######## block 1 ########
`src/rtl/uart_tx_baud.sv`:
```
// UART transmitter paced by an external baud square wave.
// Sends start bit, DATA_BIT data bits LSB first, then STOP_BIT stop bits.
module uart_tx_baud #(
  parameter int DATA_BIT = 8,
  parameter int STOP_BIT = 1,
  parameter int IDX_BIT  = 3
) (
  input  logic                clk,
  input  logic                rst,
  input  logic                baud_clk,
  input  logic                tx_start,
  input  logic [DATA_BIT-1:0] tx_data,
  output logic                tx,
  output logic                busy,
  output logic                done
);

  typedef enum logic [2:0] {
    IDLE,
    ARM,
    START,
    DATA,
    STOP
  } state_t;

  localparam logic [IDX_BIT-1:0] LAST_IDX = IDX_BIT'(DATA_BIT - 1);
  localparam logic LAST_STP = 1'(STOP_BIT - 1);

  state_t state_q, state_d;
  logic [IDX_BIT-1:0] idx_q, idx_d;
  logic [DATA_BIT-1:0] sh_q, sh_d, sh_nxt;
  logic stp_q, stp_d;
  logic tx_q, tx_d;
  logic busy_q, busy_d;
  logic done_q, done_d;
  logic bclk_q;
  logic tick;

  assign tick   = baud_clk & ~bclk_q;
  assign sh_nxt = sh_q >> 1;

  always_comb begin
    state_d = state_q;
    idx_d   = idx_q;
    sh_d    = sh_q;
    stp_d   = stp_q;
    tx_d    = tx_q;
    busy_d  = busy_q;
    done_d  = 1'b0;
    unique case (state_q)
      IDLE: begin
        tx_d   = 1'b1;
        busy_d = 1'b0;
        if (tx_start) begin
          sh_d    = tx_data;
          busy_d  = 1'b1;
          state_d = ARM;
        end
      end
      ARM: begin
        if (tick) begin
          tx_d    = 1'b0;
          state_d = START;
        end
      end
      START: begin
        if (tick) begin
          tx_d    = sh_q[0];
          idx_d   = '0;
          state_d = DATA;
        end
      end
      DATA: begin
        if (tick) begin
          if (idx_q < LAST_IDX) begin
            idx_d = idx_q + 1'b1;
            sh_d  = sh_nxt;
            tx_d  = sh_nxt[0];
          end else begin
            tx_d    = 1'b1;
            stp_d   = 1'b0;
            state_d = STOP;
          end
        end
      end
      STOP: begin
        if (tick) begin
          if (stp_q < LAST_STP) begin
            stp_d = stp_q + 1'b1;
          end else begin
            done_d  = 1'b1;
            busy_d  = 1'b0;
            state_d = IDLE;
          end
        end
      end
      default: state_d = IDLE;
    endcase
  end

  always_ff @(posedge clk or negedge rst) begin
    if (!rst) begin
      state_q <= IDLE;
      idx_q   <= '0;
      sh_q    <= '0;
      stp_q   <= 1'b0;
      tx_q    <= 1'b1;
      busy_q  <= 1'b0;
      done_q  <= 1'b0;
      bclk_q  <= 1'b0;
    end else begin
      state_q <= state_d;
      idx_q   <= idx_d;
      sh_q    <= sh_d;
      stp_q   <= stp_d;
      tx_q    <= tx_d;
      busy_q  <= busy_d;
      done_q  <= done_d;
      bclk_q  <= baud_clk;
    end
  end

  assign tx   = tx_q;
  assign busy = busy_q;
  assign done = done_q;

endmodule

```
`config.mk`:
```
export PLATFORM = sky130hd
export DESIGN_NAME = uart_tx_baud
export DESIGN_NICKNAME = d
export VERILOG_FILES = /design/src/rtl/uart_tx_baud.sv
export SDC_FILE = /design/constraint.sdc
export NUM_CORES = 1
export LEC_CHECK = 0
export ABC_AREA = 1
export CAP_MARGIN = 20
export CORE_MARGIN = 2
export CORE_UTILIZATION = 56
export DETAILED_ROUTE_END_ITERATION = 7
export GPL_TIMING_DRIVEN = 0
export PLACE_DENSITY_LB_ADDON = 0.1
export SLEW_MARGIN = 20
export SYNTH_ARGS = -nofsm -noshare
export SYNTH_HDL_FRONTEND = slang
export SYNTH_SLANG_ARGS = --single-unit
export TNS_END_PERCENT = 10
```
`constraint.sdc`:
```
create_clock -name clk -period 3.7 [get_ports clk]
set_clock_uncertainty 0.15 [all_clocks]
set_input_delay 0.74 -clock clk [delete_from_list [all_inputs] [get_ports clk]]
set_output_delay 0.74 -clock clk [all_outputs]
set_load 0.005 [all_outputs]
```
######## block 2 ########
--- src/rtl/pc_next_unit_if.sv ---
// Interface bundling the program-counter datapath signals.
// The control/immediate side is the master; pc_next_unit is the slave.
interface pc_next_unit_if #(
  parameter int unsigned XLEN = 32
);

  // Next-PC select from the control unit: 0 = PCplus4, 1 = PCtarget
  logic            PCsrc;
  // Sign-extended branch/jump offset in bytes
  logic [XLEN-1:0] ImmExt;
  // Registered current PC (drives the instruction memory address)
  logic [XLEN-1:0] PC;
  // Combinational sequential address
  logic [XLEN-1:0] PCplus4;
  // Combinational branch/jump target
  logic [XLEN-1:0] PCtarget;
  // Combinational selected next PC
  logic [XLEN-1:0] PCNext;

  // Control side: drives the select and offset, observes the addresses
  modport master (
    output PCsrc,
    output ImmExt,
    input  PC,
    input  PCplus4,
    input  PCtarget,
    input  PCNext
  );

  // PC unit side: consumes the select and offset, produces the addresses
  modport slave (
    input  PCsrc,
    input  ImmExt,
    output PC,
    output PCplus4,
    output PCtarget,
    output PCNext
  );

endinterface : pc_next_unit_if

--- src/rtl/pc_next_unit.sv ---
// Program-counter datapath for the single-cycle RV32 core.
// Holds the PC register, forms PC+4 and PC+ImmExt, and selects the next PC.
// All adds are unsigned modulo 2^XLEN; no alignment checks or masking.
module pc_next_unit #(
  parameter int unsigned     XLEN     = 32,
  parameter logic [XLEN-1:0] RESET_PC = '0
) (
  input logic             clk,
  input logic             reset,
  pc_next_unit_if.slave   bus
);

  localparam logic [XLEN-1:0] PC_STEP = XLEN'(4);

  logic [XLEN-1:0] r_pc;
  logic [XLEN-1:0] w_pc_plus4;
  logic [XLEN-1:0] w_pc_target;
  logic [XLEN-1:0] w_pc_next;

  // Address arithmetic: plain wrap-around adds. A negative ImmExt is a
  // two's-complement value, so a backward branch needs no subtractor.
  always_comb begin
    w_pc_plus4  = r_pc + PC_STEP;
    w_pc_target = r_pc + bus.ImmExt;
  end

  // Next-PC select: a plain 2:1 mux, zero latency from PCsrc/ImmExt.
  always_comb begin
    w_pc_next = w_pc_plus4;
    if (bus.PCsrc) begin
      w_pc_next = w_pc_target;
    end
  end

  // PC register: synchronous reset wins over the selected next PC; the PC
  // advances every non-reset cycle because there is no stall input.
  // NOTE: non-blocking assignment so every sequential reader sees the
  // pre-edge PC value regardless of process evaluation order.
  always_ff @(posedge clk) begin
    if (reset) begin
      r_pc <= RESET_PC;
    end else begin
      r_pc <= w_pc_next;
    end
  end

  assign bus.PC       = r_pc;
  assign bus.PCplus4  = w_pc_plus4;
  assign bus.PCtarget = w_pc_target;
  assign bus.PCNext   = w_pc_next;

endmodule : pc_next_unit

--- src/flat_wrapper.sv ---
// flat-port wrapper written by rule: the top's interface ports become plain ports
module pc_next_unit_flat 
#(
  parameter int unsigned     XLEN     = 32,
  parameter logic [XLEN-1:0] RESET_PC = '0
)
  (clk, reset, bus_PCsrc, bus_ImmExt, bus_PC, bus_PCplus4, bus_PCtarget, bus_PCNext);
  pc_next_unit_if #(.XLEN(XLEN)) bus_i ();
  input logic clk;
  input logic reset;
  input wire logic [$bits(bus_i.PCsrc)-1:0] bus_PCsrc;
  input wire logic [$bits(bus_i.ImmExt)-1:0] bus_ImmExt;
  output wire logic [$bits(bus_i.PC)-1:0] bus_PC;
  output wire logic [$bits(bus_i.PCplus4)-1:0] bus_PCplus4;
  output wire logic [$bits(bus_i.PCtarget)-1:0] bus_PCtarget;
  output wire logic [$bits(bus_i.PCNext)-1:0] bus_PCNext;
  assign bus_i.PCsrc = bus_PCsrc;
  assign bus_i.ImmExt = bus_ImmExt;
  assign bus_PC = bus_i.PC;
  assign bus_PCplus4 = bus_i.PCplus4;
  assign bus_PCtarget = bus_i.PCtarget;
  assign bus_PCNext = bus_i.PCNext;
  pc_next_unit #(.XLEN(XLEN), .RESET_PC(RESET_PC)) u_core (.clk(clk), .reset(reset), .bus(bus_i));
endmodule
--- config.mk ---
export PLATFORM = sky130hd
export DESIGN_NAME = pc_next_unit_flat
export DESIGN_NICKNAME = d
export VERILOG_FILES = /design/src/rtl/pc_next_unit_if.sv /design/src/rtl/pc_next_unit.sv /design/src/flat_wrapper.sv
export SDC_FILE = /design/constraint.sdc
export NUM_CORES = 1
export LEC_CHECK = 0
export CORE_MARGIN = 2
export CORE_UTILIZATION = 49
export CTS_BUF_LIST = sky130_fd_sc_hd__clkbuf_8
export CTS_CLUSTER_DIAMETER = 120
export DETAILED_ROUTE_END_ITERATION = 8
export GPL_ROUTABILITY_DRIVEN = 0
export PLACE_DENSITY = 0.9
export SLEW_MARGIN = 20
export SYNTH_ARGS = -nofsm -noshare
export SYNTH_HDL_FRONTEND = slang
export SYNTH_SLANG_ARGS = --single-unit
--- constraint.sdc ---
create_clock -name clk -period 6.8 [get_ports clk]
set_input_delay 0.68 -clock clk [delete_from_list [all_inputs] [get_ports clk]]
set_output_delay 0.68 -clock clk [all_outputs]
set_load 0.01 [all_outputs]
######## block 3 ########
[src/rtl/alu_exec_unit.sv]
// EX-stage ALU with valid/ready handshake.
// Single-cycle ops register in one cycle; multu/divu iterate one bit per cycle into HI/LO.
module alu_exec_unit #(
  parameter int WIDTH = 32,
  parameter int SHW   = $clog2(WIDTH)
) (
  input  logic             clk,
  input  logic             rst_n,
  input  logic             in_valid,
  output logic             in_ready,
  input  logic [1:0]       alu_op,
  input  logic [5:0]       funct,
  input  logic [WIDTH-1:0] a,
  input  logic [WIDTH-1:0] b,
  input  logic [SHW-1:0]   shamt,
  output logic             out_valid,
  output logic [WIDTH-1:0] result,
  output logic             zero,
  output logic             illegal,
  output logic [WIDTH-1:0] hi,
  output logic [WIDTH-1:0] lo
);

  typedef enum logic [1:0] {
    S_IDLE,
    S_MUL,
    S_DIV
  } state_t;

  localparam logic [5:0] F_ADD   = 6'b100000;
  localparam logic [5:0] F_SUB   = 6'b100010;
  localparam logic [5:0] F_AND   = 6'b100100;
  localparam logic [5:0] F_OR    = 6'b100101;
  localparam logic [5:0] F_NOR   = 6'b100111;
  localparam logic [5:0] F_SLT   = 6'b101010;
  localparam logic [5:0] F_SLL   = 6'b000000;
  localparam logic [5:0] F_SRL   = 6'b000010;
  localparam logic [5:0] F_JR    = 6'b001000;
  localparam logic [5:0] F_MFHI  = 6'b010000;
  localparam logic [5:0] F_MFLO  = 6'b010010;
  localparam logic [5:0] F_MULTU = 6'b011001;
  localparam logic [5:0] F_DIVU  = 6'b011011;

  state_t r_state;
  state_t w_next;

  logic               r_out_valid;
  logic               r_illegal;
  logic               r_zero;
  logic [WIDTH-1:0]   r_result;
  logic [WIDTH-1:0]   r_hi;
  logic [WIDTH-1:0]   r_lo;
  logic [WIDTH-1:0]   r_opnd;
  logic [2*WIDTH-1:0] r_acc;
  logic [SHW-1:0]     r_cnt;

  logic               w_accept;
  logic [WIDTH-1:0]   w_res;
  logic               w_ill;
  logic               w_mul;
  logic               w_div;
  logic               w_slt;
  logic [WIDTH:0]     w_msum;
  logic [2*WIDTH-1:0] w_mstep;
  logic [WIDTH:0]     w_rsh;
  logic               w_rge;
  logic [WIDTH-1:0]   w_rsub;
  logic [2*WIDTH-1:0] w_dstep;
  logic [2*WIDTH-1:0] w_step;
  logic               w_last;

  assign in_ready  = (r_state == S_IDLE);
  assign w_accept  = in_valid & in_ready;
  assign out_valid = r_out_valid;
  assign illegal   = r_illegal;
  assign result    = r_result;
  assign zero      = r_zero;
  assign hi        = r_hi;
  assign lo        = r_lo;
  assign w_slt     = $signed(a) < $signed(b);

  always_comb begin
    w_res = '0;
    w_ill = 1'b0;
    w_mul = 1'b0;
    w_div = 1'b0;
    unique case (alu_op)
      2'b00: w_res = a + b;
      2'b01: w_res = a - b;
      2'b11: w_res = a & b;
      default: begin
        unique case (funct)
          F_ADD:   w_res = a + b;
          F_SUB:   w_res = a - b;
          F_AND:   w_res = a & b;
          F_OR:    w_res = a | b;
          F_NOR:   w_res = ~(a | b);
          F_SLT:   w_res = {{(WIDTH-1){1'b0}}, w_slt};
          F_SLL:   w_res = b << shamt;
          F_SRL:   w_res = b >> shamt;
          F_JR:    w_res = a;
          F_MFHI:  w_res = r_hi;
          F_MFLO:  w_res = r_lo;
          F_MULTU: w_mul = 1'b1;
          F_DIVU:  w_div = 1'b1;
          default: w_ill = 1'b1;
        endcase
      end
    endcase
  end

  // Shift-add: upper half accumulates multiplicand, multiplier drains from lsb
  assign w_msum  = {1'b0, r_acc[2*WIDTH-1:WIDTH]}
                 + (r_acc[0] ? {1'b0, r_opnd} : '0);
  assign w_mstep = {w_msum, r_acc[WIDTH-1:1]};

  // Restoring divide: {rem, quotient/dividend} shifts left one bit per step
  assign w_rsh   = {r_acc[2*WIDTH-1:WIDTH], r_acc[WIDTH-1]};
  assign w_rge   = w_rsh >= {1'b0, r_opnd};
  assign w_rsub  = w_rsh[WIDTH-1:0] - r_opnd;
  assign w_dstep = {(w_rge ? w_rsub : w_rsh[WIDTH-1:0]),
                    r_acc[WIDTH-2:0], w_rge};

  assign w_step = (r_state == S_DIV) ? w_dstep : w_mstep;
  assign w_last = (r_cnt == SHW'(WIDTH-1));

  always_ff @(posedge clk or negedge rst_n) begin
    if (!rst_n) begin
      r_state <= S_IDLE;
    end else begin
      r_state <= w_next;
    end
  end

  always_comb begin
    w_next = r_state;
    unique case (r_state)
      S_IDLE: begin
        if (w_accept && w_mul) begin
          w_next = S_MUL;
        end else if (w_accept && w_div) begin
          w_next = S_DIV;
        end
      end
      default: begin
        if (w_last) begin
          w_next = S_IDLE;
        end
      end
    endcase
  end

  always_ff @(posedge clk or negedge rst_n) begin
    if (!rst_n) begin
      r_out_valid <= 1'b0;
      r_illegal   <= 1'b0;
      r_zero      <= 1'b1;
      r_result    <= '0;
      r_hi        <= '0;
      r_lo        <= '0;
      r_opnd      <= '0;
      r_acc       <= '0;
      r_cnt       <= '0;
    end else begin
      r_out_valid <= 1'b0;
      r_illegal   <= 1'b0;
      if (r_state == S_IDLE) begin
        if (w_accept && (w_mul || w_div)) begin
          r_cnt  <= '0;
          r_opnd <= w_mul ? a : b;
          r_acc  <= {{WIDTH{1'b0}}, (w_mul ? b : a)};
        end else if (w_accept) begin
          r_result    <= w_res;
          r_zero      <= (w_res == '0);
          r_illegal   <= w_ill;
          r_out_valid <= 1'b1;
        end
      end else begin
        r_acc <= w_step;
        r_cnt <= r_cnt + SHW'(1);
        if (w_last) begin
          r_cnt       <= '0;
          r_hi        <= w_step[2*WIDTH-1:WIDTH];
          r_lo        <= w_step[WIDTH-1:0];
          r_result    <= w_step[WIDTH-1:0];
          r_zero      <= (w_step[WIDTH-1:0] == '0);
          r_out_valid <= 1'b1;
        end
      end
    end
  end

endmodule

[config.mk]
export PLATFORM = sky130hd
export DESIGN_NAME = alu_exec_unit
export DESIGN_NICKNAME = d
export VERILOG_FILES = /design/src/rtl/alu_exec_unit.sv
export SDC_FILE = /design/constraint.sdc
export NUM_CORES = 1
export LEC_CHECK = 0
export CORE_UTILIZATION = 40
export CTS_CLUSTER_SIZE = 30
export DETAILED_ROUTE_END_ITERATION = 12
export SLEW_MARGIN = 20
export SYNTH_ARGS = -nofsm -noshare
export SYNTH_HDL_FRONTEND = slang
export SYNTH_SLANG_ARGS = --single-unit
[constraint.sdc]
create_clock -name clk -period 4.75 [get_ports clk]
set_input_delay 0.475 -clock clk [delete_from_list [all_inputs] [get_ports clk]]
set_output_delay 0.475 -clock clk [all_outputs]
set_load 0.03 [all_outputs]
######## block 4 ########
<file path="config.mk">
export PLATFORM = sky130hd
export DESIGN_NAME = fetch_pc_stage
export DESIGN_NICKNAME = d
export VERILOG_FILES = /design/src/rtl/fetch_pc_stage.sv
export SDC_FILE = /design/constraint.sdc
export NUM_CORES = 1
export LEC_CHECK = 0
export CORE_ASPECT_RATIO = 1.2
export CORE_UTILIZATION = 46
export DETAILED_ROUTE_END_ITERATION = 8
export PLACE_DENSITY = 0.82
export SYNTH_ARGS = -nofsm -noshare
export SYNTH_HDL_FRONTEND = slang
export SYNTH_SLANG_ARGS = --single-unit
</file>
<file path="constraint.sdc">
create_clock -name clk -period 5.29 [get_ports clk]
set_input_delay 0.7935 -clock clk [delete_from_list [all_inputs] [get_ports clk]]
set_output_delay 0.7935 -clock clk [all_outputs]
set_load 0.01 [all_outputs]
</file>
<file path="src/rtl/fetch_pc_stage.sv">
// Instruction-fetch stage: program counter, level-based imem request and the IF/ID register.
// A one-entry skid buffer keeps a word returned during a stall so it is delivered exactly once.
module fetch_pc_stage #(
  parameter logic [31:0] RESET_PC  = 32'h0000_0000,
  parameter logic [31:0] NOP_INSTR = 32'h0000_0000
) (
  input  logic        clk,
  input  logic        reset,
  input  logic        In_branch_taken,
  input  logic [31:0] In_BTA,
  input  logic        In_jump,
  input  logic [31:0] In_Jump_Address,
  input  logic        In_stall,
  output logic        imem_req,
  output logic [31:0] imem_addr,
  input  logic        imem_ready,
  input  logic [31:0] imem_rdata,
  output logic [31:0] PC,
  output logic [31:0] IFID_instruction,
  output logic [31:0] IFID_pc_plus_4,
  output logic        IFID_valid,
  output logic        misalign_err
);

  typedef enum logic [0:0] {
    ST_REQ  = 1'b0,
    ST_HELD = 1'b1
  } state_t;

  state_t      state_r, state_s;
  logic [31:0] pc_r, pc_s;
  logic [31:0] skid_r, skid_s;
  logic [31:0] instr_r, instr_s;
  logic [31:0] pp4_r, pp4_s;
  logic        valid_r, valid_s;
  logic        mis_r, mis_s;
  logic        redirect_s;
  logic [31:0] target_s;
  logic [31:0] pc_inc_s;

  function automatic logic word_misaligned(input logic [31:0] addr);
    return (addr[1:0] != 2'b00);
  endfunction

  function automatic logic [31:0] word_align(input logic [31:0] addr);
    return {addr[31:2], 2'b00};
  endfunction

  // Redirect decode: jump takes precedence over a simultaneous taken branch.
  always_comb begin
    redirect_s = In_branch_taken | In_jump;
    pc_inc_s   = pc_r + 32'd4;
    if (In_jump) begin
      target_s = In_Jump_Address;
    end else begin
      target_s = In_BTA;
    end
  end

  // Next-state and next-register logic; redirect overrides stall and fetch completion.
  always_comb begin
    state_s = state_r;
    pc_s    = pc_r;
    skid_s  = skid_r;
    instr_s = instr_r;
    pp4_s   = pp4_r;
    valid_s = valid_r;
    mis_s   = mis_r;
    if (redirect_s) begin
      pc_s    = word_align(target_s);
      instr_s = NOP_INSTR;
      valid_s = 1'b0;
      mis_s   = mis_r | word_misaligned(target_s);
      state_s = ST_REQ;
    end else begin
      case (state_r)
        ST_REQ: begin
          if (imem_ready && !In_stall) begin
            instr_s = imem_rdata;
            pp4_s   = pc_inc_s;
            valid_s = 1'b1;
            pc_s    = pc_inc_s;
          end else if (imem_ready && In_stall) begin
            skid_s  = imem_rdata;
            state_s = ST_HELD;
          end else if (!In_stall) begin
            valid_s = 1'b0;
          end else begin
            state_s = ST_REQ;
          end
        end
        ST_HELD: begin
          if (!In_stall) begin
            instr_s = skid_r;
            pp4_s   = pc_inc_s;
            valid_s = 1'b1;
            pc_s    = pc_inc_s;
            state_s = ST_REQ;
          end else begin
            state_s = ST_HELD;
          end
        end
        default: begin
          state_s = ST_REQ;
        end
      endcase
    end
  end

  // State register; reset clears the skid and FSM immediately so nothing buffered escapes.
  always_ff @(posedge clk or posedge reset) begin
    if (reset) begin
      state_r <= ST_REQ;
      pc_r    <= RESET_PC;
      skid_r  <= 32'h0000_0000;
      instr_r <= NOP_INSTR;
      pp4_r   <= 32'h0000_0000;
      valid_r <= 1'b0;
      mis_r   <= 1'b0;
    end else begin
      state_r <= state_s;
      pc_r    <= pc_s;
      skid_r  <= skid_s;
      instr_r <= instr_s;
      pp4_r   <= pp4_s;
      valid_r <= valid_s;
      mis_r   <= mis_s;
    end
  end

  // Request depends only on state, gated low while reset is held.
  assign imem_req         = (state_r == ST_REQ) && !reset;
  assign imem_addr        = pc_r;
  assign PC               = pc_r;
  assign IFID_instruction = instr_r;
  assign IFID_pc_plus_4   = pp4_r;
  assign IFID_valid       = valid_r;
  assign misalign_err     = mis_r;

endmodule

</file>
Figure 1. Placement by cell class (block 2).
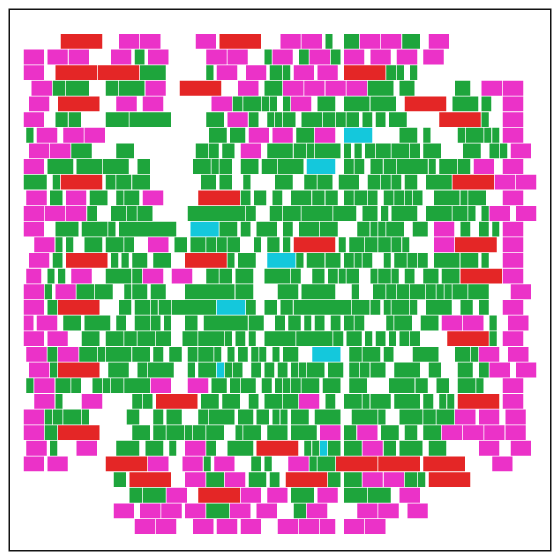
color	class	cells
red	sequential cells	32
green	combinational and other logic	454
cyan	clock drivers and dummy loads	8
magenta	remaining buffers and delay cells	164

==> results.cfg, block 2 <==
; yosys + openroad results
[routing]
drtPass1Iterations = 5
wl_um = 12900

[setup_path]
cp_num_cells = 11
r2r-end = u_core.bus.PC[30]
worst_path_dominant_cell_family = AND-OR/OR-AND gates
worstSetupEndpointType = primary output

[grt]
grt_pass1_wl_um = 20700
antenna_found_initial = 0
grt_usage = 0.288

[floorplanning]
initCoreUtil = 0.509
coreArea_mm2 = 0.00777

[clocking]
worstSkewPairLatency_ps = 290
max-clock-path-buffers = 2
cts_root_buffer = clkbuf_8

[layout]
multiInputGateArea_mm2 = 0.00312
finalNetCount = 725
comb_cells = 435
largestClassByArea = multi-input combinational cells
regArea_um2 = 641
clock_area_frac = 0.0159
largest_reg_flops = 32
buffer_area_frac = 0.287

[placement]
io_buffer_count = 162

[yosys]
common_cells = nor2_1, a21oi_1, nand2_1, dfxtp_1, ha_1
yosys.stat.seqShare = 0.162
edf_count = 0

[worst_hold_path]
hold-path-cell-count = 2
hold_path.class = reg2reg

[sta]
slew_violations = 0
fin_crit_ps = 4690

[run_status]
status = finished clean
-- block 2: cell families (layout without fill, tap and decap cells) --
logic type | after synthesis | count (layout) | share of synthesized area
simple gates | 193 | 193 | 0.253
compound gates | 135 | 135 | 0.252
xor+xnor | 55 | 55 | 0.126
buf+inv | 44 | 191 | 0.0490
fa+ha+maj | 33 | 33 | 0.106
flops | 32 | 32 | 0.162
mux | 19 | 19 | 0.0519
-- block 2: layer usage --
layer | routed length [um] | vias up | global-route usage
met5 | 0 | - | 0
met4 | 344 | 0 | 0.104
met3 | 949 | 39 | 0.0562
met2 | 6340 | 238 | 0.507
met1 | 5310 | 2084 | 0.345
li1 | - | 2149 | -
-- block 2: through the flow --
| step | std cells | setup WS [ps] | hold slack (ps) |
|---|---|---|---|
| finish | 760 | 2110 | 679 |
| global route | 760 | 1980 | 710 |
| CTS | 760 | 2100 | 667 |
| detailed placement | 752 | 2120 | 640 |
| global placement | 752 | 2160 | 627 |
| floorplan | 511 | 3320 | 644 |
-- block 2: power breakdown --
part / switching, W / internal (W)
logic: 0.000474 / 0.000508
clock network: 0.0000819 / 0.0000798
registers: 0.0000462 / 0.000216
total: 0.000602 / 0.000804
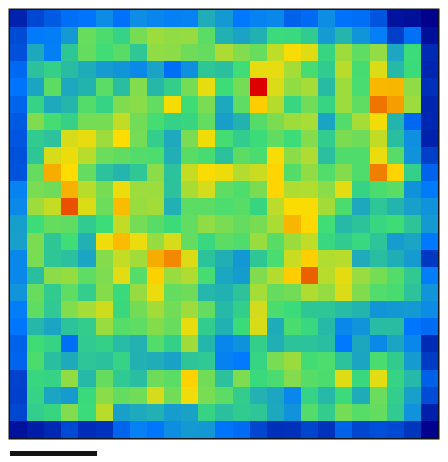
Figure 2: block 3, signal metal coverage by tile.
The bar under the picture is 50 um long. 25 x 25 tiles, from dark blue (low) to red (high), scaled to the fullest tile. Values are wire area over tile area, all layers added.
nearly empty tiles	0.30%
fullest tile	0.88
tiles over half the peak	48%

==> results.cfg, block 3 <==
; yosys + openroad results
[pwr]
peakVddDrop_uv = 436
switchingPower_w = 0.00566

[setup_path]
worstPathMaxFanout = 4
critPathBufInv = 2
r2r-end = hi[30]

[layout]
fillCellCount = 5566
syn_to_final_growth_pct = 34.3
buffer_area_frac = 0.221
drive_above_1_share = 0.234

[yosys]
ys.flop_type = dfrtp_1
edf_count = 0
top_cell_area_share = 0.211
synth_area_leader_cell = dfrtp_1
syn_inst = 3072

[clocking]
max-clock-path-buffers = 3
ctsResizeCount = 6

[run_status]
status = finished clean

[grt]
overflow = 0

[placement]
postPlaceCellArea_mm2 = 0.0308

[routing]
wl_um = 143000

[sta]
slew_violations = 0

[floorplanning]
die_h_um = 246
==> block 3: per-stage QoR <==
| step | instances | hold WS [ps] | total power [W] |
|---|---|---|---|
| 5_1_grt | 4487 | 82.8 | 0.0126 |
| 4_1_cts | 4485 | 26.3 | 0.0118 |
| 2_1_floorplan | 3072 | 179 | 0.00658 |
| 6_report | 4488 | 2.84 | 0.0121 |
| 3_5_place_dp | 4438 | 477 | 0.00944 |
| 3_3_place_gp | 4438 | 468 | 0.00928 |
==> block 3: layout by cell type, fill, tap and decap left out, types with 12 or more instances in the layout <==
cell type,count
mux2i_1,118
a221o_1,14
nand4_1,31
a21o_1,50
xor2_1,35
ha_1,164
buf_12,19
o31ai_1,18
nor4_1,15
o221ai_1,67
o211ai_1,33
a211oi_1,44
nand3_1,69
a21oi_1,239
a222oi_1,36
a22o_1,12
o21a_1,19
o21ai_0,233
nor3_1,58
o21bai_1,19
a31oi_1,27
mux4_2,43
and3_1,29
xnor2_1,88
nor2_1,238
mux2_2,32
a22oi_1,40
nand2_1,350
inv_1,143
and2_1,44
nor2b_1,26
buf_4,654
clkdlybuf4s50_1,171
a221oi_1,22
clkbuf_16,27
nand2b_1,15
or3_1,14
dfrtp_1,200
or2_2,14
a211o_1,15
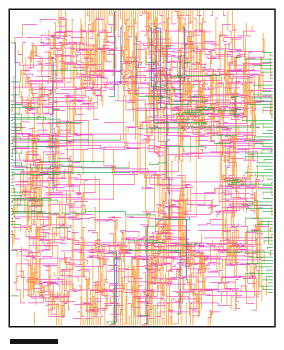
Figure 3: block 4, metal layers overlaid.
The bar under the picture is 20 um long.
color	layer	wire length
green	metal 3	1310 um
magenta	metal 1	6910 um
blue	metal 4	569 um
orange	metal 2	9440 um
via count: 5555
Total Routed Length: 18200 um
DR WL/cell: 18.2 um
Tot GR Track Use: 0.257

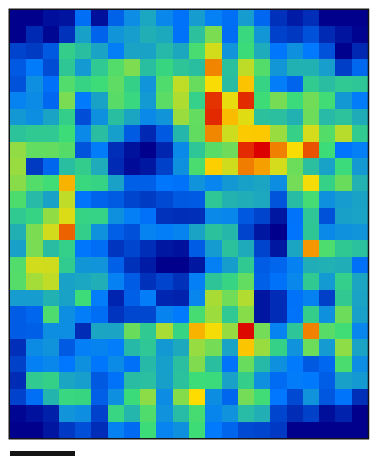
Figure 4: block 4, signal metal coverage by tile.
The bar under the picture is 20 um long. 22 x 26 tiles, from dark blue (low) to red (high), scaled to the fullest tile. Values are wire area over tile area, all layers added.
densest ninth of the die	top middle
tiles over half the peak	22%
fullest tile	0.58
mean over tiles	0.20
nearly empty tiles	3.8%

==> results.cfg, block 4 <==
; yosys + openroad results
[layout]
regArea_mm2 = 0.00318
fillCellCount = 1080
sh_seq_area = 0.344
flops = 127
syn_to_final_growth_pct = 41.6
stdcell_count = 1001
multiInputGateArea_mm2 = 0.00288

[placement]
dpl.hpwl_um = 12800
globalplace.congestion = 0.828

[grt]
overflow = 0
grtUsageMet2 = 0.456
grt_pass1_vias = 5894

[sta]
fin_worst_skew_ps = 9.90
slew_headroom = 0.254
finalClockPeriodUsage = 0.551

[yosys]
ys_ff = 127
synth_area_leader_cell = dfrtp_1
synth_area_per_cell_um2 = 10.2
ys_warn_count = 0
ys.flop_type = dfrtp_1
yosys.stat.seqShare = 0.487
syn_area_mm2 = 0.00652

[setup_path]
required_ps = 4500
regToRegStartpoint = state_r
cp_slowest_cell = dfrtp_2
crit_path_cell_trace = nor2_1 -> clkdlybuf4s50_1
worstPathMaxFanout = 37
worstSetupPathType = reg2out
reg2reg_setup_slack_ps = 2640
crit_start = state_r

[pwr]
seq_power_w = 0.00123
p_leak_nw = 3.70

[worst_hold_path]
min_to = IFID_pc_plus_4[11]
hold-path-cell-count = 2
hold_path.class = reg2reg
min_from = IFID_pc_plus_4[11]

[floorplanning]
dieArea_mm2 = 0.0147
io_pins = 233
row_count = 47

[clocking]
worstSkewPairLatency_ps = 420

[routing]
wl_met3_um = 1310

[run_status]
status = finished clean
## block 4: cell families (layout without fill, tap and decap cells)
logic type	Yosys count	count (layout)	synth area share
DFF	127	127	0.487
adders and majority gates	1	1	0.00192
and+or+nand+nor	189	189	0.141
AOI/OAI and AO/OA	126	126	0.126
muxes	65	65	0.106
buffers and inverters	84	270	0.0752
xor gates and xnor gates	46	46	0.0618
other	1	6	0.000575
## block 4: placed cells by master, fill, tap and decap left out, types with 6 or more instances in the layout
cell	n
o21ai_0	31
dfrtp_1	126
xor2_1	32
clkdlybuf4s50_1	225
nand4_1	10
conb_1	6
nor2_1	52
xnor2_1	14
mux2_2	32
buf_4	6
o21ai_1	13
nand3_1	21
a211oi_1	32
mux2i_1	33
a21oi_1	18
clkbuf_16	17
o221ai_1	6
nand2_1	80
a22oi_1	12
## block 4: tightest hold or removal path, cell delays in order, from the launching register on
cell,delay (ps)
dfrtp_1,340
nand2_1,40
o21ai_0,60
## block 4: sequential cells by signal, summed over array words and instances, names as in the netlist
register	cells
skid_r	32
IFID_pc_plus_4	30
IFID_instruction	32
misalign_err	1
IFID_valid	1
state_r	1
PC	30
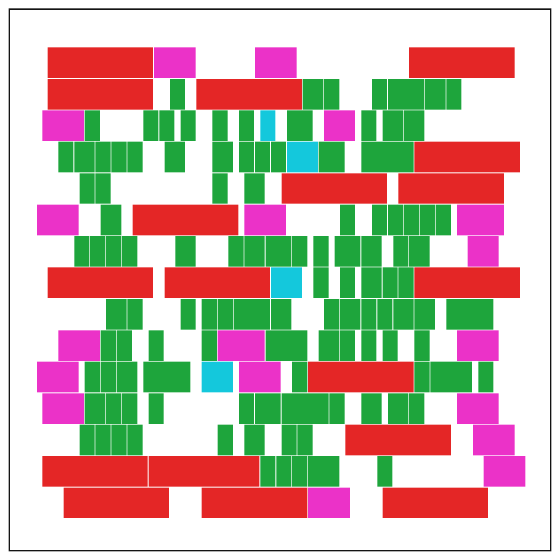
Figure 5: block 1, placement by cell class.
color	class	cells
cyan	clock drivers and dummy loads	4
red	sequential cells	18
green	combinational and other logic	115
magenta	remaining buffers and delay cells	18

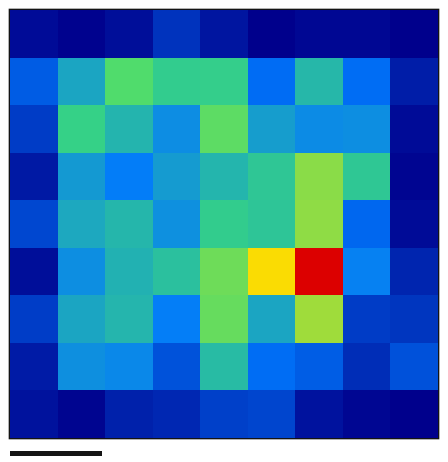
Figure 6: block 1, signal metal coverage by tile.
The bar under the picture is 10 um long. 9 x 9 tiles, from dark blue (low) to red (high), scaled to the fullest tile. Values are wire area over tile area, all layers added.
mean over tiles	0.14
nearly empty tiles	11%
densest ninth of the die	middle
fullest tile	0.55
tiles over half the peak	11%
Tot GR Track Use: 0.225
Total Routed Length: 1990 um
via count: 910

==> results.cfg, block 1 <==
; yosys + openroad results
[sta]
setup_violations = 0
tightest_slew_ps = 808
hold_violations = 0
fin_tns_setup_ps = 0
finalClockPeriodUsage = 0.599
fin_ws_ps = 1480

[setup_path]
required_ps = 2810
cp_num_cells = 1
startpoint_type = flop
crit_end = tx
cp_slowest_cell = dfstp_2

[run_status]
status = finished clean

[clocking]
worstSkewPairLatency_ps = 300
holdBufCountCts = 0
cts_setup_buffers = 0
cts_root_buffer = clkbuf_4

[pwr]
swShare = 0.463
seq_power_w = 0.000327
cellPowerDensity_mw_per_mm2 = 818

[routing]
viasPerCell = 5.06
met1_length_um = 888
drtPass1Iterations = 4
drc_errors = 0
antenna_left = 0

[yosys]
synth_area_per_cell_um2 = 7.46
ys_ff = 18
top_cell_area_share = 0.416

[grt]
grt_pass1_wl_um = 3520
grt_max_degree = 19
block 1: Yosys cell counts:
cell and count:
buf_6 2, o21ai_0 3, nand2_1 57, a21boi_0 1, nor2_4 1, nand3_1 16, dfstp_2 1, o21ai_2 1
buf_4 2, ha_1 1, inv_1 9, nor2_1 8, inv_2 2, nand4_1 1, dfrtp_1 17, o21ai_1 3
or2_1 1, xor2_1 1, nand2_4 2, nand2_2 2, nand3_2 2, nor2_2 1, a21oi_1 3
block 1: final cells by class:
cell class | count | area (um2) | share of cell area
sequential | 18 | 452 | 0.370
timing repair buffer | 14 | 140 | 0.115
multi-input combinational | 104 | 492 | 0.403
buffer | 4 | 37.5 | 0.0308
inverter | 11 | 41.3 | 0.0338
clock buffer | 4 | 26.3 | 0.0215
tap | 25 | 31.3 | 0.0256
block 1: flip-flops by register name (all words and copies together), names as in the netlist:
register and cells:
busy 1, state_q 3, tx 1, done 1, idx_q 3, bclk_q 1, sh_q 8
block 1: cells by family after synthesis:
kind of cell | count (synthesis)
adders and majority gates | 1
and+or+nand+nor | 91
DFF | 18
AOI/OAI and AO/OA | 11
xor gates and xnor gates | 1
buffers and inverters | 15

######## block 5 ########
$ cat src/rtl/pipe_ctrl.sv
// Sequencing controller for the 5-stage core: run/halt/step FSM, load-use stall and branch flush control.
// Optional performance counters are built only when PIPE_CTRL_PERF_CNT_EN is defined.
module pipe_ctrl #(
    parameter int DRAIN_CYCLES = 4,
    parameter int CNT_W        = 16
) (
    input  logic             clk,
    input  logic             reset,
    input  logic             run,
    input  logic             halt_req,
    input  logic             step,
    input  logic [4:0]       ID_rs,
    input  logic [4:0]       ID_rt,
    input  logic [4:0]       EX_rt,
    input  logic             EX_MemRead,
    input  logic             MEM_branch_taken,
    output logic             pc_write,
    output logic             ifid_write,
    output logic             ifid_flush,
    output logic             idex_flush,
    output logic             exmem_flush,
    output logic [1:0]       state,
    output logic [CNT_W-1:0] cycle_count,
    output logic [CNT_W-1:0] stall_count,
    output logic [CNT_W-1:0] flush_count
);

    typedef enum logic [1:0] {
        IDLE   = 2'b00,
        RUN    = 2'b01,
        DRAIN  = 2'b10,
        HALTED = 2'b11
    } state_t;

    localparam int DW = (DRAIN_CYCLES > 1) ? $clog2(DRAIN_CYCLES) : 1;
    localparam logic [DW-1:0] DRAIN_LOAD = DW'(DRAIN_CYCLES - 1);

    state_t        state_reg;
    logic [DW-1:0] drain_reg;

    logic active;
    logic load_use;
    logic stall_cycle;
    logic branch_flush;

    assign state = state_reg;

    // An active cycle advances the pipeline: normal running, or one step while halted.
    assign active   = (state_reg == RUN) || ((state_reg == HALTED) && step);
    assign load_use = EX_MemRead && (EX_rt != 5'd0) && ((EX_rt == ID_rs) || (EX_rt == ID_rt));

    // The branch flush squashes the stalled instruction, so it overrides the stall.
    assign stall_cycle  = active && load_use && !MEM_branch_taken;
    assign branch_flush = (active || (state_reg == DRAIN)) && MEM_branch_taken;

    always_comb begin
        pc_write    = 1'b0;
        ifid_write  = 1'b0;
        ifid_flush  = 1'b0;
        idex_flush  = 1'b0;
        exmem_flush = 1'b0;
        if (active) begin
            pc_write   = 1'b1;
            ifid_write = 1'b1;
            if (MEM_branch_taken) begin
                ifid_flush  = 1'b1;
                idex_flush  = 1'b1;
                exmem_flush = 1'b1;
            end else if (load_use) begin
                pc_write   = 1'b0;
                ifid_write = 1'b0;
                idex_flush = 1'b1;
            end
        end else if (state_reg == DRAIN) begin
            // Bubbles enter at IFID; a resolving branch still loads its target into the PC.
            ifid_write = 1'b1;
            ifid_flush = 1'b1;
            if (MEM_branch_taken) begin
                pc_write    = 1'b1;
                idex_flush  = 1'b1;
                exmem_flush = 1'b1;
            end
        end
    end

    always_ff @(posedge clk or posedge reset) begin
        if (reset) begin
            state_reg <= IDLE;
            drain_reg <= '0;
        end else begin
            case (state_reg)
                IDLE: begin
                    if (run) state_reg <= RUN;
                end
                RUN: begin
                    if (halt_req) begin
                        state_reg <= DRAIN;
                        drain_reg <= DRAIN_LOAD;
                    end
                end
                DRAIN: begin
                    if (drain_reg == '0) state_reg <= HALTED;
                    else                 drain_reg <= drain_reg - DW'(1);
                end
                HALTED: begin
                    if (run && !halt_req) state_reg <= RUN;
                end
                default: state_reg <= IDLE;
            endcase
        end
    end

`ifdef PIPE_CTRL_PERF_CNT_EN
    logic [CNT_W-1:0] cycle_reg;
    logic [CNT_W-1:0] stall_reg;
    logic [CNT_W-1:0] flush_reg;

    // Counters saturate rather than wrap so long runs never read as short ones.
    always_ff @(posedge clk or posedge reset) begin
        if (reset) begin
            cycle_reg <= '0;
            stall_reg <= '0;
            flush_reg <= '0;
        end else begin
            if ((state_reg == RUN) && (cycle_reg != '1)) cycle_reg <= cycle_reg + CNT_W'(1);
            if (stall_cycle && (stall_reg != '1))        stall_reg <= stall_reg + CNT_W'(1);
            if (branch_flush && (flush_reg != '1))       flush_reg <= flush_reg + CNT_W'(1);
        end
    end

    assign cycle_count = cycle_reg;
    assign stall_count = stall_reg;
    assign flush_count = flush_reg;
`else
    logic unused_perf;
    assign unused_perf = stall_cycle ^ branch_flush;
    assign cycle_count = '0;
    assign stall_count = '0;
    assign flush_count = '0;
`endif

endmodule

$ cat config.mk
export PLATFORM = sky130hd
export DESIGN_NAME = pipe_ctrl
export DESIGN_NICKNAME = d
export VERILOG_FILES = /design/src/rtl/pipe_ctrl.sv
export SDC_FILE = /design/constraint.sdc
export NUM_CORES = 1
export LEC_CHECK = 0
export CAP_MARGIN = 10
export CORE_MARGIN = 5
export CORE_UTILIZATION = 28
export DETAILED_ROUTE_END_ITERATION = 7
export GPL_TIMING_DRIVEN = 0
export PLACE_DENSITY = 0.77
export SYNTH_ARGS = -nofsm -noshare
export SYNTH_HDL_FRONTEND = slang
export SYNTH_SLANG_ARGS = --single-unit
$ cat constraint.sdc
create_clock -name clk -period 1.7 [get_ports clk]
set_clock_uncertainty 0.1 [all_clocks]
set_input_delay 0.34 -clock clk [delete_from_list [all_inputs] [get_ports clk]]
set_output_delay 0.34 -clock clk [all_outputs]
set_load 0.1 [all_outputs]
######## block 6 ########
<file path="src/rtl/reg_write_arbiter.sv">
// Round-robin arbiter that funnels NUM_REQ valid/ready requesters into one push register,
// with an optional guard interval after each write so downstream logic can settle.

module reg_write_arbiter_chk #(
  parameter int NUM_REQ = 4
) (
  input logic               clk_i,
  input logic               rst_n,
  input logic [NUM_REQ-1:0] req_ready,
  input logic               push,
  input logic               busy
);
  a_ready_onehot: assert property (@(posedge clk_i) disable iff (!rst_n)
    $onehot0(req_ready));
  a_ready_only_idle: assert property (@(posedge clk_i) disable iff (!rst_n)
    (req_ready != {NUM_REQ{1'b0}}) |-> !busy);
  a_push_while_busy: assert property (@(posedge clk_i) disable iff (!rst_n)
    push |-> busy);
  a_push_single: assert property (@(posedge clk_i) disable iff (!rst_n)
    push |=> !push);
endmodule

module reg_write_arbiter #(
  parameter int N        = 32,
  parameter int NUM_REQ  = 4,
  parameter int HOLD_CYC = 1,
  parameter int CNT_W    = 16
) (
  input  logic                       clk_i,
  input  logic                       rst_i,
  input  logic [NUM_REQ-1:0]         req_valid_i,
  input  logic [NUM_REQ*N-1:0]       req_data_i,
  output logic [NUM_REQ-1:0]         req_ready_o,
  output logic                       push_o,
  output logic [N-1:0]               data_o,
  output logic [$clog2(NUM_REQ)-1:0] grant_id_o,
  output logic                       busy_o,
  output logic [CNT_W-1:0]           wr_count_o
);
  localparam int              ID_W    = $clog2(NUM_REQ);
  localparam logic [ID_W-1:0] PTR_RST = ID_W'(NUM_REQ - 1);
  localparam logic [3:0]      HOLD_LD = 4'(HOLD_CYC);

  typedef enum logic [1:0] {
    IDLE  = 2'd0,
    WRITE = 2'd1,
    HOLD  = 2'd2
  } state_t;

  logic [1:0]       rst_sync_r;
  logic             rst_n_s;
  state_t           state_r;
  state_t           state_next_s;
  logic [ID_W-1:0]  ptr_r;
  logic [ID_W-1:0]  grant_r;
  logic [ID_W-1:0]  win_idx_s;
  logic [ID_W-1:0]  cand_s;
  logic             win_found_s;
  logic             accept_s;
  logic [3:0]       hold_cnt_r;
  logic             push_r;
  logic             busy_r;
  logic [N-1:0]     data_r;
  logic [CNT_W-1:0] cnt_r;

  // Reset synchronizer: asserts with rst_i, releases two clock edges after rst_i rises
  always_ff @(posedge clk_i or negedge rst_i) begin
    if (!rst_i) begin
      rst_sync_r <= 2'b00;
    end else begin
      rst_sync_r <= {rst_sync_r[0], 1'b1};
    end
  end

  assign rst_n_s = rst_sync_r[1];

  // Round-robin winner search starting just after the last granted requester
  always_comb begin
    win_found_s = 1'b0;
    win_idx_s   = {ID_W{1'b0}};
    cand_s      = {ID_W{1'b0}};
    for (int i = 1; i <= NUM_REQ; i++) begin
      cand_s = ID_W'((int'(ptr_r) + i) % NUM_REQ);
      if (!win_found_s && req_valid_i[cand_s]) begin
        win_found_s = 1'b1;
        win_idx_s   = cand_s;
      end else begin
        win_found_s = win_found_s;
      end
    end
  end

  // A handshake is only offered while idle and out of reset, so none can be lost
  assign accept_s = (state_r == IDLE) && win_found_s && rst_n_s;

  // One-hot accept strobe for the winning requester
  always_comb begin
    req_ready_o = {NUM_REQ{1'b0}};
    if (accept_s) begin
      req_ready_o[win_idx_s] = 1'b1;
    end else begin
      req_ready_o = {NUM_REQ{1'b0}};
    end
  end

  // Next-state logic for IDLE -> WRITE -> HOLD -> IDLE
  always_comb begin
    state_next_s = state_r;
    case (state_r)
      IDLE: begin
        if (accept_s) begin
          state_next_s = WRITE;
        end else begin
          state_next_s = IDLE;
        end
      end
      WRITE: begin
        if (HOLD_CYC == 0) begin
          state_next_s = IDLE;
        end else begin
          state_next_s = HOLD;
        end
      end
      HOLD: begin
        if (hold_cnt_r <= 4'd1) begin
          state_next_s = IDLE;
        end else begin
          state_next_s = HOLD;
        end
      end
      default: state_next_s = IDLE;
    endcase
  end

  // State, grant bookkeeping and registered outputs
  always_ff @(posedge clk_i or negedge rst_n_s) begin
    if (!rst_n_s) begin
      state_r    <= IDLE;
      ptr_r      <= PTR_RST;
      grant_r    <= {ID_W{1'b0}};
      hold_cnt_r <= 4'd0;
      push_r     <= 1'b0;
      busy_r     <= 1'b0;
      data_r     <= {N{1'b0}};
      cnt_r      <= {CNT_W{1'b0}};
    end else begin
      state_r <= state_next_s;
      push_r  <= accept_s;
      busy_r  <= (state_next_s != IDLE);
      if (accept_s) begin
        data_r  <= req_data_i[int'(win_idx_s)*N +: N];
        grant_r <= win_idx_s;
        ptr_r   <= win_idx_s;
        cnt_r   <= cnt_r + CNT_W'(1);
      end
      // Guard counter loads while writing and counts down through HOLD
      if (state_r == WRITE) begin
        hold_cnt_r <= HOLD_LD;
      end else if ((state_r == HOLD) && (hold_cnt_r != 4'd0)) begin
        hold_cnt_r <= hold_cnt_r - 4'd1;
      end
    end
  end

  assign push_o     = push_r;
  assign data_o     = data_r;
  assign grant_id_o = grant_r;
  assign busy_o     = busy_r;
  assign wr_count_o = cnt_r;

  reg_write_arbiter_chk #(.NUM_REQ(NUM_REQ)) u_chk (
    .clk_i     (clk_i),
    .rst_n     (rst_n_s),
    .req_ready (req_ready_o),
    .push      (push_o),
    .busy      (busy_o)
  );
endmodule

</file>
<file path="config.mk">
export PLATFORM = sky130hd
export DESIGN_NAME = reg_write_arbiter
export DESIGN_NICKNAME = d
export VERILOG_FILES = /design/src/rtl/reg_write_arbiter.sv
export SDC_FILE = /design/constraint.sdc
export NUM_CORES = 1
export LEC_CHECK = 0
export CORE_MARGIN = 8
export CORE_UTILIZATION = 45
export DETAILED_ROUTE_END_ITERATION = 12
export HOLD_SLACK_MARGIN = 0.12
export PLACE_DENSITY_LB_ADDON = 0.2
export SYNTH_ARGS = -nofsm -noshare
export SYNTH_HDL_FRONTEND = slang
export SYNTH_HIERARCHICAL = 1
export SYNTH_SLANG_ARGS = --single-unit
export TNS_END_PERCENT = 5
</file>
<file path="constraint.sdc">
create_clock -name clk_i -period 6.1 [get_ports clk_i]
set_input_delay 0.915 -clock clk_i [delete_from_list [all_inputs] [get_ports clk_i]]
set_output_delay 0.915 -clock clk_i [all_outputs]
set_load 0.01 [all_outputs]
</file>
######## block 7 ########
`config.mk`:
```
export PLATFORM = sky130hd
export DESIGN_NAME = pipe_hazard_ctrl
export DESIGN_NICKNAME = d
export VERILOG_FILES = /design/src/rtl/pipe_hazard_ctrl.sv
export SDC_FILE = /design/constraint.sdc
export NUM_CORES = 1
export LEC_CHECK = 0
export ABC_AREA = 1
export ABC_CLOCK_PERIOD_IN_PS = 2200
export CAP_MARGIN = 20
export CORE_MARGIN = 2
export CORE_UTILIZATION = 29
export DETAILED_ROUTE_END_ITERATION = 7
export SKIP_CTS_REPAIR_TIMING = 1
export SLEW_MARGIN = 30
export SYNTH_ARGS = -nofsm -noshare
export SYNTH_HDL_FRONTEND = slang
export SYNTH_SLANG_ARGS = --single-unit
export TNS_END_PERCENT = 100
```
`constraint.sdc`:
```
create_clock -name clk -period 2.2 [get_ports clk]
set_input_delay 0.44 -clock clk [delete_from_list [all_inputs] [get_ports clk]]
set_output_delay 0.44 -clock clk [all_outputs]
set_load 0.005 [all_outputs]
```
`src/rtl/pipe_hazard_ctrl.sv`:
```
// pipe_hazard_ctrl: ID-side pipeline controller (RAW stall, branch flush,
// HALT drain, stall/flush counters). Optional macro: PIPE_HAZARD_FWD_EN.
// Ports: clk, reset (sync, active-high); inst_f_if = instruction in ID;
//   rd_f_*/wr_f_* = dest reg and write flag of EX/MEM/WB; mem_read_f_ex =
//   EX is a load; branch_taken_f_ex = taken-branch pulse from EX.
//   pc_en, if_id_en, if_id_flush, id_ex_bubble = pipeline register control;
//   halted = core stopped; fwd_a_sel/fwd_b_sel = operand bypass select;
//   stall_cnt/flush_cnt = saturating performance counters.
module pipe_hazard_ctrl #(
   parameter int CNT_W     = 16,
   parameter int DRAIN_CYC = 3
) (
   input  logic             clk,
   input  logic             reset,
   input  logic [31:0]      inst_f_if,
   input  logic [4:0]       rd_f_ex,
   input  logic             wr_f_ex,
   input  logic             mem_read_f_ex,
   input  logic [4:0]       rd_f_mem,
   input  logic             wr_f_mem,
   input  logic [4:0]       rd_f_wb,
   input  logic             wr_f_wb,
   input  logic             branch_taken_f_ex,
   output logic             pc_en,
   output logic             if_id_en,
   output logic             if_id_flush,
   output logic             id_ex_bubble,
   output logic             halted,
   output logic [1:0]       fwd_a_sel,
   output logic [1:0]       fwd_b_sel,
   output logic [CNT_W-1:0] stall_cnt,
   output logic [CNT_W-1:0] flush_cnt
);

   localparam int DW = (DRAIN_CYC > 1) ? $clog2(DRAIN_CYC) : 1;
   localparam logic [5:0] OP_HALT = 6'h11;

   typedef enum logic [1:0] {
      RUN    = 2'd0,
      DRAIN  = 2'd1,
      HALTED = 2'd2
   } state_t;

   state_t         state, state_n;
   logic [DW-1:0]  drain, drain_n;
   logic [5:0]     op;
   logic [4:0]     rs, rt;
   logic           use_rs, use_rt;
   logic           ex_a, ex_b, mem_a, mem_b, wb_a, wb_b;
   logic           hazard;
   logic [1:0]     fa, fb;
   logic           stall_inc, flush_inc;
   logic           unused_bits;

   assign op = inst_f_if[31:26];
   assign rs = inst_f_if[25:21];
   assign rt = inst_f_if[20:16];

   always_comb begin
      use_rs = 1'b0;
      use_rt = 1'b0;
      case (op)
         6'h00, 6'h02, 6'h04, 6'h06, 6'h08, 6'h0A,
         6'h0D, 6'h0F: begin
            use_rs = 1'b1;
            use_rt = 1'b1;
         end
         6'h01, 6'h03, 6'h05, 6'h07, 6'h09, 6'h0B,
         6'h0C, 6'h0E, 6'h10:
            use_rs = 1'b1;
         default: ;
      endcase
   end

   function automatic logic hit(input logic       used,
                                input logic [4:0] src,
                                input logic [4:0] rd,
                                input logic       wr);
      return used && wr && (rd != 5'd0) && (src == rd);
   endfunction

   assign ex_a  = hit(use_rs, rs, rd_f_ex, wr_f_ex);
   assign ex_b  = hit(use_rt, rt, rd_f_ex, wr_f_ex);
   assign mem_a = hit(use_rs, rs, rd_f_mem, wr_f_mem);
   assign mem_b = hit(use_rt, rt, rd_f_mem, wr_f_mem);
   assign wb_a  = hit(use_rs, rs, rd_f_wb, wr_f_wb);
   assign wb_b  = hit(use_rt, rt, rd_f_wb, wr_f_wb);

`ifdef PIPE_HAZARD_FWD_EN
   // Only a load in EX cannot be bypassed; MEM beats WB (younger value).
   assign hazard = mem_read_f_ex && (ex_a || ex_b);
   assign fa = mem_a ? 2'd1 : (wb_a ? 2'd2 : 2'd0);
   assign fb = mem_b ? 2'd1 : (wb_b ? 2'd2 : 2'd0);
   assign unused_bits = ^inst_f_if[15:0];
`else
   // WB counts: the register file is written only at the clock edge.
   assign hazard = ex_a || ex_b || mem_a || mem_b || wb_a || wb_b;
   assign fa = 2'd0;
   assign fb = 2'd0;
   assign unused_bits = ^{inst_f_if[15:0], mem_read_f_ex};
`endif

   assign fwd_a_sel = reset ? 2'd0 : fa;
   assign fwd_b_sel = reset ? 2'd0 : fb;

   always_comb begin
      state_n      = state;
      drain_n      = drain;
      pc_en        = 1'b0;
      if_id_en     = 1'b0;
      if_id_flush  = 1'b0;
      id_ex_bubble = 1'b1;
      stall_inc    = 1'b0;
      flush_inc    = 1'b0;
      if (reset) begin
         if_id_flush = 1'b1;
      end else begin
         unique case (state)
            RUN: begin
               // Taken branch outranks anything in ID: it is wrong-path.
               if (branch_taken_f_ex) begin
                  pc_en       = 1'b1;
                  if_id_en    = 1'b1;
                  if_id_flush = 1'b1;
                  flush_inc   = 1'b1;
               end else if (hazard) begin
                  stall_inc = 1'b1;
               end else if (op == OP_HALT) begin
                  drain_n = DW'(DRAIN_CYC - 1);
                  state_n = DRAIN;
               end else begin
                  pc_en        = 1'b1;
                  if_id_en     = 1'b1;
                  id_ex_bubble = 1'b0;
               end
            end
            DRAIN: begin
               if (drain == '0) state_n = HALTED;
               else             drain_n = drain - 1'b1;
            end
            HALTED: ;
            default: state_n = RUN;
         endcase
      end
   end

   always_ff @(posedge clk) begin
      if (reset) begin
         state     <= RUN;
         drain     <= '0;
         halted    <= 1'b0;
         stall_cnt <= '0;
         flush_cnt <= '0;
      end else begin
         state  <= state_n;
         drain  <= drain_n;
         halted <= (state_n == HALTED);
         if (stall_inc && (stall_cnt != '1))
            stall_cnt <= stall_cnt + 1'b1;
         if (flush_inc && (flush_cnt != '1))
            flush_cnt <= flush_cnt + 1'b1;
      end
   end

endmodule

```
Figure 7. Sequential cells grouped by signal name (block 6).
The bar under the picture is 20 um long. Other sequential cells in the stronger gray, the rest of the logic in the fainter gray.
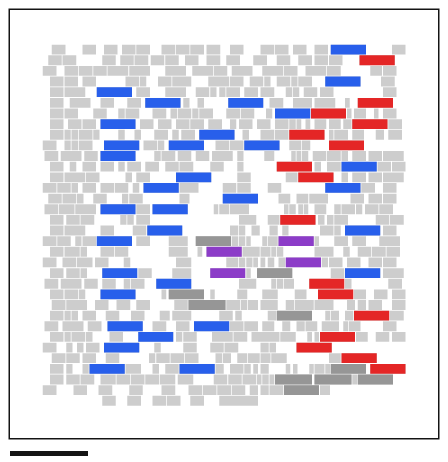
color	name in the netlist	placed flops
blue	data_o	32
red	wr_count_o	16
purple	hold_cnt_r	4
not colored	10
Register Area: 0.00156 mm2
post-layout util: 0.694
seq pwr: 0.000688 W
sequential share of cell area: 0.261

==> results.cfg, block 6 <==
; yosys + openroad results
[clocking]
ctsResizeCount = 0
worstSkewPairLatency_ps = 340
cts_num_sinks = 62
cts_buffers = 9

[floorplanning]
row_count = 34
dieArea_mm2 = 0.0120

[routing]
wl_met3_um = 1390
wl_um = 12400

[yosys]
syn-num-nets = 502
yosys.stat.seqShare = 0.396
synth_area_leader_cell = dfrtp_1

[pwr]
p_leak_nw = 2.50

[layout]
antennaDiodeCount = 0
stdcell_count = 652

[sta]
setup_violations = 0
rsz0062_at_grt = no

[setup_path]
cp_num_cells = 7
startpoint_type = primary input
worst_path_dominant_cell_family = buffers and inverters

[run_status]
status = finished clean
-- block 6: power by group --
part | internal [W] | switching [W] | leakage, nW
clock network | 0.000180 | 0.000162 | 0.0954
registers | 0.000569 | 0.000119 | 0.774
logic | 0.000655 | 0.000546 | 1.64
total | 0.00140 | 0.000827 | 2.50
-- block 6: worst min path at each step --
stage | cells after the start | endpoint | slack (ps)
4_1_cts | 0 | rst_sync_r[1] | 350
5_1_grt | 0 | rst_sync_r[1] | 380
3_5_place_dp | 0 | rst_sync_r[1] | 340
6_report | 0 | rst_sync_r[1] | 350
3_3_place_gp | 0 | rst_sync_r[1] | 330
2_1_floorplan | 0 | rst_sync_r[1] | 330
-- block 6: state kept, by name (all words and copies together), names as in the netlist --
| signal | count |
|---|---|
| hold_cnt_r | 4 |
| grant_id_o | 2 |
| ptr_r | 2 |
| data_o | 32 |
| wr_count_o | 16 |
| push_o | 1 |
| state_r | 2 |
| busy_o | 1 |
| rst_sync_r | 2 |
-- block 6: area by class of cell --
type	count	area, um2
Fill cell	666	2630
Multi-Input combinational cell	263	2120
Timing Repair Buffer	195	1940
Sequential cell	62	1560
Clock buffer	13	169
Tap cell	108	135
Inverter	8	30.0
Clock inverter	3	17.5
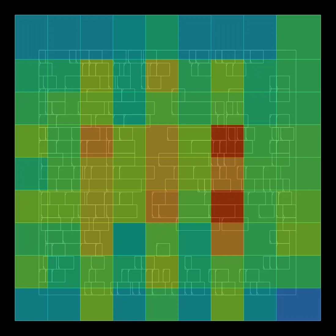
Figure 8: block 5, congestion heat map.
GRT met2 Usage: 0.143
post-layout util: 0.558
GRT busiest layer: met2
met3 Use GR: 0.0449
met1 Usage GRT: 0.0875

==> results.cfg, block 5 <==
; yosys + openroad results
[clocking]
ctsResizeCount = 60
cts_num_sinks = 4
cts_buffers = 3

[yosys]
ys_ff = 4
synth_area_leader_cell = buf_4
synth_area_per_cell_um2 = 7.86
area_leaders = buf_4, dfrtp_1, xnor2_1
ys_cells = 106
edf_count = 0

[sta]
finalClockPeriodUsage = 1.31
rsz0062_at_grt = yes
setup_violations = 7
fin_ws_ps = -529

[job]
max_cap_violations = 0

[run_status]
failed_checks = setup timing
status = complete, but fails checks

[routing]
via_count = 767
drc_errors = 0
wl_um = 1990

[grt]
antenna_found_initial = 0

[layout]
drive_above_1_share = 0.442

[floorplanning]
dieArea_mm2 = 0.00417

[pwr]
switchingPower_w = 0.00172
cellPowerDensity_mw_per_mm2 = 1770
swShare = 0.619
## block 5: per-stage QoR
stage | setup WS [ps] | std cells | setup TNS, ps | util | area, um2
detailed placement | -1770 | 212 | -8200 | 0.505 | 1420
global placement | -1760 | 212 | -8150 | 0.505 | 1420
CTS | -541 | 221 | -3110 | 0.551 | 1550
finish | -529 | 221 | -2720 | 0.558 | 1570
global route | -583 | 221 | -3210 | 0.558 | 1570
floorplan | -868 | 153 | -3050 | - | 1100
## block 5: final cells by class
cell class	instances	area [um2]
repair buffers	33	359
clock buffers	4	26.3
flip-flops and latches	4	108
plain buffers	48	360
inverters	7	26.3
fillers	263	1240
multi-input cells	94	648
well taps	31	38.8
## block 5: cells by family (layout without fill, tap and decap cells)
logic type               count (synthesis)  in the layout  synth area share
multiplexers                             3              3            0.0390
other                                    1             48           0.00450
AND/OR/NAND/NOR                         15             15            0.0796
buffers and inverters                   55             92             0.464
adder cells (fa/ha/maj)                  5              5            0.0751
flip-flops                               4              4             0.120
AND-OR/OR-AND                           13             13             0.113
XOR/XNOR                                10             10             0.105
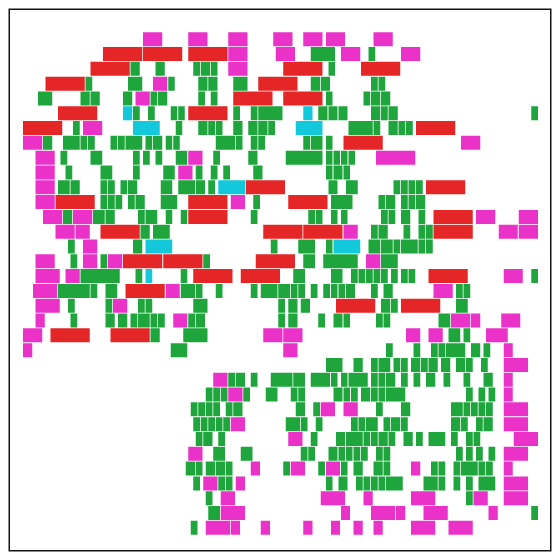
Figure 9: block 7, placement by cell class.
color	class	cells
cyan	clock drivers and dummy loads	8
red	sequential cells	37
green	combinational and other logic	392
magenta	remaining buffers and delay cells	104
fin area: 0.00377 mm2
Core ar.: 0.00876 mm2
sequential share of cell area: 0.196
row cnt: 34

==> results.cfg, block 7 <==
; yosys + openroad results
[sta]
fin_tns_setup_ps = -367
setup_violations = 3
slew_violations = 0
fin_ws_ps = -177

[routing]
viasPerCell = 4.64
antenna_left = 0

[setup_path]
slowest_delay_ps = 260
worstPathMaxFanout = 2
crit_top_cell = nor2_2

[run_status]
failed_checks = setup timing
status = complete, but fails checks

[yosys]
yosys_area_mm2 = 0.00263
fa_ha_area_frac = 0.0143

[clocking]
worstSkewPairLatency_ps = 290

[grt]
grt_max_degree = 19
[block 7: state kept, by name, summed over array words and instances (netlist names)]
signal and count:
state 2, stall_cnt 16, halted 1, drain 2, flush_cnt 16
[block 7: power by group through the flow]
stage          Sequential, W  Combinational, W  Clock (W)
6_report            0.000678          0.000286   0.000453
3_3_place_gp        0.000693          0.000290          0
4_1_cts             0.000677          0.000292   0.000478
3_5_place_dp        0.000693          0.000290          0
2_1_floorplan       0.000693          0.000132          0
5_1_grt             0.000678          0.000318   0.000508
[block 7: layout make-up]
type	count	area share
timing repair buffer	104	0.245
clock inverter	2	0.00265
sequential	37	0.196
multi-input combinational	320	0.430
clock buffer	6	0.0192
inverter	72	0.0717
tap	108	0.0358
[block 7: worst max-delay path by stage]
stage | start | to | slack [ps] | cells after the start
2_1_floorplan | rd_f_wb[2] | pc_en | 60 | 10
3_3_place_gp | rd_f_wb[3] | pc_en | -860 | 12
3_5_place_dp | inst_f_if[28] | if_id_en | -900 | 13
4_1_cts | inst_f_if[28] | if_id_en | -920 | 13
5_1_grt | rd_f_wb[4] | pc_en | -250 | 11
6_report | rd_f_wb[4] | pc_en | -180 | 11

######## block 8 ########
Figure 10. Congestion heat map (block 8).
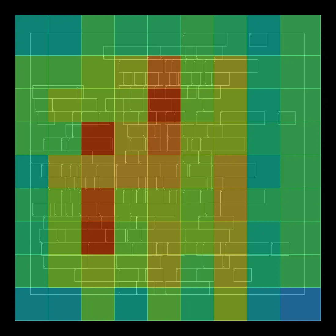
Figure 11. Signal metal coverage by tile (block 8).
The bar under the picture is 20 um long. 13 x 13 tiles, from dark blue (low) to red (high), scaled to the fullest tile. Values are wire area over tile area, all layers added.
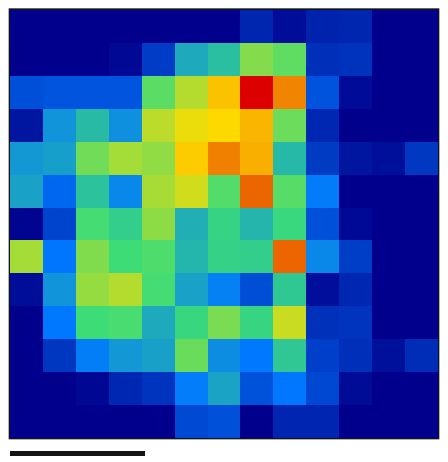
<file path="config.mk">
export PLATFORM = sky130hd
export DESIGN_NAME = m_seq_gen
export DESIGN_NICKNAME = d
export VERILOG_FILES = /design/src/rtl/m_seq_pkg.sv /design/src/rtl/m_seq_gen_packer.sv /design/src/rtl/m_seq_gen.sv
export SDC_FILE = /design/constraint.sdc
export NUM_CORES = 1
export LEC_CHECK = 0
export CORE_MARGIN = 3
export CORE_UTILIZATION = 40
export CTS_CLUSTER_DIAMETER = 80
export DETAILED_ROUTE_END_ITERATION = 10
export GPL_TIMING_DRIVEN = 0
export PLACE_DENSITY = 0.71
export SETUP_SLACK_MARGIN = 0.05
export SYNTH_ARGS = -nofsm -noshare
export SYNTH_HDL_FRONTEND = slang
export SYNTH_HIERARCHICAL = 1
export SYNTH_SLANG_ARGS = --single-unit
</file>
<file path="constraint.sdc">
create_clock -name clk -period 3.6 [get_ports clk]
set_input_delay 0.9 -clock clk [delete_from_list [all_inputs] [get_ports clk]]
set_output_delay 0.9 -clock clk [all_outputs]
set_load 0.02 [all_outputs]
</file>
<file path="src/rtl/m_seq_pkg.sv">
// rtl/m_seq_pkg.sv - shared LFSR helpers: primitive tap table, next-state and period length
package m_seq_pkg;

  localparam int MAX_N = 16;

  // Tap masks use bit i = state[i]; polynomial x^N + x^k + ... sets bits N-1 and k-1.
  function automatic logic [15:0] default_taps(input int n);
    logic [15:0] t;
    case (n)
      2:       t = 16'h0003;
      3:       t = 16'h0006;
      4:       t = 16'h000C;
      5:       t = 16'h0014;
      6:       t = 16'h0030;
      7:       t = 16'h0060;
      8:       t = 16'h00B8;
      9:       t = 16'h0110;
      10:      t = 16'h0240;
      11:      t = 16'h0500;
      12:      t = 16'h0829;
      13:      t = 16'h100D;
      14:      t = 16'h2015;
      15:      t = 16'h6000;
      16:      t = 16'hD008;
      default: t = 16'h0000;
    endcase
    return t;
  endfunction

  function automatic logic [15:0] lfsr_next(input logic [15:0] st, input logic [15:0] taps,
                                            input int n);
    logic [15:0] mask;
    logic        fb;
    mask = 16'hFFFF >> (MAX_N - n);
    fb   = ^(st & taps & mask);
    return ((st << 1) | {15'b0, fb}) & mask;
  endfunction

  function automatic int m_seq_period(input int n);
    return (1 << n) - 1;
  endfunction

endpackage

</file>
<file path="src/rtl/m_seq_gen_packer.sv">
// rtl/m_seq_gen_packer.sv - serial-to-parallel symbol packer, first chip lands in the MSB
module m_seq_packer
  import m_seq_pkg::*;
#(
  parameter int SYM_BITS = 4
) (
  input  logic                clk,
  input  logic                rst_n,
  input  logic                clr,
  input  logic                shift_en,
  input  logic                chip,
  output logic [SYM_BITS-1:0] sym_out,
  output logic                sym_valid
);

  localparam int CW = (SYM_BITS > 1) ? $clog2(SYM_BITS) : 1;
  localparam logic [CW-1:0] CNT_LAST = CW'(SYM_BITS - 1);

  logic [SYM_BITS-1:0] shreg;
  logic [SYM_BITS-1:0] shifted;
  logic [CW-1:0]       cnt;

  // Cast drops the oldest chip, which also makes SYM_BITS=1 work without a slice.
  assign shifted = SYM_BITS'({shreg, chip});

  always_ff @(posedge clk or negedge rst_n) begin
    if (!rst_n) begin
      shreg     <= '0;
      cnt       <= '0;
      sym_out   <= '0;
      sym_valid <= 1'b0;
    end else begin
      sym_valid <= 1'b0;
      if (clr) begin
        shreg <= '0;
        cnt   <= '0;
      end else if (shift_en) begin
        shreg <= shifted;
        if (cnt == CNT_LAST) begin
          sym_out   <= shifted;
          sym_valid <= 1'b1;
          cnt       <= '0;
        end else begin
          cnt <= cnt + 1'b1;
        end
      end
    end
  end

endmodule

</file>
<file path="src/rtl/m_seq_gen.sv">
// rtl/m_seq_gen.sv - Fibonacci LFSR m-sequence generator; M_SEQ_LOCKUP_RECOVER_EN reseeds an all-zero state
module m_seq_gen
  import m_seq_pkg::*;
#(
  parameter int           N        = 7,
  parameter logic [15:0]  TAPS     = 16'h0060,
  parameter logic [N-1:0] SEED     = {{(N-1){1'b0}}, 1'b1},
  parameter int           SYM_BITS = 4
) (
  input  logic                clk,
  input  logic                rst_n,
  input  logic                en,
  input  logic                load,
  input  logic [N-1:0]        seed_in,
  output logic                ser_out,
  output logic [SYM_BITS-1:0] sym_out,
  output logic                sym_valid,
  output logic                seq_start,
  output logic                lockup
);

  localparam int PERIOD = m_seq_period(N);
  localparam logic [N-1:0] PCNT_LAST = N'(PERIOD - 1);

  logic [N-1:0] state;
  logic [N-1:0] pcnt;
  logic [N-1:0] state_next;
  logic         zero_state;
  logic         step;
  logic         recover;
  logic         advance;
  logic         restart;

  assign state_next = N'(lfsr_next(16'(state), TAPS, N));
  assign zero_state = (state == '0);
  assign step       = en & ~load;

`ifdef M_SEQ_LOCKUP_RECOVER_EN
  assign recover = step & zero_state;
`else
  assign recover = 1'b0;
`endif

  assign advance = step & ~recover;
  assign restart = load | recover;

  always_ff @(posedge clk or negedge rst_n) begin
    if (!rst_n) begin
      state     <= SEED;
      pcnt      <= '0;
      ser_out   <= 1'b0;
      seq_start <= 1'b0;
      lockup    <= 1'b0;
    end else begin
      lockup    <= zero_state;
      seq_start <= 1'b0;
      if (load) begin
        state   <= seed_in;
        ser_out <= state[N-1];
        pcnt    <= '0;
      end else if (recover) begin
        state   <= SEED;
        ser_out <= state[N-1];
        pcnt    <= '0;
      end else if (en) begin
        ser_out   <= state[N-1];
        state     <= state_next;
        seq_start <= (pcnt == '0);
        pcnt      <= (pcnt == PCNT_LAST) ? '0 : pcnt + 1'b1;
      end
    end
  end

  // Packer sees the same chip that ser_out captures on this edge.
  m_seq_packer #(
    .SYM_BITS(SYM_BITS)
  ) u_packer (
    .clk      (clk),
    .rst_n    (rst_n),
    .clr      (restart),
    .shift_en (advance),
    .chip     (state[N-1]),
    .sym_out  (sym_out),
    .sym_valid(sym_valid)
  );

endmodule

</file>
==> results.cfg <==
; yosys + openroad results
[sta]
slew_headroom = 0.201
whs_ps = 481
rsz0062_at_grt = no
fin_worst_skew_ps = 0.611

[floorplanning]
io_pins = 19

[routing]
wl_met3_um = 56
highest_layer = met4

[yosys]
synthArstFlopShare = 1.00
common_cells = dfrtp_1, mux2i_1, o21ai_0, nand2_1, nor2_1
syn_area_mm2 = 0.00133
edf_count = 0
yosys_area_mm2 = 0.00133

[setup_path]
worstPathMaxFanout = 10
crit_path_cell_trace = clkdlybuf4s50_1 -> buf_2 -> nor2b_1 -> buf_6 -> or3b_1 -> a21oi_2

[placement]
dpl.hpwl_um = 1720

[layout]
nClkBuffers = 3

[run_status]
status = finished clean

[pwr]
switchingPower_w = 0.000144
## Picture notes: Figure 10
Tot GR Track Use: 0.133
GRT met2 Usage: 0.220
post-layout util: 0.514
met1 Usage GRT: 0.172

## Picture notes: Figure 11
densest ninth of the die	middle
mean over tiles	0.090
tiles over half the peak	23%
fullest tile	0.35
via count: 939
Total Routed Length: 2390 um
DR WL/cell: 13.1 um

[registers in the layout (all words and copies together) (netlist names), 2 cells and up]
name,flops
u_packer/sym_out,4
u_packer/shreg,3
u_packer/cnt,2
state,7
pcnt,7
[through the flow]
| step | utilization | setup WS (ps) |
|---|---|---|
| 6_report | 0.514 | 1330 |
| 5_1_grt | 0.514 | 1230 |
| 4_1_cts | 0.514 | 1320 |
| 3_5_place_dp | 0.504 | 969 |
| 3_3_place_gp | 0.504 | 1020 |
| 2_1_floorplan | - | 1680 |
[logic make-up (layout without fill, tap and decap cells)]
family          after synthesis  in the layout  synth area share
flops                        27             27             0.509
compound gates               24             24             0.113
fa+ha+maj                     4              4            0.0377
simple gates                 35             35             0.168
mux                          17             17             0.133
buf+inv                       9             31            0.0330
xor+xnor                      1              1           0.00659
[worst min-delay path by stage]
stage / end / slack (ps) / cells after the start
6_report: lockup / 480 / 1
5_1_grt: lockup / 510 / 1
4_1_cts: lockup / 480 / 1
3_5_place_dp: lockup / 460 / 1
3_3_place_gp: lockup / 460 / 1
2_1_floorplan: lockup / 430 / 1


==> screenshots <==
Signal metal coverage by tile.
Plate I
The bar under the picture is 20 um long. 19 x 19 tiles, from dark blue (low) to red (high), scaled to the fullest tile. Values are wire area over tile area, all layers added.
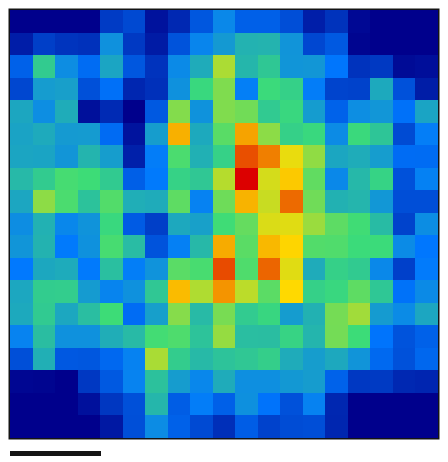
Plate II
The bar under the picture is 20 um long. 13 x 13 tiles, from dark blue (low) to red (high), scaled to the fullest tile. Values are wire area over tile area, all layers added.
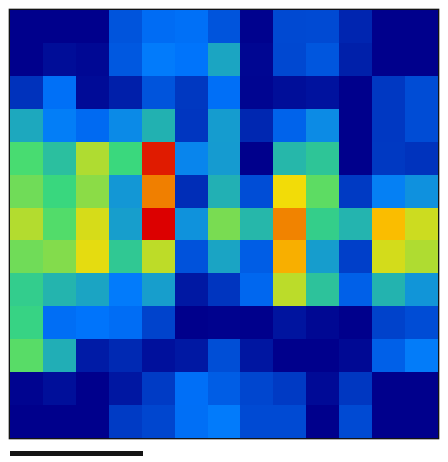
Plate III
The bar under the picture is 20 um long. 22 x 22 tiles, from dark blue (low) to red (high), scaled to the fullest tile. Values are wire area over tile area, all layers added.
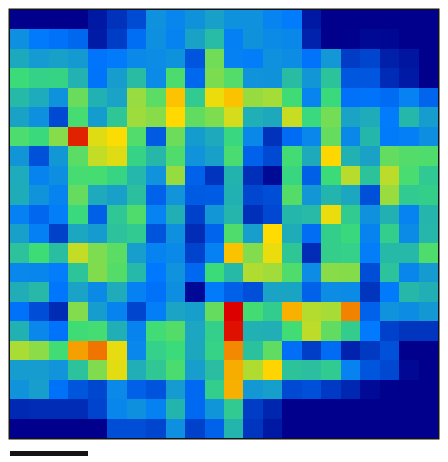
Plate IV
The bar under the picture is 20 um long. 20 x 20 tiles, from dark blue (low) to red (high), scaled to the fullest tile. Values are wire area over tile area, all layers added.
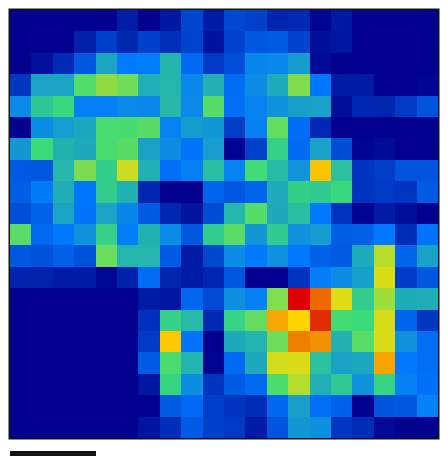
| from | picture |
|---|---|
| block 5 | Plate II |
| block 6 | Plate III |
| block 2 | Plate I |
| block 7 | Plate IV |
The one with the smallest die is Plate II.

Key to Plate III:
fullest tile	0.52
emptiest ninth of the die	bottom right
mean over tiles	0.17


==> notes/layouts.md <==
Pictures saved along the way, in no particular order.

Sequential cells grouped by signal name.
(a)
The bar under the picture is 20 um long. Other sequential cells in the stronger gray, the rest of the logic in the fainter gray.
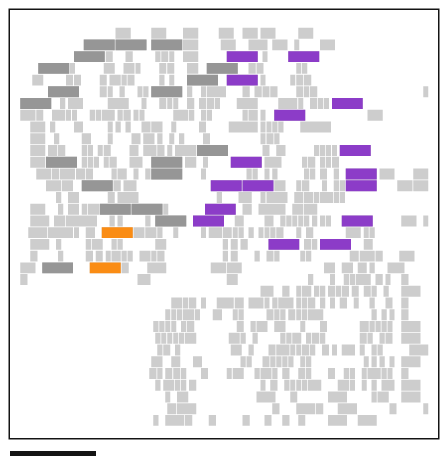
(b)
The bar under the picture is 50 um long. Other sequential cells in the stronger gray, the rest of the logic in the fainter gray.
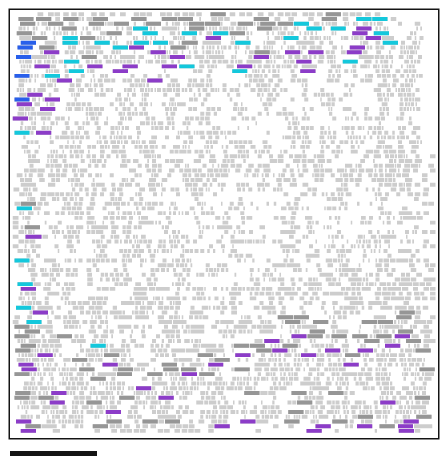
(c)
The bar under the picture is 10 um long. Other sequential cells in the stronger gray, the rest of the logic in the fainter gray.
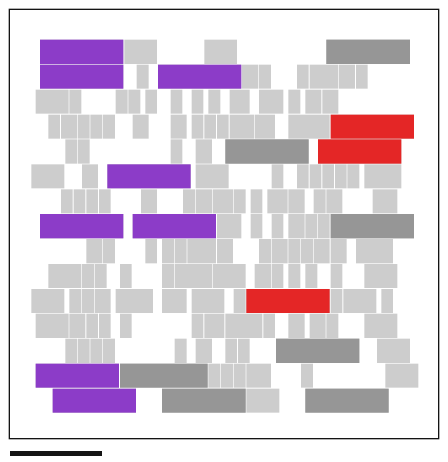
(d)
The bar under the picture is 20 um long. Other sequential cells in the stronger gray, the rest of the logic in the fainter gray.
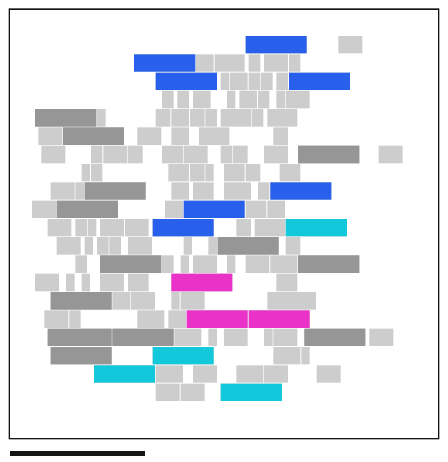
(e)
The bar under the picture is 20 um long. Other sequential cells in the stronger gray, the rest of the logic in the fainter gray.
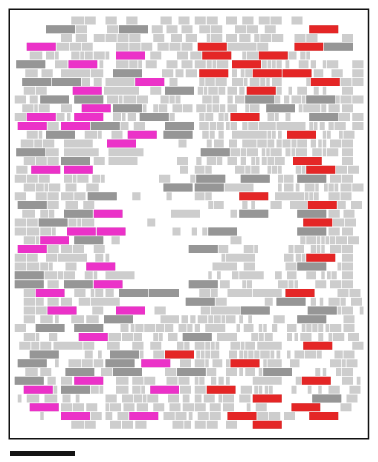
- fewest sequential cells: (c)
- most sequential cells: (b)
- (b) = block 3
- (c) = block 1
- (a) = block 7
- (d) = block 8
- (e) = block 4

No activity file was given, so power comes from the tool's default toggle rates.
